# ---- design 1 ----
$ cat config.mk
export PLATFORM = sky130hd
export DESIGN_NAME = btzk_i2c_regseq
export DESIGN_NICKNAME = d
export VERILOG_FILES = /design/src/rtl/btzk_i2c_regseq.sv
export SDC_FILE = /design/constraint.sdc
export NUM_CORES = 1
export LEC_CHECK = 0
export CAP_MARGIN = 10
export CELL_PAD_IN_SITES_DETAIL_PLACEMENT = 0
export CELL_PAD_IN_SITES_GLOBAL_PLACEMENT = 2
export CORE_UTILIZATION = 31
export CTS_BUF_LIST = sky130_fd_sc_hd__clkbuf_4
export DETAILED_ROUTE_END_ITERATION = 8
export PLACE_DENSITY_LB_ADDON = 0.15
export SLEW_MARGIN = 20
export SYNTH_ARGS = -nofsm -noshare
export SYNTH_HDL_FRONTEND = slang
export SYNTH_SLANG_ARGS = --single-unit
$ cat constraint.sdc
create_clock -name btzk_i2cseq_clk -period 2.8 [get_ports btzk_i2cseq_clk]
set_clock_uncertainty 0.1 [all_clocks]
set_input_delay 0.28 -clock btzk_i2cseq_clk [delete_from_list [all_inputs] [get_ports btzk_i2cseq_clk]]
set_output_delay 0.28 -clock btzk_i2cseq_clk [all_outputs]
set_load 0.1 [all_outputs]
$ cat src/rtl/btzk_i2c_regseq.sv
// Register-access sequencer in front of the byte-level btzk_i2c master: one host
// request becomes a pointer byte plus a data byte (write) or a repeated-START read.
// Optional watchdog/abort path compiled in with BTZK_I2CSEQ_TIMEOUT_EN.
module btzk_i2c_regseq #(
  parameter int unsigned TIMEOUT_CYCLES = 32'd1000000
) (
  input  logic       btzk_i2cseq_clk,
  input  logic       btzk_i2cseq_reset_n,
  input  logic       req_valid,
  output logic       req_ready,
  input  logic       req_write,
  input  logic [6:0] req_dev_addr,
  input  logic [7:0] req_reg_addr,
  input  logic [7:0] req_wdata,
  output logic       resp_valid,
  output logic [7:0] resp_rdata,
  output logic       resp_err,
  output logic       resp_timeout,
  output logic       m_ena,
  output logic [6:0] m_addr,
  output logic       m_rw,
  output logic [7:0] m_data_wr,
  input  logic [7:0] m_data_rd,
  input  logic       m_busy,
  input  logic       m_ack_err
);

  typedef enum logic [2:0] {
    ST_IDLE   = 3'd0,
    ST_PTR    = 3'd1,
    ST_SECOND = 3'd2,
    ST_LAST   = 3'd3,
    ST_DONE   = 3'd4
`ifdef BTZK_I2CSEQ_TIMEOUT_EN
    ,
    ST_ABORT  = 3'd5
`endif
  } state_t;

  state_t     state_r;
  logic       busy_q_r;
  logic       busy_rise_s;
  logic       accept_s;
  logic       timeout_s;
  logic       write_r;
  logic [7:0] wdata_r;
  logic       err_acc_r;
  logic       req_ready_r;
  logic       resp_valid_r;
  logic [7:0] resp_rdata_r;
  logic       resp_err_r;
  logic       resp_timeout_r;
  logic       m_ena_r;
  logic [6:0] m_addr_r;
  logic       m_rw_r;
  logic [7:0] m_data_wr_r;

  // A rising busy means the master has latched the command currently presented.
  assign busy_rise_s = m_busy & ~busy_q_r;
  assign accept_s    = (state_r == ST_IDLE) & req_valid & req_ready_r;

`ifdef BTZK_I2CSEQ_TIMEOUT_EN
  logic [31:0] wdog_r;

  assign timeout_s = (wdog_r == (TIMEOUT_CYCLES - 32'd1));

  // Watchdog: restarts on acceptance, counts only while a transaction is active.
  always_ff @(posedge btzk_i2cseq_clk or negedge btzk_i2cseq_reset_n) begin
    if (!btzk_i2cseq_reset_n) begin
      wdog_r <= 32'd0;
    end else if (accept_s) begin
      wdog_r <= 32'd0;
    end else if (((state_r == ST_PTR) || (state_r == ST_SECOND) || (state_r == ST_LAST)) && !timeout_s) begin
      wdog_r <= wdog_r + 32'd1;
    end else begin
      wdog_r <= wdog_r;
    end
  end
`else
  logic unused_timeout_s;

  assign timeout_s        = 1'b0;
  assign unused_timeout_s = ^TIMEOUT_CYCLES;
`endif

  // Sequencer FSM; all master-side and host-side outputs are registered here.
  always_ff @(posedge btzk_i2cseq_clk or negedge btzk_i2cseq_reset_n) begin
    if (!btzk_i2cseq_reset_n) begin
      state_r        <= ST_IDLE;
      busy_q_r       <= 1'b0;
      write_r        <= 1'b0;
      wdata_r        <= 8'h00;
      err_acc_r      <= 1'b0;
      req_ready_r    <= 1'b0;
      resp_valid_r   <= 1'b0;
      resp_rdata_r   <= 8'h00;
      resp_err_r     <= 1'b0;
      resp_timeout_r <= 1'b0;
      m_ena_r        <= 1'b0;
      m_addr_r       <= 7'h00;
      m_rw_r         <= 1'b0;
      m_data_wr_r    <= 8'h00;
    end else begin
      busy_q_r     <= m_busy;
      resp_valid_r <= 1'b0;
      case (state_r)
        ST_IDLE: begin
          // A lingering busy from the previous STOP blocks acceptance.
          req_ready_r <= ~m_busy;
          m_ena_r     <= 1'b0;
          m_rw_r      <= 1'b0;
          m_data_wr_r <= 8'h00;
          if (accept_s) begin
            state_r     <= ST_PTR;
            req_ready_r <= 1'b0;
            write_r     <= req_write;
            wdata_r     <= req_wdata;
            err_acc_r   <= 1'b0;
            m_addr_r    <= req_dev_addr;
            m_ena_r     <= 1'b1;
            m_rw_r      <= 1'b0;
            m_data_wr_r <= req_reg_addr;
          end
        end
        ST_PTR, ST_SECOND, ST_LAST: begin
          if (timeout_s) begin
`ifdef BTZK_I2CSEQ_TIMEOUT_EN
            state_r        <= ST_ABORT;
            m_ena_r        <= 1'b0;
            m_rw_r         <= 1'b0;
            m_data_wr_r    <= 8'h00;
            resp_valid_r   <= 1'b1;
            resp_err_r     <= 1'b1;
            resp_timeout_r <= 1'b1;
            resp_rdata_r   <= 8'h00;
`endif
          end else if (state_r == ST_PTR) begin
            // Pointer latched: present the second byte; a read flips rw for a repeated START.
            if (busy_rise_s) begin
              state_r     <= ST_SECOND;
              m_rw_r      <= ~write_r;
              m_data_wr_r <= write_r ? wdata_r : 8'h00;
            end
          end else if (state_r == ST_SECOND) begin
            if (busy_rise_s) begin
              state_r     <= ST_LAST;
              m_ena_r     <= 1'b0;
              m_rw_r      <= 1'b0;
              m_data_wr_r <= 8'h00;
            end
          end else begin
            if (m_busy) begin
              err_acc_r <= err_acc_r | m_ack_err;
            end else begin
              state_r        <= ST_DONE;
              resp_valid_r   <= 1'b1;
              resp_err_r     <= err_acc_r | m_ack_err;
              resp_timeout_r <= 1'b0;
              resp_rdata_r   <= write_r ? 8'h00 : m_data_rd;
            end
          end
        end
        ST_DONE: begin
          state_r     <= ST_IDLE;
          req_ready_r <= ~m_busy;
        end
`ifdef BTZK_I2CSEQ_TIMEOUT_EN
        ST_ABORT: begin
          // The master may still be busy; IDLE holds off the next request until it clears.
          state_r     <= ST_IDLE;
          req_ready_r <= ~m_busy;
        end
`endif
        default: begin
          state_r     <= ST_IDLE;
          req_ready_r <= 1'b0;
          m_ena_r     <= 1'b0;
          m_rw_r      <= 1'b0;
          m_data_wr_r <= 8'h00;
        end
      endcase
    end
  end

  assign req_ready    = req_ready_r;
  assign resp_valid   = resp_valid_r;
  assign resp_rdata   = resp_rdata_r;
  assign resp_err     = resp_err_r;
  assign resp_timeout = resp_timeout_r;
  assign m_ena        = m_ena_r;
  assign m_addr       = m_addr_r;
  assign m_rw         = m_rw_r;
  assign m_data_wr    = m_data_wr_r;

endmodule

# ---- design 2 ----
<file path="config.mk">
export PLATFORM = sky130hd
export DESIGN_NAME = adc_sequencer_flat
export DESIGN_NICKNAME = d
export VERILOG_FILES = /design/src/rtl/adc_sequencer_pkg.sv /design/src/rtl/adc_sequencer_if.sv /design/src/rtl/adc_sequencer_chan_picker.sv /design/src/rtl/adc_sequencer.sv /design/src/flat_wrapper.sv
export SDC_FILE = /design/constraint.sdc
export NUM_CORES = 1
export LEC_CHECK = 0
export CAP_MARGIN = 20
export CORE_MARGIN = 5
export CORE_UTILIZATION = 30
export CTS_CLUSTER_DIAMETER = 200
export DETAILED_ROUTE_END_ITERATION = 6
export HOLD_SLACK_MARGIN = 0.12
export PLACE_DENSITY = 0.51
export RECOVER_POWER = 100
export SETUP_SLACK_MARGIN = 0.02
export SYNTH_ARGS = -nofsm -noshare
export SYNTH_HDL_FRONTEND = slang
export SYNTH_HIERARCHICAL = 1
export SYNTH_SLANG_ARGS = --single-unit
</file>
<file path="constraint.sdc">
create_clock -name clk -period 3.45 [get_ports clk]
set_input_delay 0.8625 -clock clk [delete_from_list [all_inputs] [get_ports clk]]
set_output_delay 0.8625 -clock clk [all_outputs]
set_load 0.05 [all_outputs]
</file>
<file path="src/rtl/adc_sequencer_pkg.sv">
// Shared types and constants for the ADC scan sequencer.
// Holds the FSM state encoding, channel-index width and accumulator sizing.
package adc_seq_pkg;

  localparam int CHAN_W = 4;

  typedef enum logic [2:0] {
    S_IDLE,
    S_WAIT_PERIOD,
    S_ISSUE,
    S_WAIT_DATA,
    S_NEXT
  } state_t;

  // Summing 2^os_log2 samples of data_w bits needs exactly os_log2 extra bits.
  function automatic int acc_width(input int data_w, input int os_log2);
    return data_w + os_log2;
  endfunction

endpackage

</file>
<file path="src/rtl/adc_sequencer_if.sv">
// Bus between the scan sequencer (master), its ADC core and its result consumers.
// Signal names follow the core's own naming; the sequencer drives the request and result side.
interface adc_sequencer_if #(
  parameter int NUM_CHANNELS = 8,
  parameter int DATA_WIDTH   = 12
);

  logic                              enable;
  logic [NUM_CHANNELS-1:0]           chan_mask;
  logic [15:0]                       period;
  logic                              conv_ready;
  logic                              conv_start;
  logic [adc_seq_pkg::CHAN_W-1:0]    conv_channel;
  logic                              adc_valid;
  logic [adc_seq_pkg::CHAN_W-1:0]    adc_channel;
  logic [DATA_WIDTH-1:0]             adc_data;
  logic                              result_valid;
  logic [adc_seq_pkg::CHAN_W-1:0]    result_channel;
  logic [DATA_WIDTH-1:0]             result_data;
  logic                              scan_done;
  logic                              overrun;
  logic                              timeout_err;

  modport master (
    input  enable, chan_mask, period, conv_ready, adc_valid, adc_channel, adc_data,
    output conv_start, conv_channel, result_valid, result_channel, result_data,
           scan_done, overrun, timeout_err
  );

  modport slave (
    output enable, chan_mask, period, conv_ready, adc_valid, adc_channel, adc_data,
    input  conv_start, conv_channel, result_valid, result_channel, result_data,
           scan_done, overrun, timeout_err
  );

endinterface

</file>
<file path="src/rtl/adc_sequencer_chan_picker.sv">
// Finds the lowest set mask bit strictly above i_index, or the lowest set bit
// overall when i_from_start is high.
module adc_chan_picker
  import adc_seq_pkg::*;
#(
  parameter int NUM_CHANNELS = 8
) (
  input  logic [NUM_CHANNELS-1:0] i_mask,
  input  logic [CHAN_W-1:0]       i_index,
  input  logic                    i_from_start,
  output logic                    o_found,
  output logic [CHAN_W-1:0]       o_index
);

  always_comb begin
    // NOTE: every output gets a default before the loop so no latch is inferred.
    o_found = 1'b0;
    o_index = '0;
    for (int i = NUM_CHANNELS - 1; i >= 0; i--) begin
      if (i_mask[i] && (i_from_start || i > int'(i_index))) begin
        o_found = 1'b1;
        o_index = CHAN_W'(i);
      end
    end
  end

endmodule

</file>
<file path="src/rtl/adc_sequencer.sv">
// Periodic scan controller: walks enabled channels, oversamples each one through
// the ADC core and publishes one averaged result per channel.
module adc_sequencer
  import adc_seq_pkg::*;
#(
  parameter int NUM_CHANNELS = 8,
  parameter int DATA_WIDTH   = 12,
  parameter int OS_LOG2      = 2,
  parameter int TIMEOUT      = 1023
) (
  input logic             clk,
  input logic             reset_n,
  adc_sequencer_if.master bus
);

  localparam int ACC_W = acc_width(DATA_WIDTH, OS_LOG2);
  localparam int CNT_W = (OS_LOG2 > 0) ? OS_LOG2 : 1;
  localparam int TO_W  = $clog2(TIMEOUT + 1);
  localparam logic [CNT_W-1:0] LAST_CNT = CNT_W'((1 << OS_LOG2) - 1);
  localparam logic [TO_W-1:0]  LAST_TO  = TO_W'(TIMEOUT - 1);

  state_t                  r_state;
  logic [NUM_CHANNELS-1:0] r_mask_snap;
  logic [CHAN_W-1:0]       r_chan;
  logic [ACC_W-1:0]        r_acc;
  logic [CNT_W-1:0]        r_cnt;
  logic [15:0]             r_period_cnt;
  logic                    r_period_nz;
  logic [TO_W-1:0]         r_to_cnt;
  logic                    r_conv_start;
  logic                    r_result_valid;
  logic [CHAN_W-1:0]       r_result_channel;
  logic [DATA_WIDTH-1:0]   r_result_data;
  logic                    r_scan_done;
  logic                    r_overrun;
  logic                    r_timeout_err;

  logic                    w_first_found;
  logic [CHAN_W-1:0]       w_first_idx;
  logic                    w_next_found;
  logic [CHAN_W-1:0]       w_next_idx;
  logic                    w_match;
  logic                    w_timeout;
  logic                    w_last_sample;
  logic [ACC_W-1:0]        w_acc_sum;

  // The scan-start search runs on the live mask; the in-scan search on the snapshot.
  adc_chan_picker #(.NUM_CHANNELS(NUM_CHANNELS)) u_first_pick (
    .i_mask       (bus.chan_mask),
    .i_index      ({CHAN_W{1'b0}}),
    .i_from_start (1'b1),
    .o_found      (w_first_found),
    .o_index      (w_first_idx)
  );

  adc_chan_picker #(.NUM_CHANNELS(NUM_CHANNELS)) u_next_pick (
    .i_mask       (r_mask_snap),
    .i_index      (r_chan),
    .i_from_start (1'b0),
    .o_found      (w_next_found),
    .o_index      (w_next_idx)
  );

  assign w_match       = bus.adc_valid && (bus.adc_channel == r_chan);
  assign w_acc_sum     = r_acc + ACC_W'(bus.adc_data);
  assign w_last_sample = (r_cnt == LAST_CNT);
  // The conv_start cycle itself is not counted toward the timeout.
  assign w_timeout     = !r_conv_start && (r_to_cnt == LAST_TO);

  always_ff @(posedge clk or negedge reset_n) begin
    if (!reset_n) begin
      r_state          <= S_IDLE;
      r_mask_snap      <= '0;
      r_chan           <= '0;
      r_acc            <= '0;
      r_cnt            <= '0;
      r_period_cnt     <= '0;
      r_period_nz      <= 1'b0;
      r_to_cnt         <= '0;
      r_conv_start     <= 1'b0;
      r_result_valid   <= 1'b0;
      r_result_channel <= '0;
      r_result_data    <= '0;
      r_scan_done      <= 1'b0;
      r_overrun        <= 1'b0;
      r_timeout_err    <= 1'b0;
    end else begin
      // NOTE: non-blocking throughout; a later assignment in the same edge overrides these defaults.
      r_conv_start   <= 1'b0;
      r_result_valid <= 1'b0;
      r_scan_done    <= 1'b0;
      if (r_period_cnt != 16'd0) r_period_cnt <= r_period_cnt - 16'd1;
      if (!bus.enable) begin
        r_overrun     <= 1'b0;
        r_timeout_err <= 1'b0;
      end

      unique case (r_state)
        S_IDLE, S_WAIT_PERIOD: begin
          if (!bus.enable) begin
            r_state <= S_IDLE;
          end else if (r_state == S_IDLE || r_period_cnt <= 16'd1) begin
            if (w_first_found) begin
              r_state      <= S_ISSUE;
              r_mask_snap  <= bus.chan_mask;
              r_chan       <= w_first_idx;
              r_period_cnt <= bus.period;
              r_period_nz  <= (bus.period != 16'd0);
              r_acc        <= '0;
              r_cnt        <= '0;
            end else begin
              r_state <= S_IDLE;
            end
          end
        end

        S_ISSUE: begin
          if (!bus.enable) begin
            r_state <= S_IDLE;
          end else if (bus.conv_ready) begin
            r_conv_start <= 1'b1;
            r_to_cnt     <= '0;
            r_state      <= S_WAIT_DATA;
          end
        end

        S_WAIT_DATA: begin
          if (w_match) begin
            r_acc <= w_acc_sum;
            r_cnt <= r_cnt + 1'b1;
            if (!bus.enable) begin
              r_state <= S_IDLE;
            end else if (!w_last_sample) begin
              r_state <= S_ISSUE;
            end else begin
              r_result_valid   <= 1'b1;
              r_result_channel <= r_chan;
              r_result_data    <= w_acc_sum[ACC_W-1 -: DATA_WIDTH];
              r_state          <= S_NEXT;
            end
          end else if (w_timeout) begin
            if (bus.enable) begin
              r_timeout_err <= 1'b1;
              r_state       <= S_NEXT;
            end else begin
              r_state <= S_IDLE;
            end
          end else if (!r_conv_start) begin
            r_to_cnt <= r_to_cnt + 1'b1;
          end
        end

        S_NEXT: begin
          r_acc <= '0;
          r_cnt <= '0;
          if (!bus.enable) begin
            r_state <= S_IDLE;
          end else if (w_next_found) begin
            r_chan  <= w_next_idx;
            r_state <= S_ISSUE;
          end else begin
            r_scan_done <= 1'b1;
            if (r_period_cnt == 16'd0 && r_period_nz) r_overrun <= 1'b1;
            r_state <= S_WAIT_PERIOD;
          end
        end

        default: r_state <= S_IDLE;
      endcase
    end
  end

  assign bus.conv_start     = r_conv_start;
  assign bus.conv_channel   = r_chan;
  assign bus.result_valid   = r_result_valid;
  assign bus.result_channel = r_result_channel;
  assign bus.result_data    = r_result_data;
  assign bus.scan_done      = r_scan_done;
  assign bus.overrun        = r_overrun;
  assign bus.timeout_err    = r_timeout_err;

endmodule

</file>
<file path="src/flat_wrapper.sv">
// flat-port wrapper written by rule: the top's interface ports become plain ports
module adc_sequencer_flat import adc_seq_pkg::*;
#(
  parameter int NUM_CHANNELS = 8,
  parameter int DATA_WIDTH   = 12,
  parameter int OS_LOG2      = 2,
  parameter int TIMEOUT      = 1023
)
  (clk, reset_n, bus_enable, bus_chan_mask, bus_period, bus_conv_ready, bus_adc_valid, bus_adc_channel, bus_adc_data, bus_conv_start, bus_conv_channel, bus_result_valid, bus_result_channel, bus_result_data, bus_scan_done, bus_overrun, bus_timeout_err);
  adc_sequencer_if #(.NUM_CHANNELS(NUM_CHANNELS), .DATA_WIDTH(DATA_WIDTH)) bus_i ();
  input logic clk;
  input logic reset_n;
  input wire logic [$bits(bus_i.enable)-1:0] bus_enable;
  input wire logic [$bits(bus_i.chan_mask)-1:0] bus_chan_mask;
  input wire logic [$bits(bus_i.period)-1:0] bus_period;
  input wire logic [$bits(bus_i.conv_ready)-1:0] bus_conv_ready;
  input wire logic [$bits(bus_i.adc_valid)-1:0] bus_adc_valid;
  input wire logic [$bits(bus_i.adc_channel)-1:0] bus_adc_channel;
  input wire logic [$bits(bus_i.adc_data)-1:0] bus_adc_data;
  output wire logic [$bits(bus_i.conv_start)-1:0] bus_conv_start;
  output wire logic [$bits(bus_i.conv_channel)-1:0] bus_conv_channel;
  output wire logic [$bits(bus_i.result_valid)-1:0] bus_result_valid;
  output wire logic [$bits(bus_i.result_channel)-1:0] bus_result_channel;
  output wire logic [$bits(bus_i.result_data)-1:0] bus_result_data;
  output wire logic [$bits(bus_i.scan_done)-1:0] bus_scan_done;
  output wire logic [$bits(bus_i.overrun)-1:0] bus_overrun;
  output wire logic [$bits(bus_i.timeout_err)-1:0] bus_timeout_err;
  assign bus_i.enable = bus_enable;
  assign bus_i.chan_mask = bus_chan_mask;
  assign bus_i.period = bus_period;
  assign bus_i.conv_ready = bus_conv_ready;
  assign bus_i.adc_valid = bus_adc_valid;
  assign bus_i.adc_channel = bus_adc_channel;
  assign bus_i.adc_data = bus_adc_data;
  assign bus_conv_start = bus_i.conv_start;
  assign bus_conv_channel = bus_i.conv_channel;
  assign bus_result_valid = bus_i.result_valid;
  assign bus_result_channel = bus_i.result_channel;
  assign bus_result_data = bus_i.result_data;
  assign bus_scan_done = bus_i.scan_done;
  assign bus_overrun = bus_i.overrun;
  assign bus_timeout_err = bus_i.timeout_err;
  adc_sequencer #(.NUM_CHANNELS(NUM_CHANNELS), .DATA_WIDTH(DATA_WIDTH), .OS_LOG2(OS_LOG2), .TIMEOUT(TIMEOUT)) u_core (.clk(clk), .reset_n(reset_n), .bus(bus_i));
endmodule
</file>
# ---- design 3 ----
==> src/rtl/sensor_scan_sched.sv <==
// Round-robin sensor scan scheduler: one shared range-check datapath serves
// CHANNELS sensor inputs. A sample is captured, checked for range and
// saturation, then presented downstream over a valid/ready handshake.
// Channels that keep producing bad samples are latched faulty and are no
// longer arbitrated until software clears them.
module sensor_scan_sched #(
    parameter int CHANNELS           = 4,
    parameter int SensorGet_LimitBit = 10,
    parameter int BaseUpBound        = 1000,
    parameter int BaseDownBound      = 16,
    parameter int ErrLimit           = 3
) (
    input  logic                                   Clk,
    input  logic                                   Reset,
    input  logic [CHANNELS-1:0]                    ReqValid,
    input  logic [CHANNELS*SensorGet_LimitBit-1:0] ReqData,
    output logic [CHANNELS-1:0]                    ReqAck,
    output logic                                   OutValid,
    input  logic                                   OutReady,
    output logic [$clog2(CHANNELS)-1:0]            OutChannel,
    output logic [SensorGet_LimitBit-1:0]          OutValue,
    output logic [1:0]                             OutError,
    output logic [CHANNELS-1:0]                    ChannelFault,
    input  logic [CHANNELS-1:0]                    FaultClear
);

    localparam int W  = SensorGet_LimitBit;
    localparam int PW = $clog2(CHANNELS);
    localparam int CW = $clog2(ErrLimit + 1);

    // Bounds are held one bit wider than a sample so an upper bound of 2^W
    // still fits and the unsigned compares cannot wrap.
    localparam logic [W:0]    UpLimit     = (W+1)'(BaseUpBound);
    localparam logic [W:0]    DownLimit   = (W+1)'(BaseDownBound);
    localparam logic [W-1:0]  SatValue    = {W{1'b1}};
    localparam logic [CW-1:0] CntLimit    = CW'(ErrLimit);
    localparam logic [PW-1:0] LastChannel = PW'(CHANNELS - 1);

    localparam logic [1:0] IDLE    = 2'd0;
    localparam logic [1:0] CHECK   = 2'd1;
    localparam logic [1:0] PRESENT = 2'd2;

    logic [1:0]          stateReg;
    logic [1:0]          stateNext;
    logic [PW-1:0]       ptrReg;
    logic [PW-1:0]       winnerReg;
    logic [W-1:0]        sampleReg;
    logic [1:0]          errorReg;
    logic [CHANNELS-1:0] faultVec;

    logic [CHANNELS-1:0] eligible;
    logic [CHANNELS-1:0] candHit;
    logic [PW-1:0]       candIdx [CHANNELS];
    logic [W-1:0]        chanData [CHANNELS];
    logic                grantFound;
    logic [PW-1:0]       grantIdx;

    logic [W:0]          sampleWide;
    logic [1:0]          checkErr;

    // Faulted channels are invisible to the arbiter.
    assign eligible = ReqValid & ~faultVec;

    // Candidate gi is the channel gi places above the pointer, wrapped, so
    // candidate 0 has the highest priority in this round.
    for (genvar gi = 0; gi < CHANNELS; gi++) begin : gCand
        logic [PW:0] rawIdx;
        assign rawIdx       = {1'b0, ptrReg} + (PW+1)'(gi);
        assign candIdx[gi]  = (rawIdx >= (PW+1)'(CHANNELS))
                              ? PW'(rawIdx - (PW+1)'(CHANNELS))
                              : rawIdx[PW-1:0];
        assign candHit[gi]  = eligible[candIdx[gi]];
        assign chanData[gi] = ReqData[gi*W +: W];
    end

    // Pick the lowest-numbered hit among the rotated candidates.
    always_comb begin
        grantFound = 1'b0;
        grantIdx   = '0;
        for (int k = CHANNELS - 1; k >= 0; k--) begin
            if (candHit[k]) begin
                grantFound = 1'b1;
                grantIdx   = candIdx[k];
            end
        end
    end

    // Acknowledge the winner only while idle so a sample is taken exactly once.
    always_comb begin
        ReqAck = '0;
        if (!Reset && stateReg == IDLE && grantFound) begin
            ReqAck[grantIdx] = 1'b1;
        end
    end

    // Range and saturation check on the captured sample.
    assign sampleWide  = {1'b0, sampleReg};
    assign checkErr[0] = (sampleWide > UpLimit) || (sampleWide < DownLimit);
    assign checkErr[1] = (sampleReg == SatValue);

    // Next-state logic: capture, check for one cycle, then present until taken.
    always_comb begin
        stateNext = stateReg;
        case (stateReg)
            IDLE:    if (grantFound) stateNext = CHECK;
            CHECK:   stateNext = PRESENT;
            PRESENT: if (OutReady) stateNext = IDLE;
            default: stateNext = IDLE;
        endcase
    end

    // State, pointer and datapath registers; reset discards any sample in flight.
    always_ff @(posedge Clk) begin
        if (Reset) begin
            stateReg  <= IDLE;
            ptrReg    <= '0;
            winnerReg <= '0;
            sampleReg <= '0;
            errorReg  <= '0;
        end else begin
            stateReg <= stateNext;
            case (stateReg)
                IDLE: begin
                    if (grantFound) begin
                        winnerReg <= grantIdx;
                        sampleReg <= chanData[grantIdx];
                    end
                end
                CHECK: begin
                    errorReg <= checkErr;
                end
                PRESENT: begin
                    // The pointer only moves once the result has really been
                    // taken, so the next round starts just after this winner.
                    if (OutReady) begin
                        ptrReg <= (winnerReg == LastChannel) ? '0 : winnerReg + 1'b1;
                    end
                end
                default: begin
                    winnerReg <= winnerReg;
                end
            endcase
        end
    end

    // Per-channel consecutive-error counter and sticky fault flag.
    for (genvar gi = 0; gi < CHANNELS; gi++) begin : gChan
        logic [CW-1:0] errCntReg;
        logic [CW-1:0] errCntNext;
        logic          faultReg;
        logic          checkHit;

        assign checkHit = (stateReg == CHECK) && (winnerReg == PW'(gi));

        // Any error bit counts up, saturating at the limit; a clean sample restarts.
        always_comb begin
            errCntNext = '0;
            if (|checkErr) begin
                errCntNext = (errCntReg == CntLimit) ? CntLimit : errCntReg + 1'b1;
            end
        end

        // Software clear takes priority over a same-cycle check update.
        always_ff @(posedge Clk) begin
            if (Reset) begin
                errCntReg <= '0;
                faultReg  <= 1'b0;
            end else if (FaultClear[gi]) begin
                errCntReg <= '0;
                faultReg  <= 1'b0;
            end else if (checkHit) begin
                errCntReg <= errCntNext;
                if (errCntNext == CntLimit) begin
                    faultReg <= 1'b1;
                end
            end
        end

        assign faultVec[gi] = faultReg;
    end

    assign OutValid     = (stateReg == PRESENT);
    assign OutChannel   = winnerReg;
    assign OutValue     = sampleReg;
    assign OutError     = errorReg;
    assign ChannelFault = faultVec;

endmodule

==> config.mk <==
export PLATFORM = sky130hd
export DESIGN_NAME = sensor_scan_sched
export DESIGN_NICKNAME = d
export VERILOG_FILES = /design/src/rtl/sensor_scan_sched.sv
export SDC_FILE = /design/constraint.sdc
export NUM_CORES = 1
export LEC_CHECK = 0
export CAP_MARGIN = 20
export CORE_MARGIN = 2
export CORE_UTILIZATION = 47
export DETAILED_ROUTE_END_ITERATION = 10
export GPL_TIMING_DRIVEN = 0
export PLACE_DENSITY = 0.93
export SLEW_MARGIN = 15
export SYNTH_ARGS = -nofsm -noshare
export SYNTH_HDL_FRONTEND = slang
export SYNTH_SLANG_ARGS = --single-unit
==> constraint.sdc <==
create_clock -name Clk -period 3.41 [get_ports Clk]
set_input_delay 0.341 -clock Clk [delete_from_list [all_inputs] [get_ports Clk]]
set_output_delay 0.341 -clock Clk [all_outputs]
set_load 0.05 [all_outputs]
# ---- design 4 ----
## src/rtl/uart_massiv_transaction_ctrl.sv

```systemverilog
// uart_massiv_transaction_ctrl: sequences one request/response transaction
// over a UART massiv block (clear RX buffer, launch TX, wait for the reply).
// Optional build macro: UART_MASSIV_CTRL_TIMEOUT_EN enables the reply
// timeout (status 01 after TIMEOUT_CYCLES clocks in WAIT_RX).
module uart_massiv_transaction_ctrl #(
    parameter int unsigned NUM_OF_DATA_BITS_IN_PACK = 8,
    parameter int unsigned TX_MASSIV_DEEP           = 2,
    parameter int unsigned RX_MASSIV_DEEP           = 2,
    parameter int unsigned TIMEOUT_CYCLES           = 65535,
    localparam int unsigned TX_W   = NUM_OF_DATA_BITS_IN_PACK * TX_MASSIV_DEEP,
    localparam int unsigned RX_W   = NUM_OF_DATA_BITS_IN_PACK * RX_MASSIV_DEEP,
    localparam int unsigned TXC_W  = $clog2(TX_MASSIV_DEEP) + 1,
    localparam int unsigned RXC_W  = $clog2(RX_MASSIV_DEEP) + 1,
    localparam int unsigned RXE_W  = RX_MASSIV_DEEP
) (
    input  logic             IN_CLOCK,
    input  logic             IN_RESET,
    input  logic             IN_REQ_VALID,
    output logic             OUT_REQ_READY,
    input  logic [TX_W-1:0]  IN_REQ_TX_DATA,
    input  logic [TXC_W-1:0] IN_REQ_TX_COUNT,
    input  logic [RXC_W-1:0] IN_REQ_RX_COUNT,
    output logic             OUT_RSP_VALID,
    input  logic             IN_RSP_READY,
    output logic [RX_W-1:0]  OUT_RSP_RX_DATA,
    output logic [1:0]       OUT_RSP_STATUS,
    output logic [TX_W-1:0]  OUT_TX_DATA_MASSIV,
    output logic [TXC_W-1:0] OUT_TX_NUMBER_OF_PACKS_TO_SEND,
    output logic             OUT_TX_LAUNCH,
    output logic             OUT_RX_CLEAR_BUFFER,
    input  logic             IN_TX_ACTIVE,
    input  logic             IN_TX_DONE,
    input  logic [RX_W-1:0]  IN_RX_DATA_MASSIV,
    input  logic [RXE_W-1:0] IN_RX_ERROR,
    input  logic [RXC_W-1:0] IN_RX_NUM_OF_DATA_PACKS_READY
);

    localparam logic [1:0] ST_OK     = 2'b00;
    localparam logic [1:0] ST_RX_ERR = 2'b10;

    typedef enum logic [2:0] {
        IDLE    = 3'd0,
        CLEAR   = 3'd1,
        LAUNCH  = 3'd2,
        WAIT_TX = 3'd3,
        WAIT_RX = 3'd4,
        RESP    = 3'd5
    } state_t;

    state_t           state;
    logic [RXC_W-1:0] rx_cnt_q;
    logic             rx_done;
    logic [1:0]       rx_status;

`ifdef UART_MASSIV_CTRL_TIMEOUT_EN
    localparam logic [1:0]  ST_TIMEOUT = 2'b01;
    localparam int unsigned CNT_W      = $clog2(TIMEOUT_CYCLES + 1);
    logic [CNT_W-1:0] timeout_cnt_q;
`else
    // Timeout limit has no effect when the reply timeout is not built in.
    if (TIMEOUT_CYCLES == 0) begin : g_timeout_unused
    end
`endif

    // Counts saturate to the massiv depth so the UART block never over-runs.
    logic [TXC_W-1:0] tx_cnt_sat;
    logic [RXC_W-1:0] rx_cnt_sat;
    assign tx_cnt_sat = (IN_REQ_TX_COUNT > TXC_W'(TX_MASSIV_DEEP)) ?
                        TXC_W'(TX_MASSIV_DEEP) : IN_REQ_TX_COUNT;
    assign rx_cnt_sat = (IN_REQ_RX_COUNT > RXC_W'(RX_MASSIV_DEEP)) ?
                        RXC_W'(RX_MASSIV_DEEP) : IN_REQ_RX_COUNT;

    // Reply completion decision for WAIT_RX; error outranks completion.
    always_comb begin
        rx_done   = 1'b0;
        rx_status = ST_OK;
        if (rx_cnt_q == '0) begin
            rx_done = 1'b1;
        end else if (|IN_RX_ERROR) begin
            rx_done   = 1'b1;
            rx_status = ST_RX_ERR;
        end else if (IN_RX_NUM_OF_DATA_PACKS_READY >= rx_cnt_q) begin
            rx_done = 1'b1;
`ifdef UART_MASSIV_CTRL_TIMEOUT_EN
        end else if ((32'(timeout_cnt_q) + 32'd1) >= TIMEOUT_CYCLES) begin
            rx_done   = 1'b1;
            rx_status = ST_TIMEOUT;
`endif
        end
    end

    // Transaction FSM with registered outputs.
    always_ff @(posedge IN_CLOCK) begin
        if (IN_RESET) begin
            state                          <= IDLE;
            OUT_REQ_READY                  <= 1'b0;
            OUT_RSP_VALID                  <= 1'b0;
            OUT_RSP_STATUS                 <= ST_OK;
            OUT_RSP_RX_DATA                <= '0;
            OUT_TX_LAUNCH                  <= 1'b0;
            OUT_RX_CLEAR_BUFFER            <= 1'b0;
            OUT_TX_DATA_MASSIV             <= '0;
            OUT_TX_NUMBER_OF_PACKS_TO_SEND <= '0;
            rx_cnt_q                       <= '0;
`ifdef UART_MASSIV_CTRL_TIMEOUT_EN
            timeout_cnt_q                  <= '0;
`endif
        end else begin
            case (state)
                IDLE: begin
                    if (OUT_REQ_READY && IN_REQ_VALID) begin
                        OUT_TX_DATA_MASSIV             <= IN_REQ_TX_DATA;
                        OUT_TX_NUMBER_OF_PACKS_TO_SEND <= tx_cnt_sat;
                        rx_cnt_q                       <= rx_cnt_sat;
                        OUT_REQ_READY                  <= 1'b0;
                        OUT_RX_CLEAR_BUFFER            <= 1'b1;
                        state                          <= CLEAR;
                    end else begin
                        OUT_REQ_READY <= 1'b1;
                    end
                end
                CLEAR: begin
                    OUT_RX_CLEAR_BUFFER <= 1'b0;
                    state               <= LAUNCH;
                end
                LAUNCH: begin
                    if (OUT_TX_NUMBER_OF_PACKS_TO_SEND == '0) begin
                        state <= WAIT_RX;
`ifdef UART_MASSIV_CTRL_TIMEOUT_EN
                        timeout_cnt_q <= '0;
`endif
                    end else if (!IN_TX_ACTIVE) begin
                        OUT_TX_LAUNCH <= 1'b1;
                        state         <= WAIT_TX;
                    end
                end
                WAIT_TX: begin
                    OUT_TX_LAUNCH <= 1'b0;
                    if (IN_TX_DONE) begin
                        state <= WAIT_RX;
`ifdef UART_MASSIV_CTRL_TIMEOUT_EN
                        timeout_cnt_q <= '0;
`endif
                    end
                end
                WAIT_RX: begin
                    if (rx_done) begin
                        OUT_RSP_RX_DATA <= IN_RX_DATA_MASSIV;
                        OUT_RSP_STATUS  <= rx_status;
                        OUT_RSP_VALID   <= 1'b1;
                        state           <= RESP;
                    end
`ifdef UART_MASSIV_CTRL_TIMEOUT_EN
                    else begin
                        timeout_cnt_q <= timeout_cnt_q + CNT_W'(1);
                    end
`endif
                end
                RESP: begin
                    if (IN_RSP_READY) begin
                        OUT_RSP_VALID <= 1'b0;
                        OUT_REQ_READY <= 1'b1;
                        state         <= IDLE;
                    end
                end
                default: begin
                    state <= IDLE;
                end
            endcase
        end
    end

endmodule
```

## config.mk

```make
export PLATFORM = sky130hd
export DESIGN_NAME = uart_massiv_transaction_ctrl
export DESIGN_NICKNAME = d
export VERILOG_FILES = /design/src/rtl/uart_massiv_transaction_ctrl.sv
export SDC_FILE = /design/constraint.sdc
export NUM_CORES = 1
export LEC_CHECK = 0
export CAP_MARGIN = 10
export CORE_UTILIZATION = 30
export DETAILED_ROUTE_END_ITERATION = 10
export GPL_ROUTABILITY_DRIVEN = 0
export SLEW_MARGIN = 30
export SYNTH_ARGS = -nofsm -noshare
export SYNTH_HDL_FRONTEND = slang
export SYNTH_SLANG_ARGS = --single-unit
```

## constraint.sdc

```tcl
create_clock -name IN_CLOCK -period 3.9 [get_ports IN_CLOCK]
set_clock_uncertainty 0.05 [all_clocks]
set_input_delay 0.585 -clock IN_CLOCK [delete_from_list [all_inputs] [get_ports IN_CLOCK]]
set_output_delay 0.585 -clock IN_CLOCK [all_outputs]
set_load 0.005 [all_outputs]
```


==> screenshots <==
Cells by drive strength.
shot_01.png
Bar = 20 um.
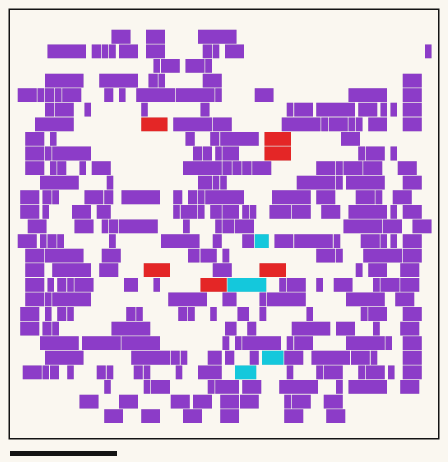
shot_02.png
Bar = 20 um.
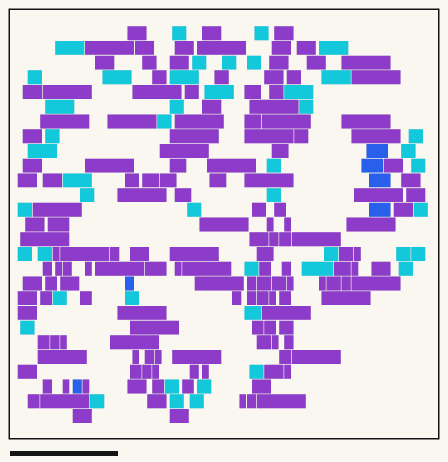
shot_03.png
Bar = 20 um.
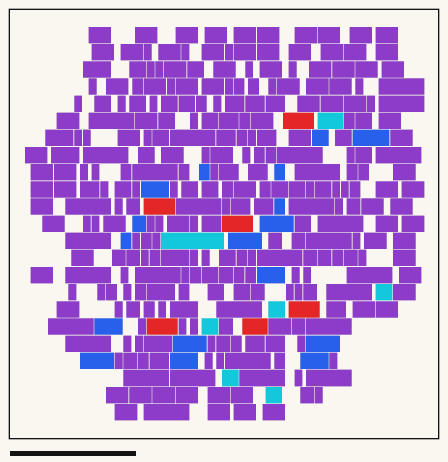
shot_04.png
Bar = 50 um.
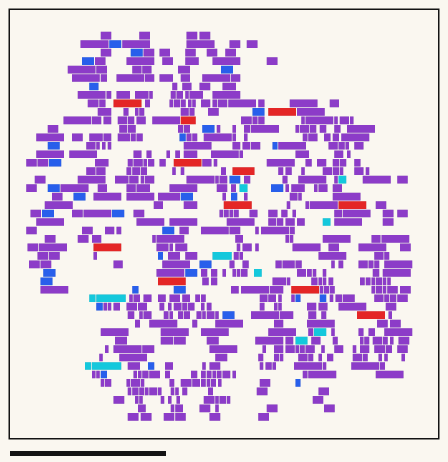
- design 1 = shot_02.png
- design 4 = shot_01.png
- design 2 = shot_04.png
- design 3 = shot_03.png

Figure 1. A small window of the routed layout (design 3).
Window x 36 to 66, y 2 to 32 um. Cells in grey, sequential cells in the stronger grey; small squares are vias.
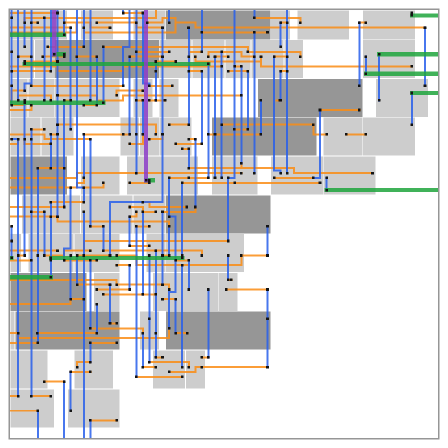
Key: purple = met4; green = met3; orange = met1; blue = met2
Netlist names of flops here include gChan.errCntReg (5), gChan.faultReg (3). Most frequent: clkdlybuf4s50_1 (10), dfxtp_1 (9), nand2_1 (4). 58 logic cells have their middle in the window. Sequential cells in the window: 9.

Figure 2. Clock routing (design 3).
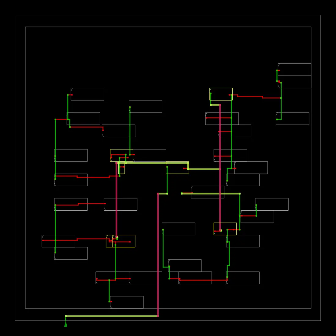
CTS Buf Count: 5
setup skew after layout: 3.62 ps

==> metrics.log, design 3 <==
[flow] summary of implementation run
INFO  metric report.final.hold_viol_count = 0
INFO  metric finalWorstPathRequiredPeriod = approximately 3200 ps
INFO  metric cp_cell_sequence = clkdlybuf4s50_1 -> nor2b_1 -> a311oi_2 -> nor2_1 -> nand2_1 -> nor2_1 -> clkdlybuf4s50_1
INFO  metric antenna-diode-count = 0
INFO  metric grt_pass1_wl = 8850 um
INFO  metric cts_hold_buf = 0
INFO  metric synth.top_cells.by_count = 30 x sky130_fd_sc_hd__dfxtp_1, 26 x sky130_fd_sc_hd__inv_1, 23 x sky130_fd_sc_hd__nand2_1
INFO  metric final.fill_count = 315
INFO  metric nClkBuffers = 7
INFO  metric comb_area = 1130 um2
INFO  metric fin_ws = ~250 ps
INFO  metric compound_share_synth = 30.4%
INFO  metric postPlaceCellArea = 2710 um2
INFO  metric finalInstanceArea = about 2800 um2
INFO  metric synth-edff-count = 0
INFO  metric run_status = complete, no violations
INFO  metric logic_family = AND-OR/OR-AND gates
INFO  metric fp_util = 48.3%
INFO  metric grt_start_max_net_pins = 11
INFO  metric ys_chip_area = 1920 um2
INFO  metric hold_ws = a little under 500 ps
INFO  metric antenna_violations_before_repair = 0
[design 3: state kept, by name, summed over array words and instances (netlist names)]
name and cells:
ptrReg 2, OutError 2, gChan.errCntReg 8, gChan.faultReg 4, OutChannel 2, OutValue 10
stateReg 2
[design 3: final timing paths]
path         slack (ps)  cells past startpoint                                 end                          startpoint
max                 250                      7                           ReqAck[3]                         ReqValid[2]
min                 490                      2  gChan[1].errCntReg[0]$_SDFFE_PP0P_  gChan[1].errCntReg[0]$_SDFFE_PP0P_
max reg2reg        1270                      5            OutValue[7]$_SDFFE_PP0P_      gChan[2].faultReg$_SDFFE_PP0P_
min reg2reg         490                      2  gChan[1].errCntReg[0]$_SDFFE_PP0P_  gChan[1].errCntReg[0]$_SDFFE_PP0P_
[design 3: metal layers]
layer,global-route usage (%),share of wire (%)
met5,0,0
met4,9.00,1.7
met3,5.43,7.6
met2,42.4,49
met1,33.2,41
[design 3: critical path, delay by kind of cell]
kind | cells | cell delay [ps]
compound gates | 1 | 250
buf+inv | 2 | 1290
simple gates | 4 | 930
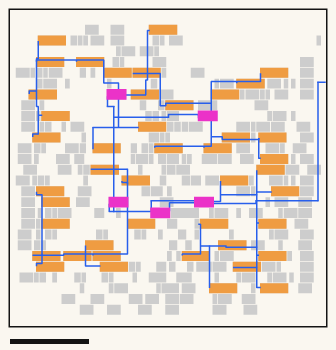
Figure 3: design 4, clock wires, drivers and flops.
Bar = 20 um.
Key: magenta = cells driving clock nets [count 5]; blue = clock wires [length 544 um]; orange = flip-flops [count 44]
There are 6 routed clock nets.
latest clock arrival within the worst-skew pair: 280 ps

Figure 4. Clock routing (design 4).
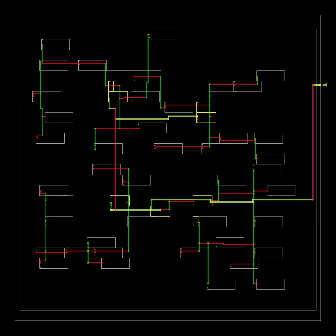
Flops: 44
count of clock tree sinks: 44

==> metrics.log, design 4 <==
[flow] summary of implementation run
INFO  metric grt_use_met3 = 5.83%
INFO  metric post-cts-setup-buffers = 0
INFO  metric final_util = roughly half
INFO  metric die.size.x = ~80 um
INFO  metric ff2ff_path_depth = 6
INFO  metric fp-row-count = 27
INFO  metric critical_path_peak_fanout = 33
INFO  metric timing.hold.worst.start = OUT_TX_DATA_MASSIV[12]$_SDFFE_PP0P_
INFO  metric drive_gt1_share = 3.37%
INFO  metric dpl.hpwl = 3010 um
INFO  metric rsz0062_at_grt = false
INFO  metric run_status = complete, no violations
INFO  metric cts_buffer_depth = 2
INFO  metric highest_delay_cell_along_the_critical_path = sky130_fd_sc_hd__clkinv_1
INFO  metric ys_chip_area = 1820 um2
INFO  metric cp.arrival = 2450 ps
INFO  metric crit_path_end = OUT_RSP_RX_DATA[4]$_SDFFE_PP0P_
INFO  metric ys_ff = between 40 and 50
INFO  metric dieArea = around 6400 um2
INFO  metric largestRegisters = OUT_RSP_RX_DATA x16, OUT_TX_DATA_MASSIV x16, state x3
INFO  metric synth_seq_share = 48.5%
INFO  metric grt_start_max_net_pins = 34
INFO  metric syn-cell-area = 1820 um2
INFO  metric worst_slew_pin_slew = between 800 and 900 ps
INFO  metric report.final.hold_viol_count = 0
INFO  metric synthesis.nets = roughly 270
## design 4: cell type report
type	count	area, um2
Clock buffer	8	90.1
Fill cell	564	2910
Inverter	5	18.8
Multi-Input combinational cell	155	841
Sequential cell	44	881
Tap cell	72	90.1
Timing Repair Buffer	85	848
## design 4: placed cells by master (no fill, tap or decap), types with 2 or more instances in the layout
cell type / n
sky130_fd_sc_hd__nand2b_1: 2
sky130_fd_sc_hd__nand3b_1: 2
sky130_fd_sc_hd__ha_1: 2
sky130_fd_sc_hd__clkdlybuf4s50_1: 84
sky130_fd_sc_hd__dfxtp_1: 44
sky130_fd_sc_hd__clkbuf_1: 2
sky130_fd_sc_hd__inv_1: 4
sky130_fd_sc_hd__nand3_1: 2
sky130_fd_sc_hd__nand2_1: 73
sky130_fd_sc_hd__o21ai_0: 2
sky130_fd_sc_hd__mux2i_1: 17
sky130_fd_sc_hd__a21oi_1: 27
sky130_fd_sc_hd__nor3_1: 3
sky130_fd_sc_hd__clkbuf_8: 6
sky130_fd_sc_hd__nor2_1: 9
## design 4: critical path: cells and delay by family
| family | cells | cell delay, ps |
|---|---|---|
| buffers and inverters | 3 | 1490 |
| and+or+nand+nor | 1 | 280 |
| muxes | 1 | 100 |
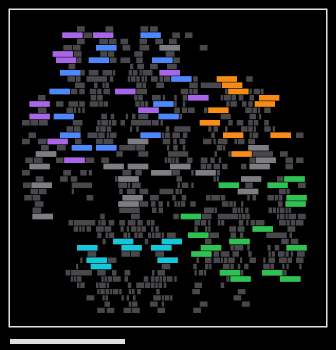
Figure 5: design 2, where the registers sit.
Bar = 50 um.
Key: purple = u_core/bus.result_data [flops 12]; blue = u_core/r_acc [flops 14]; orange = u_core/r_to_cnt [flops 10]; cyan = u_core/r_mask_snap [flops 8]; green = u_core/r_period_cnt [flops 16]
fraction of standard cell area that is sequential: 32.4%
fin util: 38.4%
register cell area after layout: 1980 um2

==> metrics.log, design 2 <==
[flow] summary of implementation run
INFO  metric run_status = finished with violations
INFO  metric failed_checks = max-capacitance violations, max-slew violations
INFO  metric synth_async_sr_flop_share = 100%
INFO  metric final-max-slew-violation-count = 63
INFO  metric syn-cell-area = 4870 um2
INFO  metric reg2reg_setup_slack = 540 ps
INFO  metric rsz0062_at_grt = false
INFO  metric adder_share = under 10%
INFO  metric max_flop_register = u_core/r_period_cnt
INFO  metric pre_cts_ws = 59.5 ps
INFO  metric r2r-end = u_core/r_mask_snap[0]$_DFFE_PN0P_
INFO  metric syn_inst = 499
INFO  metric number_of_max_cap_violations = 1
INFO  metric rr_startpoint = u_core/r_period_cnt[3]$_DFF_PN0_
INFO  metric highest_layer = met4
INFO  metric fp-row-count = roughly 46
INFO  metric clk_pin_slew_worst_paths = 60 ps
INFO  metric synth-edff-count = 0
INFO  metric timing.critical_path.required = 3710 ps
INFO  metric met1_usage = 17.6%
INFO  metric vias_per_cell = 4.83
INFO  metric placedCellCount = 792
INFO  metric dieArea = 18,900 um2
INFO  metric die.size.x = 137 um
INFO  metric resized_cells_post_cts = 0
INFO  metric route.met3.wl = 676 um
INFO  metric largest_reg_flops = 16
INFO  metric fin_ws = around 330 ps
INFO  metric cts_buffer_depth = 2
INFO  metric worst-setup-path-type = primary input to register
INFO  metric synthDistinctLibCells = 65
INFO  metric postPlaceCellArea = 5860 um2
INFO  metric worst_hold_path_type = register to register
INFO  metric whs_endpoint = u_core/r_mask_snap[1]$_DFFE_PN0P_
INFO  metric warnings = 29
==> design 2: layout make-up <==
cell class                      instances  area (um2)
Clock inverter                          4        22.5
Tap cell                              216         270
Multi-Input combinational cell        406        2780
Sequential cell                        79        1980
Inverter                               14        57.6
Clock buffer                           11         243
Timing Repair Buffer                   78         747
Fill cell                            1631        9780
==> design 2: worst max-delay path, delay by kind of cell <==
family / cells / cell delay, ps
AND-OR/OR-AND: 5 / 880
buffers and inverters: 2 / 800
AND/OR/NAND/NOR: 4 / 840
==> design 2: cell usage after synthesis, drive strengths merged (6+ instances only) <==
cell    number  area share (%)
xnor2       18             3.2
nand2       39             3.0
o21ai       32             3.3
nor4        10             1.3
and2         7            0.90
a31oi        7            0.90
a21oi       15             1.5
buf         15             2.4
dfrtp       79              41
ha          18             4.6
nor2        39             3.1
nand4        9             1.2
nor2b        8             1.0
nand3b       8             1.2
or2          7            0.90
nand3       18             1.8
a22o        11             2.0
or3          6            0.87
clkbuf      10            0.77
mux2        34             7.9
nor3        10             1.0
inv         14             1.2
xor2        17             3.1
Figure 6. Where the registers sit (design 1).
Bar = 20 um.
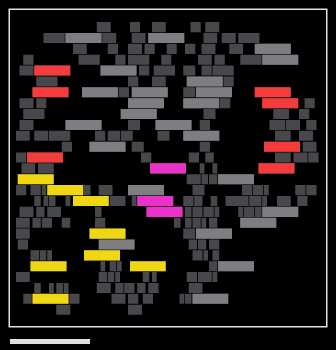
Key: yellow = resp_rdata [flops 8, where lower left]; magenta = state_r [flops 3]; red = m_addr [flops 7]
Another 24 sequential cells are not coloured.
register cell area after layout: 1050 um2
fin util: 44.3%
fraction of standard cell area that is sequential: 42.3%

==> metrics.log, design 1 <==
[flow] summary of implementation run
INFO  metric run_status = complete, no violations
INFO  metric ioPinCount = about 66
INFO  metric crit_path_end_kind = register
INFO  metric critPathLaunchType = register
INFO  metric finish.net_count = 248
INFO  metric final_common_cell = sky130_fd_sc_hd__dfrtp_1
INFO  metric synthesis.nets = 188
INFO  metric final-max-slew-violation-count = 0
INFO  metric die.size.x = 79.1 um
INFO  metric tap_cells = roughly 72
INFO  metric grt_pass1_wl = 6450 um
INFO  metric resized_cells_post_cts = 0
INFO  metric synth.yosys.warnings = 0
INFO  metric final-clk-cell-share = 2.37%
INFO  metric critical_path_peak_fanout = 24
INFO  metric cp.arrival = 2120 ps
INFO  metric ys_ff = 42
INFO  metric worst_hold_path_type = primary input to register
INFO  metric syn_inst = between 150 and 200
## design 1: cells by family after synthesis
family	after synthesis
adder cells (fa/ha/maj)	1
buffers and inverters	18
flip-flops	42
multiplexers	16
other	1
AND/OR/NAND/NOR	34
AND-OR/OR-AND	39
## design 1: through the flow
step | hold slack, ps | utilization (%) | instance area (um2) | setup WS, ps
2_1_floorplan | -116 | - | 1840 | 590
3_3_place_gp | 364 | 43.1 | 2420 | 757
3_5_place_dp | 371 | 43.1 | 2420 | 663
4_1_cts | 365 | 44.3 | 2490 | 811
5_1_grt | 373 | 44.3 | 2490 | 711
6_report | 373 | 44.3 | 2490 | 839
## design 1: routing by layer
metal / GRT usage (%) / wire length (um) / vias to the layer above / part of all wire, %
li1: - / - / 646 / -
met1: 16.6 / 1730 / 645 / 43
met2: 23.1 / 1980 / 43 / 50
met3: 4.60 / 234 / 5 / 5.9
met4: 4.36 / 39 / 0 / 0.98
met5: 0 / 0 / - / 0

# ---- design 5 ----
Figure 7. A small window of the routed layout (design 5).
Window x 82 to 112, y 3 to 33 um. Cells in grey, sequential cells in the stronger grey; small squares are vias.
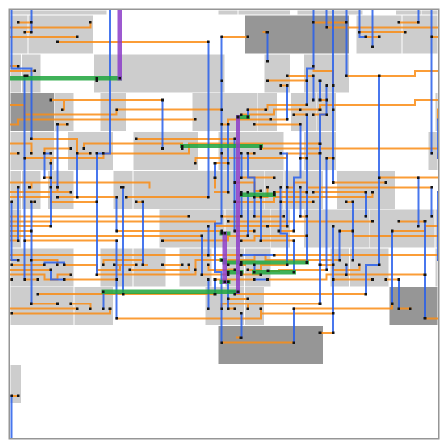

$ cat config.mk
export PLATFORM = sky130hd
export DESIGN_NAME = led_pwm_dimmer
export DESIGN_NICKNAME = d
export VERILOG_FILES = /design/src/rtl/led_pwm_dimmer.sv
export SDC_FILE = /design/constraint.sdc
export NUM_CORES = 1
export LEC_CHECK = 0
export CORE_AREA = 5 5 124 67
export DETAILED_ROUTE_END_ITERATION = 16
export DIE_AREA = 0 0 129 72
export PLACE_DENSITY = 0.68
export SLEW_MARGIN = 20
export SYNTH_ARGS = -nofsm -noshare
export SYNTH_HDL_FRONTEND = slang
export SYNTH_SLANG_ARGS = --single-unit
export TNS_END_PERCENT = 30
$ cat constraint.sdc
create_clock -name clk -period 10 [get_ports clk]
set_input_delay 1.5 -clock clk [delete_from_list [all_inputs] [get_ports clk]]
set_output_delay 1.5 -clock clk [all_outputs]
set_load 0.005 [all_outputs]
$ cat src/rtl/led_pwm_dimmer.sv
// led_pwm_dimmer
//   Multi-channel LED brightness PWM generator. Each channel takes a
//   logarithmic brightness level, maps it to a duty-slot count and drives a
//   registered PWM output. Duty changes take effect only at PWM-period
//   boundaries, so a period is never cut short or stretched. With fade_en set,
//   the active duty ramps one slot at a time toward its target.
//
// Ports
//   clk           system clock
//   reset         synchronous, active-high reset
//   enable        global output enable (0 forces pwm_out low; timing and
//                 fade progress keep running)
//   fade_en       1 = ramp duty toward target, 0 = jump at next boundary
//   level         per-channel brightness, channel n at [n*LEVEL_BITS +: LEVEL_BITS]
//   pwm_out       registered PWM drive, one bit per channel
//   period_start  one-cycle pulse on the first clk of each PWM period
//   fading        per channel, 1 while active duty differs from target
module led_pwm_dimmer #(
  parameter int CHANNELS     = 4,
  parameter int RES_BITS     = 4,
  parameter int PRESCALE     = 401,
  parameter int LEVEL_BITS   = 3,
  parameter int FADE_PERIODS = 8
) (
  input  logic                           clk,
  input  logic                           reset,
  input  logic                           enable,
  input  logic                           fade_en,
  input  logic [CHANNELS*LEVEL_BITS-1:0] level,
  output logic [CHANNELS-1:0]            pwm_out,
  output logic                           period_start,
  output logic [CHANNELS-1:0]            fading
);

  localparam int PS_W   = (PRESCALE > 1) ? $clog2(PRESCALE) : 1;
  localparam int FD_W   = (FADE_PERIODS > 1) ? $clog2(FADE_PERIODS) : 1;
  // Duty needs one extra bit so that "all slots on" (2^RES_BITS) is encodable.
  localparam int DUTY_W = RES_BITS + 1;

  localparam logic [PS_W-1:0]   PS_LAST   = PS_W'(PRESCALE - 1);
  localparam logic [FD_W-1:0]   FADE_LAST = FD_W'(FADE_PERIODS - 1);
  localparam logic [DUTY_W-1:0] DUTY_ONE  = DUTY_W'(1);

  // Level L maps to 2^L slots; levels beyond the resolution mean "off".
  function automatic logic [DUTY_W-1:0] level_to_target(
    input logic [LEVEL_BITS-1:0] lvl
  );
    if (int'(lvl) <= RES_BITS) begin
      return DUTY_ONE << lvl;
    end
    return '0;
  endfunction

  // One-slot move toward the target; never passes it, so it cannot leave
  // the 0..2^RES_BITS range as long as the target is inside it.
  function automatic logic [DUTY_W-1:0] step_toward(
    input logic [DUTY_W-1:0] cur,
    input logic [DUTY_W-1:0] tgt
  );
    if (cur < tgt) begin
      return cur + DUTY_ONE;
    end
    if (cur > tgt) begin
      return cur - DUTY_ONE;
    end
    return cur;
  endfunction

  logic [PS_W-1:0]     ps_cnt_q, ps_cnt_d;
  logic [RES_BITS-1:0] slot_q, slot_d;
  logic [FD_W-1:0]     fade_cnt_q, fade_cnt_d;
  logic [DUTY_W-1:0]   cur_q [CHANNELS];
  logic [DUTY_W-1:0]   cur_d [CHANNELS];
  logic [DUTY_W-1:0]   tgt   [CHANNELS];
  logic [CHANNELS-1:0] pwm_q, pwm_d;
  logic [CHANNELS-1:0] fading_q, fading_d;
  logic                period_start_q;

  logic slot_tick;
  logic period_end;
  logic fade_step;

  assign slot_tick  = (ps_cnt_q == PS_LAST);
  assign period_end = slot_tick && (slot_q == {RES_BITS{1'b1}});
  assign fade_step  = period_end && (fade_cnt_q == FADE_LAST);

  // Timing chain: prescaler -> slot counter -> fade period counter.
  always_comb begin
    ps_cnt_d   = slot_tick ? '0 : ps_cnt_q + PS_W'(1);
    slot_d     = slot_tick ? slot_q + RES_BITS'(1) : slot_q;
    fade_cnt_d = fade_cnt_q;
    if (period_end) begin
      fade_cnt_d = (fade_cnt_q == FADE_LAST) ? '0 : fade_cnt_q + FD_W'(1);
    end
  end

  // Per-channel duty update, only at the period boundary. Level inputs are
  // looked at every cycle but only matter at that one instant.
  always_comb begin
    for (int n = 0; n < CHANNELS; n++) begin
      tgt[n]   = level_to_target(level[n*LEVEL_BITS +: LEVEL_BITS]);
      cur_d[n] = cur_q[n];
      if (period_end) begin
        if (!fade_en) begin
          cur_d[n] = tgt[n];
        end else if (fade_step) begin
          cur_d[n] = step_toward(cur_q[n], tgt[n]);
        end
      end
      pwm_d[n]    = enable && ({1'b0, slot_q} < cur_q[n]);
      fading_d[n] = (cur_q[n] != tgt[n]);
    end
  end

  always_ff @(posedge clk) begin
    if (reset) begin
      ps_cnt_q       <= '0;
      slot_q         <= '0;
      fade_cnt_q     <= '0;
      pwm_q          <= '0;
      fading_q       <= '0;
      period_start_q <= 1'b0;
      for (int n = 0; n < CHANNELS; n++) begin
        cur_q[n] <= '0;
      end
    end else begin
      ps_cnt_q       <= ps_cnt_d;
      slot_q         <= slot_d;
      fade_cnt_q     <= fade_cnt_d;
      pwm_q          <= pwm_d;
      fading_q       <= fading_d;
      period_start_q <= period_end;
      for (int n = 0; n < CHANNELS; n++) begin
        cur_q[n] <= cur_d[n];
      end
    end
  end

  assign pwm_out      = pwm_q;
  assign fading       = fading_q;
  assign period_start = period_start_q;

endmodule

# ---- design 6 ----
===== config.mk =====
export PLATFORM = sky130hd
export DESIGN_NAME = pc_seq
export DESIGN_NICKNAME = d
export VERILOG_FILES = /design/src/rtl/pc_seq.sv
export SDC_FILE = /design/constraint.sdc
export NUM_CORES = 1
export LEC_CHECK = 0
export CELL_PAD_IN_SITES_DETAIL_PLACEMENT = 0
export CELL_PAD_IN_SITES_GLOBAL_PLACEMENT = 1
export CORE_UTILIZATION = 30
export CTS_CLUSTER_DIAMETER = 80
export DETAILED_ROUTE_END_ITERATION = 16
export GPL_TIMING_DRIVEN = 0
export PLACE_DENSITY = 0.83
export SKIP_LAST_GASP = 1
export SYNTH_ARGS = -nofsm -noshare
export SYNTH_HDL_FRONTEND = slang
export SYNTH_SLANG_ARGS = --single-unit

===== constraint.sdc =====
create_clock -name clk -period 3.6 [get_ports clk]
set_clock_uncertainty 0.15 [all_clocks]
set_input_delay 0.9 -clock clk [delete_from_list [all_inputs] [get_ports clk]]
set_output_delay 0.9 -clock clk [all_outputs]
set_load 0.1 [all_outputs]

===== src/rtl/pc_seq.sv =====
// Fetch-stage program counter: increment, relative branch, absolute jump, call/return stack, stall and halt/resume.
// Optional return stack built only when PC_RETSTACK_EN is defined; otherwise call behaves as a jump and ret as an increment.
module pc_seq #(
   parameter int             D         = 10,
   parameter int             OW        = 8,
   parameter int             DEPTH     = 4,
   parameter logic [D-1:0]   RESET_VEC = '0
) (
   input  logic                      clk,
   input  logic                      reset_n,
   input  logic                      stall,
   input  logic                      absjump_en,
   input  logic                      reljump_en,
   input  logic                      call_en,
   input  logic                      ret_en,
   input  logic                      halt_req,
   input  logic                      resume,
   input  logic [D-1:0]              target,
   input  logic [OW-1:0]             offset,
   output logic [D-1:0]              prog_ctr,
   output logic                      halted,
   output logic [$clog2(DEPTH):0]    stk_depth,
   output logic                      stk_ovf,
   output logic                      stk_unf
);

   localparam int AW = $clog2(DEPTH);
   localparam int DW = AW + 1;

   typedef enum logic {RUN, HALT} state_t;

   state_t         state;
   state_t         state_nxt;
   logic           active;
   logic [D-1:0]   pc_inc;
   logic [D-1:0]   off_ext;
   logic [D-1:0]   pc_nxt;

   assign active  = (state == RUN) && !stall;
   assign pc_inc  = prog_ctr + D'(1);
   assign off_ext = D'($signed(offset));

   always_ff @(posedge clk) begin
      if (!reset_n) state <= RUN;
      else          state <= state_nxt;
   end

   always_comb begin
      state_nxt = state;
      case (state)
         RUN:     if (halt_req && !stall) state_nxt = HALT;
         HALT:    if (resume)             state_nxt = RUN;
         default: state_nxt = RUN;
      endcase
   end

   always_comb begin
      halted = (state == HALT);
   end

`ifdef PC_RETSTACK_EN
   logic [D-1:0]  stack [DEPTH];
   logic [DW-1:0] depth;
   logic          ovf;
   logic          unf;
   logic          push;
   logic          pop;
   logic          set_ovf;
   logic          set_unf;
   logic          stk_empty;
   logic          stk_full;
   logic [AW-1:0] top_idx;
   logic [AW-1:0] push_idx;

   assign stk_empty = (depth == '0);
   assign stk_full  = (depth == DW'(DEPTH));
   assign top_idx   = AW'(depth - DW'(1));
   assign push_idx  = AW'(depth);

   always_comb begin
      pc_nxt  = pc_inc;
      push    = 1'b0;
      pop     = 1'b0;
      set_ovf = 1'b0;
      set_unf = 1'b0;
      if (ret_en) begin
         if (!stk_empty) begin
            pc_nxt = stack[top_idx];
            pop    = 1'b1;
         end else begin
            set_unf = 1'b1;
         end
      end else if (call_en) begin
         // The jump is taken even when the push has to be dropped.
         pc_nxt = target;
         if (!stk_full) push    = 1'b1;
         else           set_ovf = 1'b1;
      end else if (absjump_en) begin
         pc_nxt = target;
      end else if (reljump_en) begin
         pc_nxt = prog_ctr + off_ext;
      end
   end

   always_ff @(posedge clk) begin
      if (!reset_n) begin
         depth <= '0;
         ovf   <= 1'b0;
         unf   <= 1'b0;
      end else if (active) begin
         if (push)     depth <= depth + DW'(1);
         else if (pop) depth <= depth - DW'(1);
         ovf <= ovf | set_ovf;
         unf <= unf | set_unf;
      end
   end

   // Contents need no reset; only entries below depth are ever read.
   always_ff @(posedge clk) begin
      if (reset_n && active && push) stack[push_idx] <= pc_inc;
   end

   assign stk_depth = depth;
   assign stk_ovf   = ovf;
   assign stk_unf   = unf;
`else
   always_comb begin
      pc_nxt = pc_inc;
      if (ret_en)                      pc_nxt = pc_inc;
      else if (call_en || absjump_en)  pc_nxt = target;
      else if (reljump_en)             pc_nxt = prog_ctr + off_ext;
   end

   assign stk_depth = '0;
   assign stk_ovf   = 1'b0;
   assign stk_unf   = 1'b0;
`endif

   always_ff @(posedge clk) begin
      if (!reset_n)    prog_ctr <= RESET_VEC;
      else if (active) prog_ctr <= pc_nxt;
   end

endmodule



==> layout pictures side by side <==
Clock routing.
image #1
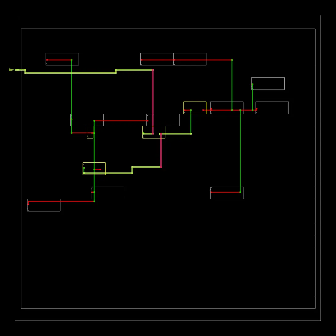
image #2
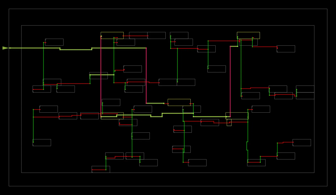
- most sequential cells: image #2
- image #2 = design 5
- image #1 = design 6

Figure 8. Clock wires, drivers and flops (design 6).
Bar = 20 um.
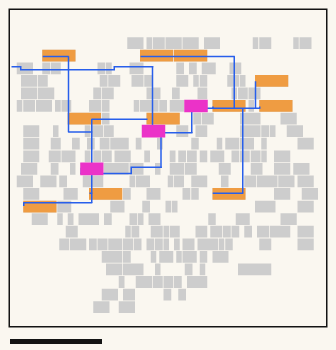
Key: orange = flip-flops [count 11]; blue = clock wires [length 238 um]; magenta = cells driving clock nets [count 3]
There are 4 routed clock nets.
latest clock arrival within the worst-skew pair: 250 ps
power share of the clock group: 24.7%
Clock net power: 133 uW

==> metrics.log, design 6 <==
[flow] summary of implementation run
INFO  metric run_status = complete, no violations
INFO  metric worst_slew_pin_slew = 971 ps
INFO  metric area_share_nonclk_buffers = 24.3%
INFO  metric port_buffers = 37
INFO  metric cts_buffer_depth = 2
INFO  metric area.share.sequential = around an eighth
INFO  metric totalPowerFinal = roughly 540 uW
INFO  metric grt_pass1_wl = 6760 um
INFO  metric timing.fmax = 309 MHz
INFO  metric n_all_buffers = 49
INFO  metric gp_routability_congestion = 0.912
INFO  metric rr_startpoint = prog_ctr[0]$_SDFFE_PN0P_
INFO  metric met1_usage = between 20% and 30%
INFO  metric synth_seq_share = 16.7%
INFO  metric crit_path_end = prog_ctr[8]$_SDFFE_PN0P_
INFO  metric finalInstanceArea = between 1500 and 2000 um2
INFO  metric drtAntennaViolNets = 0
INFO  metric critical_path_peak_fanout = 3
INFO  metric cts_hold_buf = 0
INFO  metric finish.cell_count_without_fillers = 275
INFO  metric postPlaceCellArea = 1770 um2
INFO  metric dominant_power_group = combinational cells
INFO  metric number_of_max_cap_violations = 0
INFO  metric finalWorstPathRequiredPeriod = 3230 ps
INFO  metric remaining_drc_errors = 0
INFO  metric multi_input_gates = 153
INFO  metric routed_wire_length_per_instance = 15.1 um
INFO  metric fp_util = 32.1%
INFO  metric ff2ff_path_depth = 7
INFO  metric total_leakage_power = approximately 0.0007 uW
INFO  metric power_switching_share = between 40% and 50%
INFO  metric setup_viol = 0
design 6: logic make-up (layout without fill, tap and decap cells):
kind of cell | Yosys count | count (layout) | synth area share (%)
and+or+nand+nor | 66 | 66 | 26.9
AOI/OAI and AO/OA | 64 | 64 | 32.7
buffers and inverters | 20 | 61 | 7.67
adders and majority gates | 11 | 11 | 11.0
DFF | 11 | 11 | 16.7
xor gates and xnor gates | 5 | 5 | 3.31
muxes | 2 | 2 | 1.52
other | 1 | 5 | 0.284
design 6: metal layers:
metal  wire length [um]  vias to the layer above
met1               2040                      696
met5                  0                        -
li1                   -                      766
met4                 44                        0
met2               1830                       56
met3                252                        6
design 6: worst max-delay path, stage by stage:
cell	delay, ps
sky130_fd_sc_hd__clkdlybuf4s50_1	410
sky130_fd_sc_hd__ha_1	250
sky130_fd_sc_hd__fa_1	410
sky130_fd_sc_hd__a21oi_1	260
sky130_fd_sc_hd__o211ai_1	170
sky130_fd_sc_hd__o41ai_1	440
sky130_fd_sc_hd__nor4b_1	110
sky130_fd_sc_hd__a211o_1	280
design 6: registers in the layout, indices dropped and copies added, names as in the netlist:
register / count
prog_ctr: 10
halted: 1
Figure 9. Cells by drive strength (design 5).
Bar = 50 um.
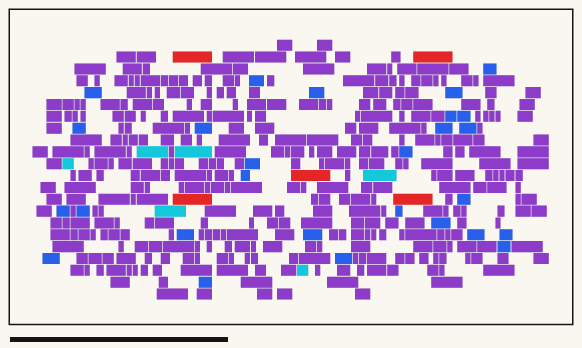
Key: purple = drive 1 or less [cells 371]; cyan = drive 3 to 4 [cells 6]; blue = drive 2 [cells 27]; red = drive 6 and up [cells 5]
number of non-clock buffers in the layout: 26
signed area change from the synthesized netlist to the final layout: 12.8%

About Figure 7:
Key: blue = met2; green = met3; purple = met4; orange = met1
46 logic cells have their middle in the window. Sequential cells in the window: 2. Most frequent: ha_1 (9), inv_1 (6), nor2_1 (5). Netlist names of flops here include cur_q (2).

==> metrics.log, design 5 <==
[flow] summary of implementation run
INFO  metric run_status = complete, no violations
INFO  metric timing.critical_path.required = just over 10,000 ps
INFO  metric clock_tree_from_tritoncts = done
INFO  metric final_common_cell = sky130_fd_sc_hd__nor2_1
INFO  metric finish.cell_count_without_fillers = 505
INFO  metric route.met3.wl = 479 um
INFO  metric floorplan.die.height = 72 um
INFO  metric dpl.hpwl = 5870 um
INFO  metric overall_overflow_remaining_after_global_route = 0
INFO  metric yosysMostFrequentCell = sky130_fd_sc_hd__nor2_1
INFO  metric core-area = 7100 um2
INFO  metric clock_latency = between 200 and 300 ps
INFO  metric timing.fmax = slightly above 200 MHz
INFO  metric number_of_instances_on_the_worst_hold_path = 2
INFO  metric grt_use_met3 = under 10%
INFO  metric timing.slew.headroom = 48.0%
INFO  metric timing.hold.worst.start = fade_cnt_q[1]$_SDFFE_PP0P_
INFO  metric fp_util = 48.2%
INFO  metric die.size.x = 129 um
INFO  metric finalWorstPathRequiredPeriod = 4810 ps
INFO  metric synthesis.nets = around 460
INFO  metric rr_startpoint = cur_q[3][2]$_SDFFE_PP0P_
INFO  metric gp_routability_congestion = around 0.88
==> design 5: report_power, final <==
| group | switching [uW] | internal [uW] |
|---|---|---|
| sequential | 1.53 | 182 |
| combinational | 32.1 | 29.0 |
| clock | 67.5 | 89.4 |
==> design 5: state kept, by name (all words and copies together), names as in the netlist <==
name          count
fading            4
slot_q            4
cur_q            20
ps_cnt_q          9
pwm_out           4
fade_cnt_q        3
period_start      1
==> design 5: logic make-up (layout without fill, tap and decap cells) <==
family,count (synthesis),in the layout,share of synthesized area [%]
multiplexers,12,12,3.80
adder cells (fa/ha/maj),53,53,20.2
buffers and inverters,41,62,5.30
AND/OR/NAND/NOR,127,127,20.1
AND-OR/OR-AND,88,88,18.6
flip-flops,45,45,26.3
XOR/XNOR,22,22,5.63
==> design 5: cell type report <==
class	instances	area [um2]	area share [%]
Sequential cell	45	901	23.3
Multi-Input combinational cell	302	2340	60.6
Clock buffer	5	125	3.24
Tap cell	96	120	3.11
Timing Repair Buffer	26	255	6.61
Clock inverter	1	5.00	0.130
Inverter	30	113	2.92

# ---- design 7 ----
Figure 10. Where the registers sit (design 7).
Bar = 20 um.
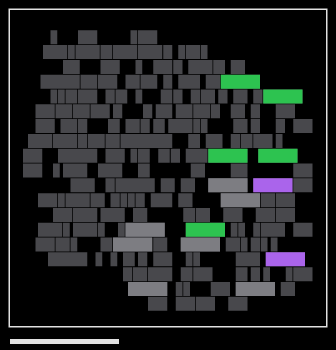

`src/rtl/otp_cipher_engine_if.sv`:
```
// Valid/ready symbol bus between the loader stage, the OTP cipher engine and the
// display decoder. The master is the stage that feeds symbols and consumes results.
interface otp_cipher_engine_if #(
  parameter int SYM_W = 5,
  parameter int IDX_W = 2
);
  logic             mode;
  logic             in_valid;
  logic             in_ready;
  logic [SYM_W-1:0] in_text;
  logic [SYM_W-1:0] in_key;
  logic             out_valid;
  logic             out_ready;
  logic [SYM_W-1:0] out_text;
  logic [IDX_W-1:0] out_index;
  logic             out_err;
  logic             msg_done;

  modport master (
    output mode, in_valid, in_text, in_key, out_ready,
    input  in_ready, out_valid, out_text, out_index, out_err, msg_done
  );

  modport slave (
    input  mode, in_valid, in_text, in_key, out_ready,
    output in_ready, out_valid, out_text, out_index, out_err, msg_done
  );
endinterface

```
`src/rtl/otp_cipher_engine.sv`:
```
// One-time-pad cipher engine: enciphers/deciphers one (text, key) symbol per
// handshake modulo ALPHABET and groups symbols into messages of MSG_LEN.
module otp_cipher_engine #(
  parameter int SYM_W    = 5,
  parameter int ALPHABET = 26,
  parameter int MSG_LEN  = 4,
  parameter int IDX_W    = (MSG_LEN > 1) ? $clog2(MSG_LEN) : 1
) (
  input  logic                 clk,
  input  logic                 rst,
  otp_cipher_engine_if.slave   bus
);

  if (ALPHABET < 2 || ALPHABET > (1 << SYM_W)) begin : g_bad_alphabet
    $error("otp_cipher_engine: ALPHABET out of range 2..2^SYM_W");
  end
  if (MSG_LEN < 1) begin : g_bad_msg_len
    $error("otp_cipher_engine: MSG_LEN must be at least 1");
  end

  localparam logic [SYM_W:0]   ALPHA = ALPHABET[SYM_W:0];
  localparam logic [IDX_W-1:0] LAST  = IDX_W'(MSG_LEN - 1);

  typedef enum logic {RUN, DONE} state_t;

  state_t           state_q, state_d;
  logic [IDX_W-1:0] cnt_q, cnt_d;
  logic             mode_q, mode_d;
  logic             out_valid_q, out_valid_d;
  logic [SYM_W-1:0] out_text_q, out_text_d;
  logic [IDX_W-1:0] out_index_q, out_index_d;
  logic             out_err_q, out_err_d;
  logic             msg_done_q, msg_done_d;

  logic             in_ready;
  logic             accept;
  logic             cur_mode;
  logic [SYM_W:0]   t_ext, k_ext, sum;
  logic [SYM_W-1:0] res;
  logic             sym_err;

  assign in_ready = (state_q == RUN) && (!out_valid_q || bus.out_ready);
  assign accept   = bus.in_valid && in_ready;
  // The first symbol of a message uses the live mode input; later ones the latched copy.
  assign cur_mode = (cnt_q == '0) ? bus.mode : mode_q;

  always_comb begin
    t_ext   = {1'b0, bus.in_text};
    k_ext   = {1'b0, bus.in_key};
    sum     = t_ext + k_ext;
    sym_err = (t_ext >= ALPHA) || (k_ext >= ALPHA);
    res     = '0;
    if (cur_mode) begin
      res = (sum >= ALPHA) ? SYM_W'(sum - ALPHA) : SYM_W'(sum);
    end else begin
      res = (t_ext >= k_ext) ? SYM_W'(t_ext - k_ext) : SYM_W'(t_ext + ALPHA - k_ext);
    end
  end

  always_comb begin
    state_d     = state_q;
    cnt_d       = cnt_q;
    mode_d      = mode_q;
    out_valid_d = out_valid_q;
    out_text_d  = out_text_q;
    out_index_d = out_index_q;
    out_err_d   = out_err_q;
    msg_done_d  = 1'b0;

    if (accept) begin
      out_valid_d = 1'b1;
      out_text_d  = sym_err ? '0 : res;
      out_err_d   = sym_err;
      out_index_d = cnt_q;
      if (cnt_q == '0) mode_d = bus.mode;
      if (cnt_q == LAST) begin
        cnt_d   = '0;
        state_d = DONE;
      end else begin
        cnt_d = cnt_q + IDX_W'(1);
      end
    end else if (out_valid_q && bus.out_ready) begin
      out_valid_d = 1'b0;
    end

    // The message is only reported complete once its last symbol has left.
    if (state_q == DONE && (!out_valid_q || bus.out_ready)) begin
      msg_done_d = 1'b1;
      state_d    = RUN;
    end
  end

  always_ff @(posedge clk) begin
    if (!rst) begin
      state_q     <= RUN;
      cnt_q       <= '0;
      mode_q      <= 1'b0;
      out_valid_q <= 1'b0;
      out_text_q  <= '0;
      out_index_q <= '0;
      out_err_q   <= 1'b0;
      msg_done_q  <= 1'b0;
    end else begin
      state_q     <= state_d;
      cnt_q       <= cnt_d;
      mode_q      <= mode_d;
      out_valid_q <= out_valid_d;
      out_text_q  <= out_text_d;
      out_index_q <= out_index_d;
      out_err_q   <= out_err_d;
      msg_done_q  <= msg_done_d;
    end
  end

  assign bus.in_ready  = in_ready;
  assign bus.out_valid = out_valid_q;
  assign bus.out_text  = out_text_q;
  assign bus.out_index = out_index_q;
  assign bus.out_err   = out_err_q;
  assign bus.msg_done  = msg_done_q;

endmodule

```
`src/flat_wrapper.sv`:
```
// flat-port wrapper written by rule: the top's interface ports become plain ports
module otp_cipher_engine_flat 
#(
  parameter int SYM_W    = 5,
  parameter int ALPHABET = 26,
  parameter int MSG_LEN  = 4,
  parameter int IDX_W    = (MSG_LEN > 1) ? $clog2(MSG_LEN) : 1
)
  (clk, rst, bus_mode, bus_in_valid, bus_in_text, bus_in_key, bus_out_ready, bus_in_ready, bus_out_valid, bus_out_text, bus_out_index, bus_out_err, bus_msg_done);
  otp_cipher_engine_if #(.SYM_W(SYM_W), .IDX_W(IDX_W)) bus_i ();
  input  logic clk;
  input  logic rst;
  input wire logic [$bits(bus_i.mode)-1:0] bus_mode;
  input wire logic [$bits(bus_i.in_valid)-1:0] bus_in_valid;
  input wire logic [$bits(bus_i.in_text)-1:0] bus_in_text;
  input wire logic [$bits(bus_i.in_key)-1:0] bus_in_key;
  input wire logic [$bits(bus_i.out_ready)-1:0] bus_out_ready;
  output wire logic [$bits(bus_i.in_ready)-1:0] bus_in_ready;
  output wire logic [$bits(bus_i.out_valid)-1:0] bus_out_valid;
  output wire logic [$bits(bus_i.out_text)-1:0] bus_out_text;
  output wire logic [$bits(bus_i.out_index)-1:0] bus_out_index;
  output wire logic [$bits(bus_i.out_err)-1:0] bus_out_err;
  output wire logic [$bits(bus_i.msg_done)-1:0] bus_msg_done;
  assign bus_i.mode = bus_mode;
  assign bus_i.in_valid = bus_in_valid;
  assign bus_i.in_text = bus_in_text;
  assign bus_i.in_key = bus_in_key;
  assign bus_i.out_ready = bus_out_ready;
  assign bus_in_ready = bus_i.in_ready;
  assign bus_out_valid = bus_i.out_valid;
  assign bus_out_text = bus_i.out_text;
  assign bus_out_index = bus_i.out_index;
  assign bus_out_err = bus_i.out_err;
  assign bus_msg_done = bus_i.msg_done;
  otp_cipher_engine #(.SYM_W(SYM_W), .ALPHABET(ALPHABET), .MSG_LEN(MSG_LEN), .IDX_W(IDX_W)) u_core (.clk(clk), .rst(rst), .bus(bus_i));
endmodule
```
`config.mk`:
```
export PLATFORM = sky130hd
export DESIGN_NAME = otp_cipher_engine_flat
export DESIGN_NICKNAME = d
export VERILOG_FILES = /design/src/rtl/otp_cipher_engine_if.sv /design/src/rtl/otp_cipher_engine.sv /design/src/flat_wrapper.sv
export SDC_FILE = /design/constraint.sdc
export NUM_CORES = 1
export LEC_CHECK = 0
export CAP_MARGIN = 25
export CORE_MARGIN = 2
export CORE_UTILIZATION = 46
export DETAILED_ROUTE_END_ITERATION = 10
export HOLD_SLACK_MARGIN = 0.15
export PLACE_DENSITY = 0.72
export SLEW_MARGIN = 5
export SYNTH_ARGS = -nofsm -noshare
export SYNTH_HDL_FRONTEND = slang
export SYNTH_SLANG_ARGS = --single-unit
```
`constraint.sdc`:
```
create_clock -name clk -period 3.2 [get_ports clk]
set_input_delay 0.48 -clock clk [delete_from_list [all_inputs] [get_ports clk]]
set_output_delay 0.48 -clock clk [all_outputs]
set_load 0.01 [all_outputs]
```
# ---- design 8 ----
### config.mk
export PLATFORM = sky130hd
export DESIGN_NAME = sd_byte_feeder_flat
export DESIGN_NICKNAME = d
export VERILOG_FILES = /design/src/rtl/sd_byte_feeder_if.sv /design/src/rtl/sd_byte_feeder.sv /design/src/flat_wrapper.sv
export SDC_FILE = /design/constraint.sdc
export NUM_CORES = 1
export LEC_CHECK = 0
export ABC_AREA = 1
export CAP_MARGIN = 20
export CORE_MARGIN = 2
export CORE_UTILIZATION = 35
export CTS_BUF_LIST = sky130_fd_sc_hd__clkbuf_8
export CTS_CLUSTER_DIAMETER = 50
export DETAILED_ROUTE_END_ITERATION = 8
export MAX_ROUTING_LAYER = met4
export PLACE_DENSITY = 0.58
export SLEW_MARGIN = 0
export SYNTH_ARGS = -nofsm -noshare
export SYNTH_HDL_FRONTEND = slang
export SYNTH_SLANG_ARGS = --single-unit
### constraint.sdc
create_clock -name clk -period 2.65 [get_ports clk]
set_input_delay 0.53 -clock clk [delete_from_list [all_inputs] [get_ports clk]]
set_output_delay 0.53 -clock clk [all_outputs]
set_load 0.01 [all_outputs]
### src/rtl/sd_byte_feeder_if.sv
// rtl/sd_byte_feeder_if.sv - producer stream and SD-writer handshake bundle for sd_byte_feeder
interface sd_byte_feeder_if;
    logic [7:0]  in_data;
    logic        in_valid;
    logic        in_ready;
    logic        flush;
    logic        sd_init_finish;
    logic [7:0]  fo_data;
    logic        fo_start;
    logic        fo_finish;
    logic        busy;
    logic        overflow;
    logic [15:0] block_count;

    // master: the feeder itself, which initiates fo_start transfers
    modport master (
        input  in_data, in_valid, flush, sd_init_finish, fo_finish,
        output in_ready, fo_data, fo_start, busy, overflow, block_count
    );

    // slave: producer plus SD writer surrounding the feeder
    modport slave (
        output in_data, in_valid, flush, sd_init_finish, fo_finish,
        input  in_ready, fo_data, fo_start, busy, overflow, block_count
    );
endinterface

### src/rtl/sd_byte_feeder.sv
// rtl/sd_byte_feeder.sv - byte FIFO feeding the SD block writer over a 4-phase fo_start/fo_finish handshake
module sd_byte_feeder #(
    parameter int         DEPTH      = 16,
    parameter logic [7:0] END_TOKEN  = 8'h2D,
    parameter int         BLOCK_MAX  = 511,
    parameter int         GAP_CYCLES = 2
) (
    input  logic             clk,
    input  logic             reset,
    sd_byte_feeder_if.master bus
);
    localparam int ADDR_W = $clog2(DEPTH);
    localparam int CNT_W  = ADDR_W + 1;
    localparam int GAP_W  = (GAP_CYCLES > 1) ? $clog2(GAP_CYCLES) : 1;

    localparam logic [CNT_W-1:0] FULL     = CNT_W'(DEPTH);
    localparam logic [GAP_W-1:0] GAP_LAST = GAP_W'(GAP_CYCLES - 1);
    localparam logic [8:0]       BLK_LAST = 9'(BLOCK_MAX);

    typedef enum logic [1:0] {
        IDLE = 2'd0,
        REQ  = 2'd1,
        ACK  = 2'd2,
        REL  = 2'd3
    } stateType;

    logic [7:0]        mem [DEPTH];
    logic [ADDR_W-1:0] wrPtr;
    logic [ADDR_W-1:0] rdPtr;
    logic [CNT_W-1:0]  count;
    logic              flushPend;
    logic              overflowReg;

    stateType          state;
    logic [GAP_W-1:0]  gapCnt;
    logic [8:0]        blkIdx;
    logic [15:0]       blockCount;
    logic [7:0]        foData;
    logic              foStart;

    logic              notFull;
    logic              dataPush;
    logic              tokenPush;
    logic              doPush;
    logic              doPop;
    logic [7:0]        pushByte;

    // A pending flush closes the input so the token is the next entry after any byte already taken.
    assign notFull   = (count < FULL);
    assign dataPush  = bus.in_valid && bus.in_ready;
    assign tokenPush = flushPend && notFull;
    assign doPush    = dataPush || tokenPush;
    assign pushByte  = tokenPush ? END_TOKEN : bus.in_data;
    assign doPop     = (state == IDLE) && bus.sd_init_finish && (count != '0) && bus.fo_finish;

    assign bus.in_ready    = notFull && !flushPend;
    assign bus.busy        = (state != IDLE) || (count != '0) || flushPend;
    assign bus.overflow    = overflowReg;
    assign bus.block_count = blockCount;
    assign bus.fo_data     = foData;
    assign bus.fo_start    = foStart;

    always_ff @(posedge clk) begin
        if (doPush) begin
            mem[wrPtr] <= pushByte;
        end
    end

    always_ff @(posedge clk or posedge reset) begin
        if (reset) begin
            wrPtr       <= '0;
            rdPtr       <= '0;
            count       <= '0;
            flushPend   <= 1'b0;
            overflowReg <= 1'b0;
        end else begin
            if (doPush) begin
                wrPtr <= wrPtr + 1'b1;
            end
            if (doPop) begin
                rdPtr <= rdPtr + 1'b1;
            end
            case ({doPush, doPop})
                2'b10:   count <= count + 1'b1;
                2'b01:   count <= count - 1'b1;
                default: count <= count;
            endcase
            if (tokenPush) begin
                flushPend <= 1'b0;
            end else if (bus.flush) begin
                flushPend <= 1'b1;
            end
            // A stalled producer during a pending flush is back-pressure, not data loss.
            if (bus.in_valid && !notFull && !flushPend) begin
                overflowReg <= 1'b1;
            end
        end
    end

    always_ff @(posedge clk or posedge reset) begin
        if (reset) begin
            state      <= IDLE;
            foStart    <= 1'b0;
            foData     <= 8'h00;
            gapCnt     <= '0;
            blkIdx     <= '0;
            blockCount <= '0;
        end else begin
            case (state)
                IDLE: begin
                    foStart <= 1'b0;
                    if (doPop) begin
                        foData  <= mem[rdPtr];
                        foStart <= 1'b1;
                        state   <= REQ;
                    end
                end
                REQ: begin
                    foStart <= 1'b1;
                    if (!bus.fo_finish) begin
                        state <= ACK;
                    end
                end
                ACK: begin
                    foStart <= 1'b1;
                    if (bus.fo_finish) begin
                        foStart <= 1'b0;
                        gapCnt  <= '0;
                        state   <= REL;
                        // Same termination rule the writer applies, so both agree on block edges.
                        if ((foData == END_TOKEN) || (blkIdx == BLK_LAST)) begin
                            blockCount <= blockCount + 1'b1;
                            blkIdx     <= '0;
                        end else begin
                            blkIdx <= blkIdx + 1'b1;
                        end
                    end
                end
                REL: begin
                    foStart <= 1'b0;
                    if (gapCnt == GAP_LAST) begin
                        state <= IDLE;
                    end else begin
                        gapCnt <= gapCnt + 1'b1;
                    end
                end
                default: begin
                    foStart <= 1'b0;
                    state   <= IDLE;
                end
            endcase
        end
    end
endmodule

### src/flat_wrapper.sv
// flat-port wrapper written by rule: the top's interface ports become plain ports
module sd_byte_feeder_flat 
#(
    parameter int         DEPTH      = 16,
    parameter logic [7:0] END_TOKEN  = 8'h2D,
    parameter int         BLOCK_MAX  = 511,
    parameter int         GAP_CYCLES = 2
)
  (clk, reset, bus_in_data, bus_in_valid, bus_flush, bus_sd_init_finish, bus_fo_finish, bus_in_ready, bus_fo_data, bus_fo_start, bus_busy, bus_overflow, bus_block_count);
  sd_byte_feeder_if bus_i ();
  input  logic clk;
  input  logic reset;
  input wire logic [$bits(bus_i.in_data)-1:0] bus_in_data;
  input wire logic [$bits(bus_i.in_valid)-1:0] bus_in_valid;
  input wire logic [$bits(bus_i.flush)-1:0] bus_flush;
  input wire logic [$bits(bus_i.sd_init_finish)-1:0] bus_sd_init_finish;
  input wire logic [$bits(bus_i.fo_finish)-1:0] bus_fo_finish;
  output wire logic [$bits(bus_i.in_ready)-1:0] bus_in_ready;
  output wire logic [$bits(bus_i.fo_data)-1:0] bus_fo_data;
  output wire logic [$bits(bus_i.fo_start)-1:0] bus_fo_start;
  output wire logic [$bits(bus_i.busy)-1:0] bus_busy;
  output wire logic [$bits(bus_i.overflow)-1:0] bus_overflow;
  output wire logic [$bits(bus_i.block_count)-1:0] bus_block_count;
  assign bus_i.in_data = bus_in_data;
  assign bus_i.in_valid = bus_in_valid;
  assign bus_i.flush = bus_flush;
  assign bus_i.sd_init_finish = bus_sd_init_finish;
  assign bus_i.fo_finish = bus_fo_finish;
  assign bus_in_ready = bus_i.in_ready;
  assign bus_fo_data = bus_i.fo_data;
  assign bus_fo_start = bus_i.fo_start;
  assign bus_busy = bus_i.busy;
  assign bus_overflow = bus_i.overflow;
  assign bus_block_count = bus_i.block_count;
  sd_byte_feeder #(.DEPTH(DEPTH), .END_TOKEN(END_TOKEN), .BLOCK_MAX(BLOCK_MAX), .GAP_CYCLES(GAP_CYCLES)) u_core (.clk(clk), .reset(reset), .bus(bus_i));
endmodule
# ---- design 9 ----
$ cat src/rtl/serial_result_sender_if.sv
// Handshake and data bundle between the result sender and the HPS-facing PIO side.
interface serial_result_sender_if #(
    parameter int NUM_WORDS  = 8,
    parameter int WORD_WIDTH = 32
);
    logic [NUM_WORDS*WORD_WIDTH-1:0] iResults;
    logic [7:0]                      iWordCount;
    logic                            iStart;
    logic                            iWordRead;
    logic                            iDoneFeedback;
    logic                            oReady;
    logic                            oWordValid;
    logic [7:0]                      oWordIndex;
    logic [WORD_WIDTH-1:0]           oWordData;
    logic                            oDone;
    logic [WORD_WIDTH-1:0]           oChecksum;
    logic [2:0]                      oState;

    modport master (
        input  iResults, iWordCount, iStart, iWordRead, iDoneFeedback,
        output oReady, oWordValid, oWordIndex, oWordData, oDone, oChecksum, oState
    );

    modport slave (
        output iResults, iWordCount, iStart, iWordRead, iDoneFeedback,
        input  oReady, oWordValid, oWordIndex, oWordData, oDone, oChecksum, oState
    );
endinterface

$ cat src/rtl/serial_result_sender.sv
// Sends a snapshot of result words to the HPS one at a time over a four-phase
// PIO handshake, accumulating a wrapping checksum of the words sent.
module serial_result_sender #(
    parameter int NUM_WORDS  = 8,
    parameter int WORD_WIDTH = 32
) (
    input  logic                    iClock,
    input  logic                    iReset,
    serial_result_sender_if.master  bus
);
    typedef enum logic [2:0] {
        ST_IDLE         = 3'd0,
        ST_PRESENT      = 3'd1,
        ST_RELEASE      = 3'd2,
        ST_DONE         = 3'd3,
        ST_DONE_RELEASE = 3'd4
    } state_t;

    localparam logic [7:0] MAX_COUNT = 8'(NUM_WORDS);

    state_t                          state_q, state_d;
    logic [NUM_WORDS*WORD_WIDTH-1:0] buf_q, buf_d;
    logic [7:0]                      count_q, count_d;
    logic [7:0]                      index_q, index_d;
    logic [WORD_WIDTH-1:0]           checksum_q, checksum_d;
    logic                            ready_q, ready_d;
    logic                            valid_q, valid_d;
    logic                            done_q, done_d;
    logic [7:0]                      word_index_q, word_index_d;
    logic [WORD_WIDTH-1:0]           word_data_q, word_data_d;
    logic [WORD_WIDTH-1:0]           cur_word;

    assign cur_word = buf_q[32'(index_q)*WORD_WIDTH +: WORD_WIDTH];

    always_comb begin
        state_d    = state_q;
        buf_d      = buf_q;
        count_d    = count_q;
        index_d    = index_q;
        checksum_d = checksum_q;

        unique case (state_q)
            ST_IDLE: begin
                if (bus.iStart) begin
                    buf_d      = bus.iResults;
                    count_d    = (bus.iWordCount > MAX_COUNT) ? MAX_COUNT : bus.iWordCount;
                    index_d    = '0;
                    checksum_d = '0;
                    state_d    = (count_d != '0) ? ST_PRESENT : ST_DONE;
                end
            end
            ST_PRESENT: begin
                if (bus.iWordRead) begin
                    checksum_d = checksum_q + cur_word;
                    state_d    = ST_RELEASE;
                end
            end
            ST_RELEASE: begin
                if (!bus.iWordRead) begin
                    if (index_q + 8'd1 == count_q) begin
                        state_d = ST_DONE;
                    end else begin
                        index_d = index_q + 8'd1;
                        state_d = ST_PRESENT;
                    end
                end
            end
            ST_DONE: begin
                if (bus.iDoneFeedback) state_d = ST_DONE_RELEASE;
            end
            ST_DONE_RELEASE: begin
                if (!bus.iDoneFeedback) state_d = ST_IDLE;
            end
            default: state_d = ST_IDLE;
        endcase

        // Outputs are registered, so they are decoded from the next state.
        ready_d      = (state_d == ST_IDLE);
        valid_d      = (state_d == ST_PRESENT);
        done_d       = (state_d == ST_DONE);
        word_index_d = '0;
        word_data_d  = '0;
        if (state_d == ST_PRESENT || state_d == ST_RELEASE) begin
            word_index_d = index_d;
            word_data_d  = buf_d[32'(index_d)*WORD_WIDTH +: WORD_WIDTH];
        end
    end

    always_ff @(posedge iClock) begin
        if (iReset) begin
            state_q      <= ST_IDLE;
            count_q      <= '0;
            index_q      <= '0;
            checksum_q   <= '0;
            ready_q      <= 1'b1;
            valid_q      <= 1'b0;
            done_q       <= 1'b0;
            word_index_q <= '0;
            word_data_q  <= '0;
        end else begin
            state_q      <= state_d;
            count_q      <= count_d;
            index_q      <= index_d;
            checksum_q   <= checksum_d;
            ready_q      <= ready_d;
            valid_q      <= valid_d;
            done_q       <= done_d;
            word_index_q <= word_index_d;
            word_data_q  <= word_data_d;
        end
    end

    // Buffer contents are don't-care after reset, so it carries no reset.
    always_ff @(posedge iClock) begin
        buf_q <= buf_d;
    end

    assign bus.oReady     = ready_q;
    assign bus.oWordValid = valid_q;
    assign bus.oWordIndex = word_index_q;
    assign bus.oWordData  = word_data_q;
    assign bus.oDone      = done_q;
    assign bus.oChecksum  = checksum_q;
    assign bus.oState     = state_q;
endmodule

$ cat src/flat_wrapper.sv
// flat-port wrapper written by rule: the top's interface ports become plain ports
module serial_result_sender_flat 
#(
    parameter int NUM_WORDS  = 8,
    parameter int WORD_WIDTH = 32
)
  (iClock, iReset, bus_iResults, bus_iWordCount, bus_iStart, bus_iWordRead, bus_iDoneFeedback, bus_oReady, bus_oWordValid, bus_oWordIndex, bus_oWordData, bus_oDone, bus_oChecksum, bus_oState);
  serial_result_sender_if #(.NUM_WORDS(NUM_WORDS), .WORD_WIDTH(WORD_WIDTH)) bus_i ();
  input  logic iClock;
  input  logic iReset;
  input wire logic [$bits(bus_i.iResults)-1:0] bus_iResults;
  input wire logic [$bits(bus_i.iWordCount)-1:0] bus_iWordCount;
  input wire logic [$bits(bus_i.iStart)-1:0] bus_iStart;
  input wire logic [$bits(bus_i.iWordRead)-1:0] bus_iWordRead;
  input wire logic [$bits(bus_i.iDoneFeedback)-1:0] bus_iDoneFeedback;
  output wire logic [$bits(bus_i.oReady)-1:0] bus_oReady;
  output wire logic [$bits(bus_i.oWordValid)-1:0] bus_oWordValid;
  output wire logic [$bits(bus_i.oWordIndex)-1:0] bus_oWordIndex;
  output wire logic [$bits(bus_i.oWordData)-1:0] bus_oWordData;
  output wire logic [$bits(bus_i.oDone)-1:0] bus_oDone;
  output wire logic [$bits(bus_i.oChecksum)-1:0] bus_oChecksum;
  output wire logic [$bits(bus_i.oState)-1:0] bus_oState;
  assign bus_i.iResults = bus_iResults;
  assign bus_i.iWordCount = bus_iWordCount;
  assign bus_i.iStart = bus_iStart;
  assign bus_i.iWordRead = bus_iWordRead;
  assign bus_i.iDoneFeedback = bus_iDoneFeedback;
  assign bus_oReady = bus_i.oReady;
  assign bus_oWordValid = bus_i.oWordValid;
  assign bus_oWordIndex = bus_i.oWordIndex;
  assign bus_oWordData = bus_i.oWordData;
  assign bus_oDone = bus_i.oDone;
  assign bus_oChecksum = bus_i.oChecksum;
  assign bus_oState = bus_i.oState;
  serial_result_sender #(.NUM_WORDS(NUM_WORDS), .WORD_WIDTH(WORD_WIDTH)) u_core (.iClock(iClock), .iReset(iReset), .bus(bus_i));
endmodule
$ cat config.mk
export PLATFORM = sky130hd
export DESIGN_NAME = serial_result_sender_flat
export DESIGN_NICKNAME = d
export VERILOG_FILES = /design/src/rtl/serial_result_sender_if.sv /design/src/rtl/serial_result_sender.sv /design/src/flat_wrapper.sv
export SDC_FILE = /design/constraint.sdc
export NUM_CORES = 1
export LEC_CHECK = 0
export CAP_MARGIN = 10
export CORE_ASPECT_RATIO = 1.5
export CORE_MARGIN = 2
export CORE_UTILIZATION = 30
export DETAILED_ROUTE_END_ITERATION = 8
export SYNTH_ARGS = -nofsm -noshare
export SYNTH_HDL_FRONTEND = slang
export SYNTH_SLANG_ARGS = --single-unit
$ cat constraint.sdc
create_clock -name iClock -period 6.5 [get_ports iClock]
set_clock_uncertainty 0.15 [all_clocks]
set_input_delay 0.975 -clock iClock [delete_from_list [all_inputs] [get_ports iClock]]
set_output_delay 0.975 -clock iClock [all_outputs]
set_load 0.05 [all_outputs]
# ---- design 10 ----
[config.mk]
export PLATFORM = sky130hd
export DESIGN_NAME = traffic_light_monitor
export DESIGN_NICKNAME = d
export VERILOG_FILES = /design/src/rtl/traffic_pkg.sv /design/src/rtl/tlm_lamp_decode.sv /design/src/rtl/traffic_light_monitor.sv
export SDC_FILE = /design/constraint.sdc
export NUM_CORES = 1
export LEC_CHECK = 0
export ABC_AREA = 1
export CAP_MARGIN = 20
export CORE_AREA = 2 2 69 71
export CTS_BUF_LIST = sky130_fd_sc_hd__clkbuf_2 sky130_fd_sc_hd__clkbuf_4 sky130_fd_sc_hd__clkbuf_8
export CTS_CLUSTER_SIZE = 28
export DETAILED_ROUTE_END_ITERATION = 8
export DIE_AREA = 0 0 71 73
export GPL_TIMING_DRIVEN = 0
export PLACE_DENSITY = 0.74
export SYNTH_ARGS = -nofsm -noshare
export SYNTH_HDL_FRONTEND = slang
export SYNTH_HIERARCHICAL = 1
export SYNTH_SLANG_ARGS = --single-unit
[constraint.sdc]
create_clock -name clk -period 3.4 [get_ports clk]
set_input_delay 0.51 -clock clk [delete_from_list [all_inputs] [get_ports clk]]
set_output_delay 0.51 -clock clk [all_outputs]
set_load 0.02 [all_outputs]
[src/rtl/traffic_pkg.sv]
// Shared definitions for the traffic light monitor: fault codes, FSM
// encoding, sample classes and the one-hot-to-lane helper.
package traffic_pkg;

   localparam int NUM_LANES = 4;

   // Fault codes reported on fault_code
   localparam logic [2:0] FC_NONE    = 3'd0;
   localparam logic [2:0] FC_ILLEGAL = 3'd1;
   localparam logic [2:0] FC_ORDER   = 3'd2;
   localparam logic [2:0] FC_SHORT   = 3'd3;
   localparam logic [2:0] FC_STUCK   = 3'd4;

   // Monitor FSM encoding
   localparam logic [1:0] ST_IDLE  = 2'd0;
   localparam logic [1:0] ST_TRACK = 2'd1;
   localparam logic [1:0] ST_FAULT = 2'd2;

   // Per-cycle lamp sample classification
   typedef enum logic [1:0] {
      SMP_DARK    = 2'd0,
      SMP_VALID   = 2'd1,
      SMP_ILLEGAL = 2'd2
   } smp_t;

   // Lane index of a one-hot green vector (result is meaningless otherwise)
   function automatic logic [1:0] onehot_to_lane(input logic [NUM_LANES-1:0] v);
      logic [1:0] l;
      l = 2'd0;
      for (int i = 0; i < NUM_LANES; i++)
         if (v[i]) l = l | 2'(i);
      return l;
   endfunction

endpackage

[src/rtl/tlm_lamp_decode.sv]
// Combinational lamp decoder: classifies an r/g sample and extracts the
// lane index of the green lamp.
module tlm_lamp_decode
   import traffic_pkg::*;
(
   input  logic [NUM_LANES-1:0] r,
   input  logic [NUM_LANES-1:0] g,
   output smp_t                 cls,
   output logic [1:0]           lane
);

   logic dark;
   logic onehot;

   assign dark   = (r == '0) && (g == '0);
   assign onehot = (g != '0) && ((g & (g - 4'd1)) == '0);
   assign lane   = onehot_to_lane(g);

   // A valid sample has exactly one green and every other lane red
   always_comb begin
      cls = SMP_ILLEGAL;
      if (dark)                      cls = SMP_DARK;
      else if (onehot && (r == ~g))  cls = SMP_VALID;
   end

endmodule

[src/rtl/traffic_light_monitor.sv]
// Lamp bus safety monitor: tracks the 0->1->2->3 green rotation, checks
// dwell limits, latches the first violation and counts full rotations.
module traffic_light_monitor
   import traffic_pkg::*;
#(
   parameter int DWELL_MIN = 11,
   parameter int DWELL_MAX = 11,
   parameter int CW        = 8
) (
   input  logic                 clk,
   input  logic                 rst,
   input  logic [NUM_LANES-1:0] r,
   input  logic [NUM_LANES-1:0] g,
   input  logic                 clr_fault,
   output logic                 fault,
   output logic [2:0]           fault_code,
   output logic [1:0]           cur_lane,
   output logic                 lane_valid,
   output logic [15:0]          cycle_count
);

   localparam logic [CW-1:0] DMIN = CW'(DWELL_MIN);
   localparam logic [CW-1:0] DMAX = CW'(DWELL_MAX);

   smp_t        cls;
   logic [1:0]  smp_lane;

   logic [1:0]    state_q, state_d;
   logic [CW-1:0] dwell_q, dwell_d;
   logic [1:0]    lane_q,  lane_d;
   logic          lv_q,    lv_d;
   logic          fault_q, fault_d;
   logic [2:0]    code_q,  code_d;
   logic [15:0]   cnt_q,   cnt_d;

   logic          trip;
   logic [2:0]    trip_code;

   tlm_lamp_decode u_dec (
      .r    (r),
      .g    (g),
      .cls  (cls),
      .lane (smp_lane)
   );

   // Next-state logic; any violation funnels through trip into FAULT
   always_comb begin
      state_d   = state_q;
      dwell_d   = dwell_q;
      lane_d    = lane_q;
      lv_d      = lv_q;
      fault_d   = fault_q;
      code_d    = code_q;
      cnt_d     = cnt_q;
      trip      = 1'b0;
      trip_code = FC_NONE;

      case (state_q)
         ST_IDLE: begin
            // Only a lane-0 green starts tracking; other greens are skipped
            if (cls == SMP_ILLEGAL) begin
               trip      = 1'b1;
               trip_code = FC_ILLEGAL;
            end else if (cls == SMP_VALID && smp_lane == 2'd0) begin
               state_d = ST_TRACK;
               lane_d  = 2'd0;
               dwell_d = CW'(1);
               lv_d    = 1'b1;
            end
         end
         ST_TRACK: begin
            if (cls == SMP_ILLEGAL) begin
               trip      = 1'b1;
               trip_code = FC_ILLEGAL;
            end else if (cls == SMP_DARK) begin
               // Controller went dark: treat as its reset, no fault
               state_d = ST_IDLE;
               dwell_d = '0;
               lane_d  = 2'd0;
               lv_d    = 1'b0;
            end else if (smp_lane == lane_q) begin
               if (dwell_q == DMAX) begin
                  trip      = 1'b1;
                  trip_code = FC_STUCK;
               end else begin
                  dwell_d = dwell_q + CW'(1);
               end
            end else if (smp_lane == lane_q + 2'd1) begin
               if (dwell_q < DMIN) begin
                  trip      = 1'b1;
                  trip_code = FC_SHORT;
               end else begin
                  lane_d  = smp_lane;
                  dwell_d = CW'(1);
                  if (lane_q == 2'd3) cnt_d = cnt_q + 16'd1;
               end
            end else begin
               trip      = 1'b1;
               trip_code = FC_ORDER;
            end
         end
         ST_FAULT: begin
            // Inputs ignored; only an explicit clear leaves FAULT
            if (clr_fault) begin
               state_d = ST_IDLE;
               fault_d = 1'b0;
               code_d  = FC_NONE;
               dwell_d = '0;
               lane_d  = 2'd0;
               lv_d    = 1'b0;
            end
         end
         default: begin
            state_d = ST_IDLE;
            dwell_d = '0;
            lv_d    = 1'b0;
         end
      endcase

      if (trip) begin
         state_d = ST_FAULT;
         fault_d = 1'b1;
         code_d  = trip_code;
         dwell_d = '0;
         lv_d    = 1'b0;
      end
   end

   // State registers with synchronous active-low reset
   always_ff @(posedge clk) begin
      if (!rst) begin
         state_q <= ST_IDLE;
         dwell_q <= '0;
         lane_q  <= 2'd0;
         lv_q    <= 1'b0;
         fault_q <= 1'b0;
         code_q  <= FC_NONE;
         cnt_q   <= '0;
      end else begin
         state_q <= state_d;
         dwell_q <= dwell_d;
         lane_q  <= lane_d;
         lv_q    <= lv_d;
         fault_q <= fault_d;
         code_q  <= code_d;
         cnt_q   <= cnt_d;
      end
   end

   assign fault       = fault_q;
   assign fault_code  = code_q;
   assign cur_lane    = lane_q;
   assign lane_valid  = lv_q;
   assign cycle_count = cnt_q;

endmodule

Figure 11. Clock routing (design 8).
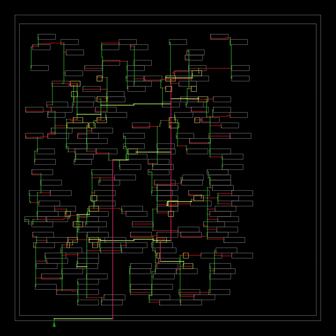
Flops: 180
Clock net power: 1760 uW

Figure 12. Clock wires, drivers and flops (design 8).
Bar = 50 um.
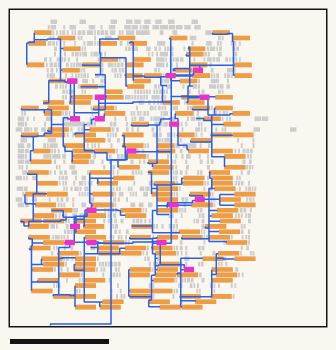
Key: blue = clock wires [length 2,090 um]; orange = flip-flops [count 180]; magenta = cells driving clock nets [count 17]
There are 18 routed clock nets.
power share of the clock group: 18.8%
setup skew after layout: 12.9 ps
latest clock arrival within the worst-skew pair: 460 ps

==> metrics.log, design 8 <==
[flow] summary of implementation run
INFO  metric ys_ff = between 150 and 200
INFO  metric yosys_most_used_dff = sky130_fd_sc_hd__edfxtp_1
INFO  metric synth-cells-yosys = 914
INFO  metric avgSynthCellArea = 9.28 um2
INFO  metric adder_share = roughly 2.4%
INFO  metric ys_sh_mux = 0%
INFO  metric finish.net_count = 1,007
INFO  metric cts_buffer_depth = 2
INFO  metric clock_tree.htree_level_count = 4
INFO  metric syn-cell-area = 8480 um2
INFO  metric run_status = complete, no violations
INFO  metric warnings = 34
INFO  metric timing.slew.headroom = 49.1%
INFO  metric reg2reg_setup_slack = 350 ps
INFO  metric placedCellCount = 1,277
INFO  metric compound_share_synth = approximately 2.2%
INFO  metric worst_hold_path_type = primary input to async pin
[design 8: through the flow]
stage,hold slack (ps),area (um2)
after global routing,434,9750
after global placement,463,9380
after CTS,420,9750
after floorplan,454,8480
final,427,9750
after detailed placement,462,9380
[design 8: kinds of logic (layout without fill, tap and decap cells)]
| group | after synthesis | count (layout) |
|---|---|---|
| simple gates | 484 | 484 |
| flops | 180 | 180 |
| xor+xnor | 17 | 17 |
| buf+inv | 182 | 258 |
| other cells | 0 | 1 |
| compound gates | 35 | 35 |
| fa+ha+maj | 16 | 16 |
[design 8: area by class of cell]
type | count | area share, %
repair buffers | 76 | 7.16
flip-flops and latches | 180 | 52.8
multi-input cells | 552 | 26.4
diodes | 1 | 0.0257
inverters | 150 | 5.77
clock inverters | 15 | 1.37
well taps | 319 | 4.09
clock buffers | 17 | 2.40
[design 8: where the power goes]
group / switching [uW] / internal [uW]
Clock: 1020 / 745
Combinational: 2410 / 1190
Sequential: 299 / 3730
[design 8: worst min-delay path, cell delays in order]
cell	delay, ps
sky130_fd_sc_hd__clkdlybuf4s50_1	410
sky130_fd_sc_hd__inv_2	70
sky130_fd_sc_hd__buf_12	270
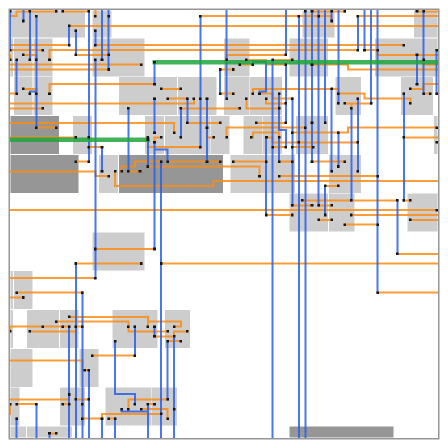
Figure 13: design 9, a small window of the routed layout.
Window x 135 to 165, y 59 to 89 um. Cells in grey, sequential cells in the stronger grey; small squares are vias.
Key: green = met3; orange = met1; blue = met2
Sequential cells in the window: 2. 41 logic cells have their middle in the window. Netlist names of flops here include u_core.buf_q (1), u_core.bus.oChecksum (1). Most frequent: nand2_1 (7), nor2_1 (4).

==> metrics.log, design 9 <==
[flow] summary of implementation run
INFO  metric run_status = complete, no violations
INFO  metric ys_chip_area = 17,200 um2
INFO  metric synth_async_sr_flop_share = 0%
INFO  metric number_of_instances_on_the_worst_hold_path = 2
INFO  metric antenna-diode-count = 2
INFO  metric nClkBuffers = 55
INFO  metric n_all_buffers = 365
INFO  metric vias_per_cell = about 5
INFO  metric area_leaders = sky130_fd_sc_hd__dfxtp_1 41%, sky130_fd_sc_hd__nand2_1 17%, sky130_fd_sc_hd__mux2i_1 9.4%
INFO  metric multi_input_gates = 1,506
INFO  metric route.layer.met1.wl = 27,100 um
INFO  metric met1_usage = 27.1%
INFO  metric setup_viol = 0
INFO  metric die.size.x = 200 um
INFO  metric comb_area = 9600 um2
INFO  metric report.final.hold_viol_count = 0
INFO  metric dr.pass1.iters = 5
INFO  metric resized_cells_post_cts = 0
[design 9: stage by stage]
step	hold slack (ps)	cell area, um2	util (%)
2_1_floorplan	283	17200	-
3_3_place_gp	295	21300	37.5
3_5_place_dp	300	21300	37.5
4_1_cts	310	22500	39.6
5_1_grt	322	22500	39.7
6_report	311	22500	39.7
[design 9: power breakdown]
part	total [uW]	switching (uW)	leakage, uW	internal (uW)
clock network	2160	880	0.000604	1280
registers	2660	177	0.00292	2480
logic	1530	874	0.00605	660
[design 9: worst register-to-register path, delay by kind of cell (launching register included)]
| family | cells | cell delay, ps |
|---|---|---|
| muxes | 3 | 1150 |
| buffers and inverters | 2 | 970 |
| DFF | 1 | 850 |
| AOI/OAI and AO/OA | 3 | 700 |
| and+or+nand+nor | 2 | 440 |
| adders and majority gates | 1 | 340 |
| xor gates and xnor gates | 1 | 220 |
[design 9: logic make-up (layout without fill, tap and decap cells)]
group                      Yosys count  in the layout  share of synthesized area [%]
AOI/OAI and AO/OA                  173            173                           6.84
xor gates and xnor gates            33             33                           1.68
adders and majority gates           33             33                           2.44
buffers and inverters              139            443                           3.82
DFF                                350            350                           40.7
muxes                              292            292                           22.1
other                                0              2                              0
and+or+nand+nor                    975            975                           22.4
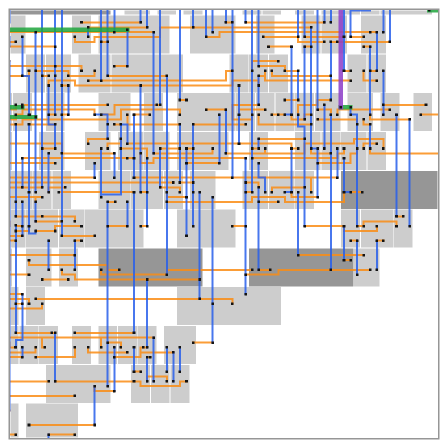
Figure 14: design 10, a small window of the routed layout.
Window x 38 to 68, y 3 to 33 um. Cells in grey, sequential cells in the stronger grey; small squares are vias.
Key: orange = met1; green = met3; blue = met2; purple = met4
78 logic cells have their middle in the window. Netlist names of flops here include dwell_q (2), cur_lane (1). Most frequent: nand2_1 (23), nor2_1 (8), nand3_1 (8). Sequential cells in the window: 3.

==> metrics.log, design 10 <==
[flow] summary of implementation run
INFO  metric dr.pass1.iters = 4
INFO  metric rsz0062_at_grt = false
INFO  metric cp.arrival = 2600 ps
INFO  metric yosys.area_share.xor_xnor = 4.47%
INFO  metric clock_tree.htree_level_count = 2
INFO  metric root_buffer = sky130_fd_sc_hd__clkbuf_8
INFO  metric p_clk = 322 uW
INFO  metric power.share.combinational = 10.7%
INFO  metric run_status = complete, no violations
INFO  metric core-area = between 4000 and 5000 um2
INFO  metric die.size.x = about 70 um
INFO  metric post-cts-setup-buffers = 0
INFO  metric synth-cells-yosys = 338
INFO  metric detail_route.iter0.violations = 134
INFO  metric syn_inst = about 340
INFO  metric finish.net_count = 391
INFO  metric worst-setup-path-type = primary input to register
INFO  metric finalWorstPathRequiredPeriod = 2420 ps
INFO  metric layout_top_cells_excl_fill_tap = 99 x sky130_fd_sc_hd__nand2_1, 37 x sky130_fd_sc_hd__inv_1, 35 x sky130_fd_sc_hd__nor2_1
INFO  metric total_switching_power = ~200 uW
INFO  metric synthDistinctLibCells = 31
INFO  metric p_int = ~590 uW
INFO  metric powerComb = between 80 and 90 uW
INFO  metric warnings = 26
INFO  metric timing.slew.headroom = 67.7%
INFO  metric antenna_violations_before_repair = 0
INFO  metric avgSynthCellArea = ~6.4 um2
INFO  metric setup_viol = 0
INFO  metric dominant_power_group = registers
INFO  metric cts_buffer_depth = 2
INFO  metric cpMostUsedCell = sky130_fd_sc_hd__nand2_1
INFO  metric worst_slew_pin_slew = around 480 ps
INFO  metric crit_buf_inv = 3
INFO  metric clock_skew = 4.73 ps
INFO  metric sequentialPowerShare = 48.5%
INFO  metric fin_ws = 976 ps
INFO  metric gp_routability_congestion = 0.899
INFO  metric fp-row-count = 25
INFO  metric netlist.top_cell.by_area = sky130_fd_sc_hd__dfxtp_1
INFO  metric fp_util = 47.5%
-- design 10: routing by layer --
metal  track usage [%]  vias up  routed length (um)  part of all wire [%]
met5                 0        -                   0                     0
met3              5.39        9                 191                   3.7
met2              33.9       36                2310                    45
met4              5.45        0                  53                   1.0
met1              28.6      978                2540                    50
li1                  -     1158                   -                     -
-- design 10: area by class of cell --
| type | count | share of cell area (%) |
|---|---|---|
| Multi-Input combinational cell | 257 | 49.3 |
| Buffer | 4 | 1.42 |
| Tap cell | 54 | 2.56 |
| Clock buffer | 8 | 3.70 |
| Sequential cell | 32 | 24.3 |
| Timing Repair Buffer | 32 | 12.1 |
| Inverter | 45 | 6.64 |
-- design 10: path summary, 6_finish.rpt --
check | start | to | slack (ps) | cells past startpoint
worst max-delay path | g[3] | dwell_q[0]$_SDFFE_PP0P_ | 980 | 15
worst min-delay path | rst | fault$_SDFFE_PN0P_ | 460 | 3
worst max register to register | cur_lane[0]$_SDFFE_PN0P_ | cycle_count[7]$_SDFFE_PN0P_ | 1660 | 11
worst min register to register | dwell_q[6]$_SDFFE_PP0P_ | dwell_q[6]$_SDFFE_PP0P_ | 470 | 2
Figure 15. Clock wires, drivers and flops (design 7).
Bar = 20 um.
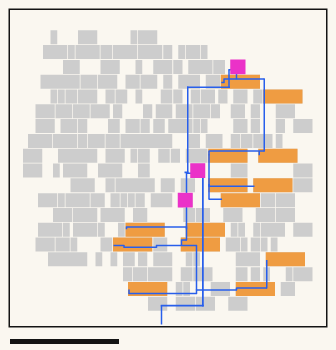
Key: blue = clock wires [length 206 um]; magenta = cells driving clock nets [count 3]; orange = flip-flops [count 14]
There are 4 routed clock nets.
latest clock arrival within the worst-skew pair: 280 ps
setup skew after layout: 8.19 ps

Figure 16. A small window of the routed layout (design 7).
Window x 28 to 58, y 0 to 30 um. Cells in grey, sequential cells in the stronger grey; small squares are vias.
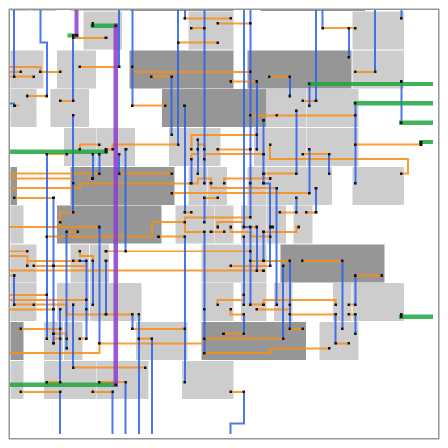
Key: green = met3; purple = met4; blue = met2; orange = met1
Netlist names of flops here include u_core.bus.out_index (2), u_core.cnt_q (2). Most frequent: clkdlybuf4s50_1 (11), nand2_1 (8), dfxtp_1 (7). Sequential cells in the window: 7. 49 logic cells have their middle in the window.

Notes on Figure 10 above:
Key: purple = u_core.bus.out_index [flops 2]; green = u_core.bus.out_text [flops 5, where middle right]
Another 7 sequential cells are not coloured.
fin util: 60.7%
register cell area after layout: 280 um2
fraction of standard cell area that is sequential: 16.8%

==> metrics.log, design 7 <==
[flow] summary of implementation run
INFO  metric syn-cell-area = 1340 um2
INFO  metric dpl.hpwl = ~2500 um
INFO  metric n_all_buffers = 30
INFO  metric crit_buf_inv = 2
INFO  metric worst-setup-path-type = primary input to register
INFO  metric synth-edff-count = 0
INFO  metric drtAntennaViolNets = 0
INFO  metric grtUsageTotal = 19.0%
INFO  metric core-area = 2760 um2
INFO  metric layout_top_cells_excl_fill_tap = 25 x sky130_fd_sc_hd__clkdlybuf4s50_1, 19 x sky130_fd_sc_hd__inv_1, 17 x sky130_fd_sc_hd__ha_1
INFO  metric yosysMostFrequentCell = sky130_fd_sc_hd__inv_1
INFO  metric synth_async_sr_flop_share = 0%
INFO  metric run_status = complete, no violations
INFO  metric pre_cts_ws = 147 ps
INFO  metric netlist.top_cell.by_area = sky130_fd_sc_hd__dfxtp_1
INFO  metric vias_per_cell = 5.41
[design 7: routing by layer]
metal  vias up  global-route usage (%)  wire (um)
met2        33                    33.1       1400
met4         0                    8.64         71
li1        615                       -          -
met5         -                       0          0
met1       523                    23.2       1350
met3         9                    2.46        136
[design 7: where the power goes]
group	switching, uW	internal (uW)
Clock	56.8	43.7
Combinational	133	131
Sequential	7.36	187
[design 7: state kept, by name (all words and copies together), names as in the netlist]
name	count
u_core.bus.out_index	2
u_core.bus.msg_done	1
u_core.bus.out_err	1
u_core.bus.out_text	5
u_core.mode_q	1
u_core.state_q	1
u_core.bus.out_valid	1
u_core.cnt_q	2
[design 7: path summary, 6_finish.rpt]
path | start | end | slack [ps] | cells after the start
max reg2reg | u_core.bus.out_valid$_SDFFE_PN0P_ | u_core.bus.out_text[4]$_SDFFE_PN0P_ | 1450 | 6
min reg2reg | u_core.bus.out_index[0]$_SDFFE_PN0P_ | u_core.bus.out_index[0]$_SDFFE_PN0P_ | 470 | 2
min | u_core.bus.out_index[0]$_SDFFE_PN0P_ | u_core.bus.out_index[0]$_SDFFE_PN0P_ | 470 | 2
max | bus_in_text[1] | u_core.bus.out_text[4]$_SDFFE_PN0P_ | 420 | 8

==> screenshots <==
Cells by drive strength.
Plate I
Bar = 50 um.
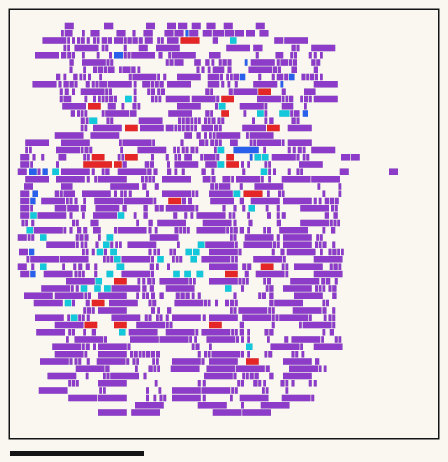
Plate II
Bar = 50 um.
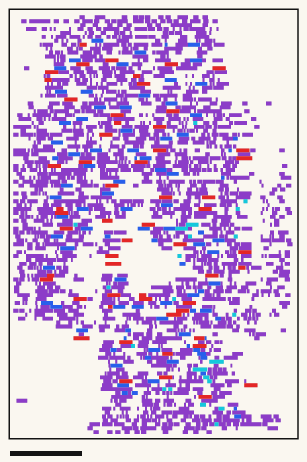
Plate III
Bar = 20 um.
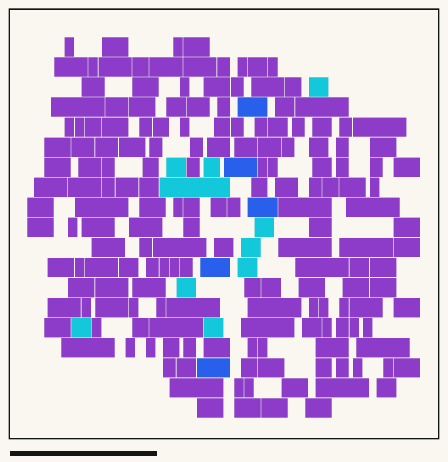
Plate IV
Bar = 20 um.
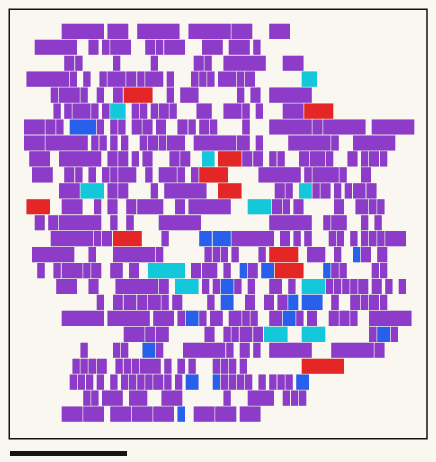
Plate IV comes from design 10.
Plate II comes from design 9.
Plate III comes from design 7.
Plate I comes from design 8.
The one with the most cells is Plate II.
The one with the smallest die is Plate III.

Key to Plate II:
Key: cyan = drive 3 to 4 [cells 22]; purple = drive 1 or less [cells 2,129]; red = drive 6 and up [cells 57]; blue = drive 2 [cells 91]


# ---- design 11 ----
Figure 17. A small window of the routed layout (design 11).
Window x 48 to 78, y 6 to 36 um. Cells in grey, sequential cells in the stronger grey; small squares are vias.
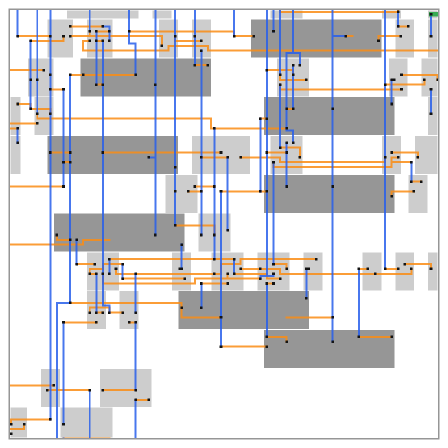
Figure 18. Clock wires, drivers and flops (design 11).
Bar = 20 um.
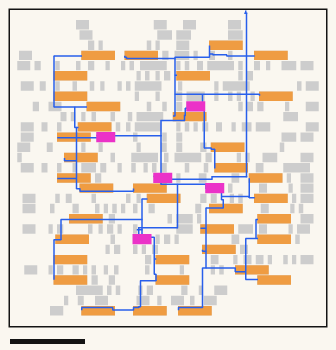
## src/rtl/bam_seq_mult_ctrl.sv

```systemverilog
// bam_seq_mult_ctrl: sequential unsigned multiplier, one Bam_cell row reused over WIDTH cycles
`timescale 1ns/1ps
module bam_cell (
  input  logic a,
  input  logic b,
  input  logic pre_out,
  input  logic carry_in,
  output logic sum,
  output logic carry_out
);
  logic pp;
  assign pp = a & b;
  assign sum = pp ^ pre_out ^ carry_in;
  assign carry_out = (pp & pre_out) | (carry_in & (pp ^ pre_out));
endmodule

module bam_seq_mult_ctrl #(
  parameter int WIDTH = 8,
  localparam int CNT_W = $clog2(WIDTH)
) (
  input  logic               clk,
  input  logic               rst_n,
  input  logic               in_valid,
  output logic               in_ready,
  input  logic [WIDTH-1:0]   A,
  input  logic [WIDTH-1:0]   B,
  output logic               out_valid,
  input  logic               out_ready,
  output logic [2*WIDTH-1:0] P,
  output logic               busy
);
  typedef enum logic [1:0] {IDLE, CALC, DONE} state_t;
  localparam logic [CNT_W-1:0] LAST = CNT_W'(WIDTH - 1);
  state_t state, state_nx;
  logic [CNT_W-1:0] cnt;
  logic [WIDTH-1:0] a_reg, b_reg, sum;
  logic [2*WIDTH-1:0] acc;
  logic [WIDTH:0] carry;
  logic a_bit;
  assign a_bit = a_reg[cnt];
  assign carry[0] = 1'b0;
  genvar j;
  for (j = 0; j < WIDTH; j++) begin : g_cell
    bam_cell u_cell (
      .a(a_bit),
      .b(b_reg[j]),
      .pre_out(acc[WIDTH+j]),
      .carry_in(carry[j]),
      .sum(sum[j]),
      .carry_out(carry[j+1])
    );
  end
  assign in_ready = state == IDLE;
  assign out_valid = state == DONE;
  assign busy = state != IDLE;
  assign P = out_valid ? acc : '0;
  always_ff @(posedge clk or negedge rst_n)
    if (!rst_n) state <= IDLE;
    else state <= state_nx;
  always_comb begin
    state_nx = state;
    state_nx = state == IDLE ? (in_valid ? CALC : IDLE) :
               state == CALC ? (cnt == LAST ? DONE : CALC) :
               state == DONE ? (out_ready ? IDLE : DONE) : IDLE;
  end
  // top carry lands in acc[2W-1] so the full 2W-bit product is kept
  always_ff @(posedge clk or negedge rst_n)
    if (!rst_n) begin
      cnt <= '0;
      acc <= '0;
      a_reg <= '0;
      b_reg <= '0;
    end else if (state == IDLE && in_valid) begin
      a_reg <= A;
      b_reg <= B;
      acc <= '0;
      cnt <= '0;
    end else if (state == CALC) begin
      acc <= {carry[WIDTH], sum, acc[WIDTH-1:1]};
      if (cnt != LAST) cnt <= cnt + 1'b1;
    end
endmodule

```

## config.mk

```make
export PLATFORM = sky130hd
export DESIGN_NAME = bam_seq_mult_ctrl
export DESIGN_NICKNAME = d
export VERILOG_FILES = /design/src/rtl/bam_seq_mult_ctrl.sv
export SDC_FILE = /design/constraint.sdc
export NUM_CORES = 1
export LEC_CHECK = 0
export ABC_AREA = 1
export CELL_PAD_IN_SITES_DETAIL_PLACEMENT = 1
export CELL_PAD_IN_SITES_GLOBAL_PLACEMENT = 2
export CORE_MARGIN = 1
export CORE_UTILIZATION = 30
export DETAILED_ROUTE_END_ITERATION = 6
export GPL_TIMING_DRIVEN = 0
export PLACE_DENSITY = 0.75
export SLEW_MARGIN = 20
export SYNTH_ARGS = -nofsm -noshare
export SYNTH_HDL_FRONTEND = slang
export SYNTH_HIERARCHICAL = 1
export SYNTH_SLANG_ARGS = --single-unit
```

## constraint.sdc

```tcl
create_clock -name clk -period 6.2 [get_ports clk]
set_input_delay 1.24 -clock clk [delete_from_list [all_inputs] [get_ports clk]]
set_output_delay 1.24 -clock clk [all_outputs]
set_load 0.02 [all_outputs]
```

==> metrics.log <==
[flow] summary of implementation run
INFO  metric global_route.peak_usage_layer = met2
INFO  metric core-area = 6420 um2
INFO  metric via_count = 1,541
INFO  metric pre_cts_ws = 819 ps
INFO  metric run_status = finished with violations
INFO  metric grt_start_max_net_pins = 24
INFO  metric remaining_drc_errors = 6
INFO  metric vias_per_cell = roughly 4.3
INFO  metric syn-cell-area = 2030 um2
INFO  metric ys_sh_mux = 0%
INFO  metric power.share.combinational = 49.8%
INFO  metric failed_checks = design-rule violations
INFO  metric worst-setup-path-type = register to register
INFO  metric root_buffer = sky130_fd_sc_hd__clkbuf_8
INFO  metric adder_share = 9.14%
INFO  metric grt_pass1_vias = 1,615
INFO  metric synthDistinctLibCells = 23
INFO  metric route.met3.wl = 168 um
INFO  metric antenna-diode-count = 0
## Picture notes: Figure 17
Key: blue = met2; orange = met1; green = met3
Netlist names of flops here include acc (6), state (2). Sequential cells in the window: 8. Most frequent: dfrtp_1 (8), inv_1 (7), nor2_1 (7). 37 logic cells have their middle in the window.

## Picture notes: Figure 18
Key: magenta = cells driving clock nets [count 5]; blue = clock wires [length 544 um]; orange = flip-flops [count 37]
There are 6 routed clock nets. Position of the flops: widely spread.
setup skew after layout: 6.26 ps
Clock net power: 171 uW
power share of the clock group: 14.9%

-- final timing paths --
path,startpoint,endpoint,slack [ps]
max in group asynchronous,rst_n,acc[15]$_DFFE_PN0P_,4910
setup / recovery,cnt[0]$_DFFE_PN0P_,acc[14]$_DFFE_PN0P_,840
hold reg to reg,b_reg[4]$_DFFE_PN0P_,b_reg[4]$_DFFE_PN0P_,480
min in group asynchronous,rst_n,acc[10]$_DFFE_PN0P_,850
hold / removal,b_reg[4]$_DFFE_PN0P_,b_reg[4]$_DFFE_PN0P_,480
setup reg to reg,cnt[0]$_DFFE_PN0P_,acc[14]$_DFFE_PN0P_,840
-- layout make-up --
| class | count | area [um2] | area share [%] |
|---|---|---|---|
| inverter | 62 | 233 | 8.97 |
| multi-input combinational | 132 | 801 | 30.9 |
| sequential | 37 | 926 | 35.7 |
| clock buffer | 7 | 86.3 | 3.33 |
| buffer | 9 | 66.3 | 2.56 |
| tap | 77 | 96.3 | 3.71 |
| timing repair buffer | 38 | 385 | 14.9 |
-- tightest hold or removal path, delay by kind of cell (launching register included) --
kind / cells / cell delay [ps]
flops: 1 / 350
simple gates: 2 / 90


==> screenshots <==
Where the registers sit.
picture 1
Bar = 20 um.
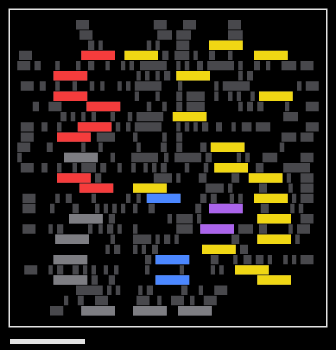
picture 2
Bar = 20 um.
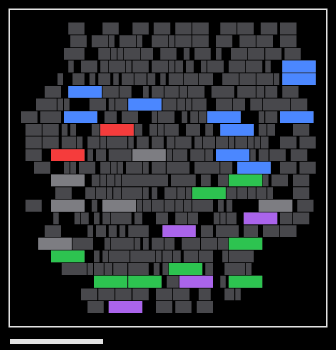
picture 3
Bar = 50 um.
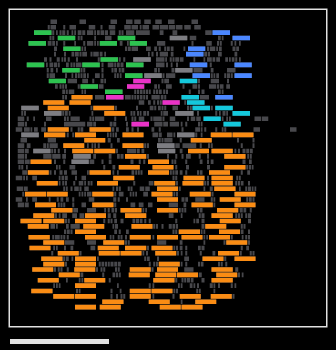
picture 4
Bar = 20 um.
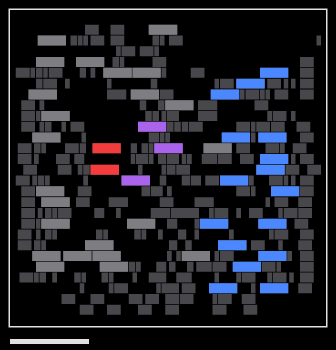
picture 5
Bar = 50 um.
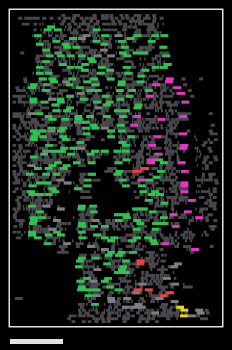
picture 6
Bar = 50 um.
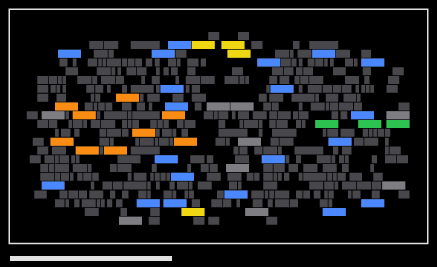
Of these, most cells: picture 5
Of these, most sequential cells: picture 5
picture 1 -> design 11
picture 2 -> design 3
picture 6 -> design 5
picture 5 -> design 9
picture 3 -> design 8
picture 4 -> design 4


==> layout pictures side by side <==
A small window of the routed layout.
(a)
Window x 36 to 66, y 2 to 32 um. Cells in grey, sequential cells in the stronger grey; small squares are vias.
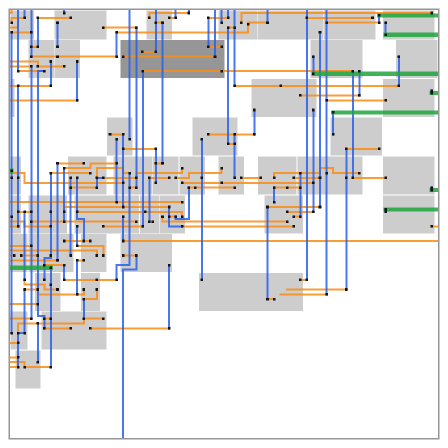
(b)
Window x 45 to 75, y 5 to 35 um. Cells in grey, sequential cells in the stronger grey; small squares are vias.
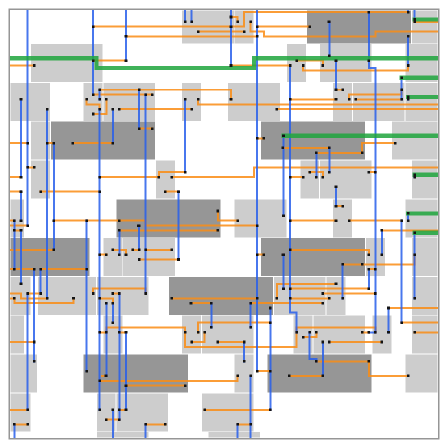
(c)
Window x 88 to 118, y 19 to 49 um. Cells in grey, sequential cells in the stronger grey; small squares are vias.
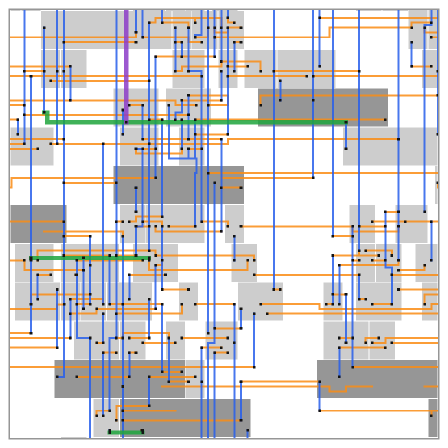
(d)
Window x 105 to 135, y 25 to 55 um. Cells in grey, sequential cells in the stronger grey; small squares are vias.
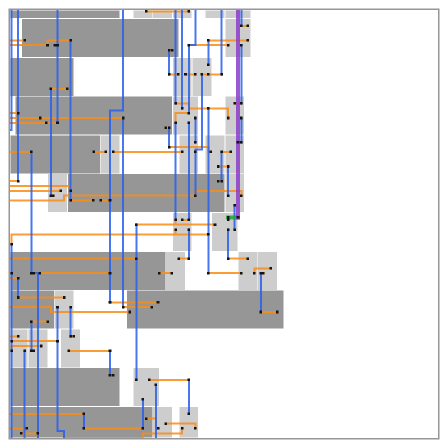
(e)
Window x 44 to 74, y 5 to 35 um. Cells in grey, sequential cells in the stronger grey; small squares are vias.
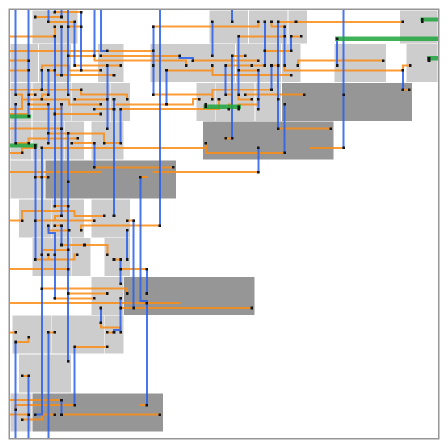
| from | picture |
|---|---|
| design 1 | (e) |
| design 6 | (a) |
| design 8 | (d) |
| design 2 | (c) |
| design 4 | (b) |

Key to (e):
Key: blue = met2; green = met3; orange = met1
Sequential cells in the window: 5. 42 logic cells have their middle in the window. Most frequent: dfrtp_1 (5), buf_4 (4).

No activity file was given, so power comes from the tool's default toggle rates.
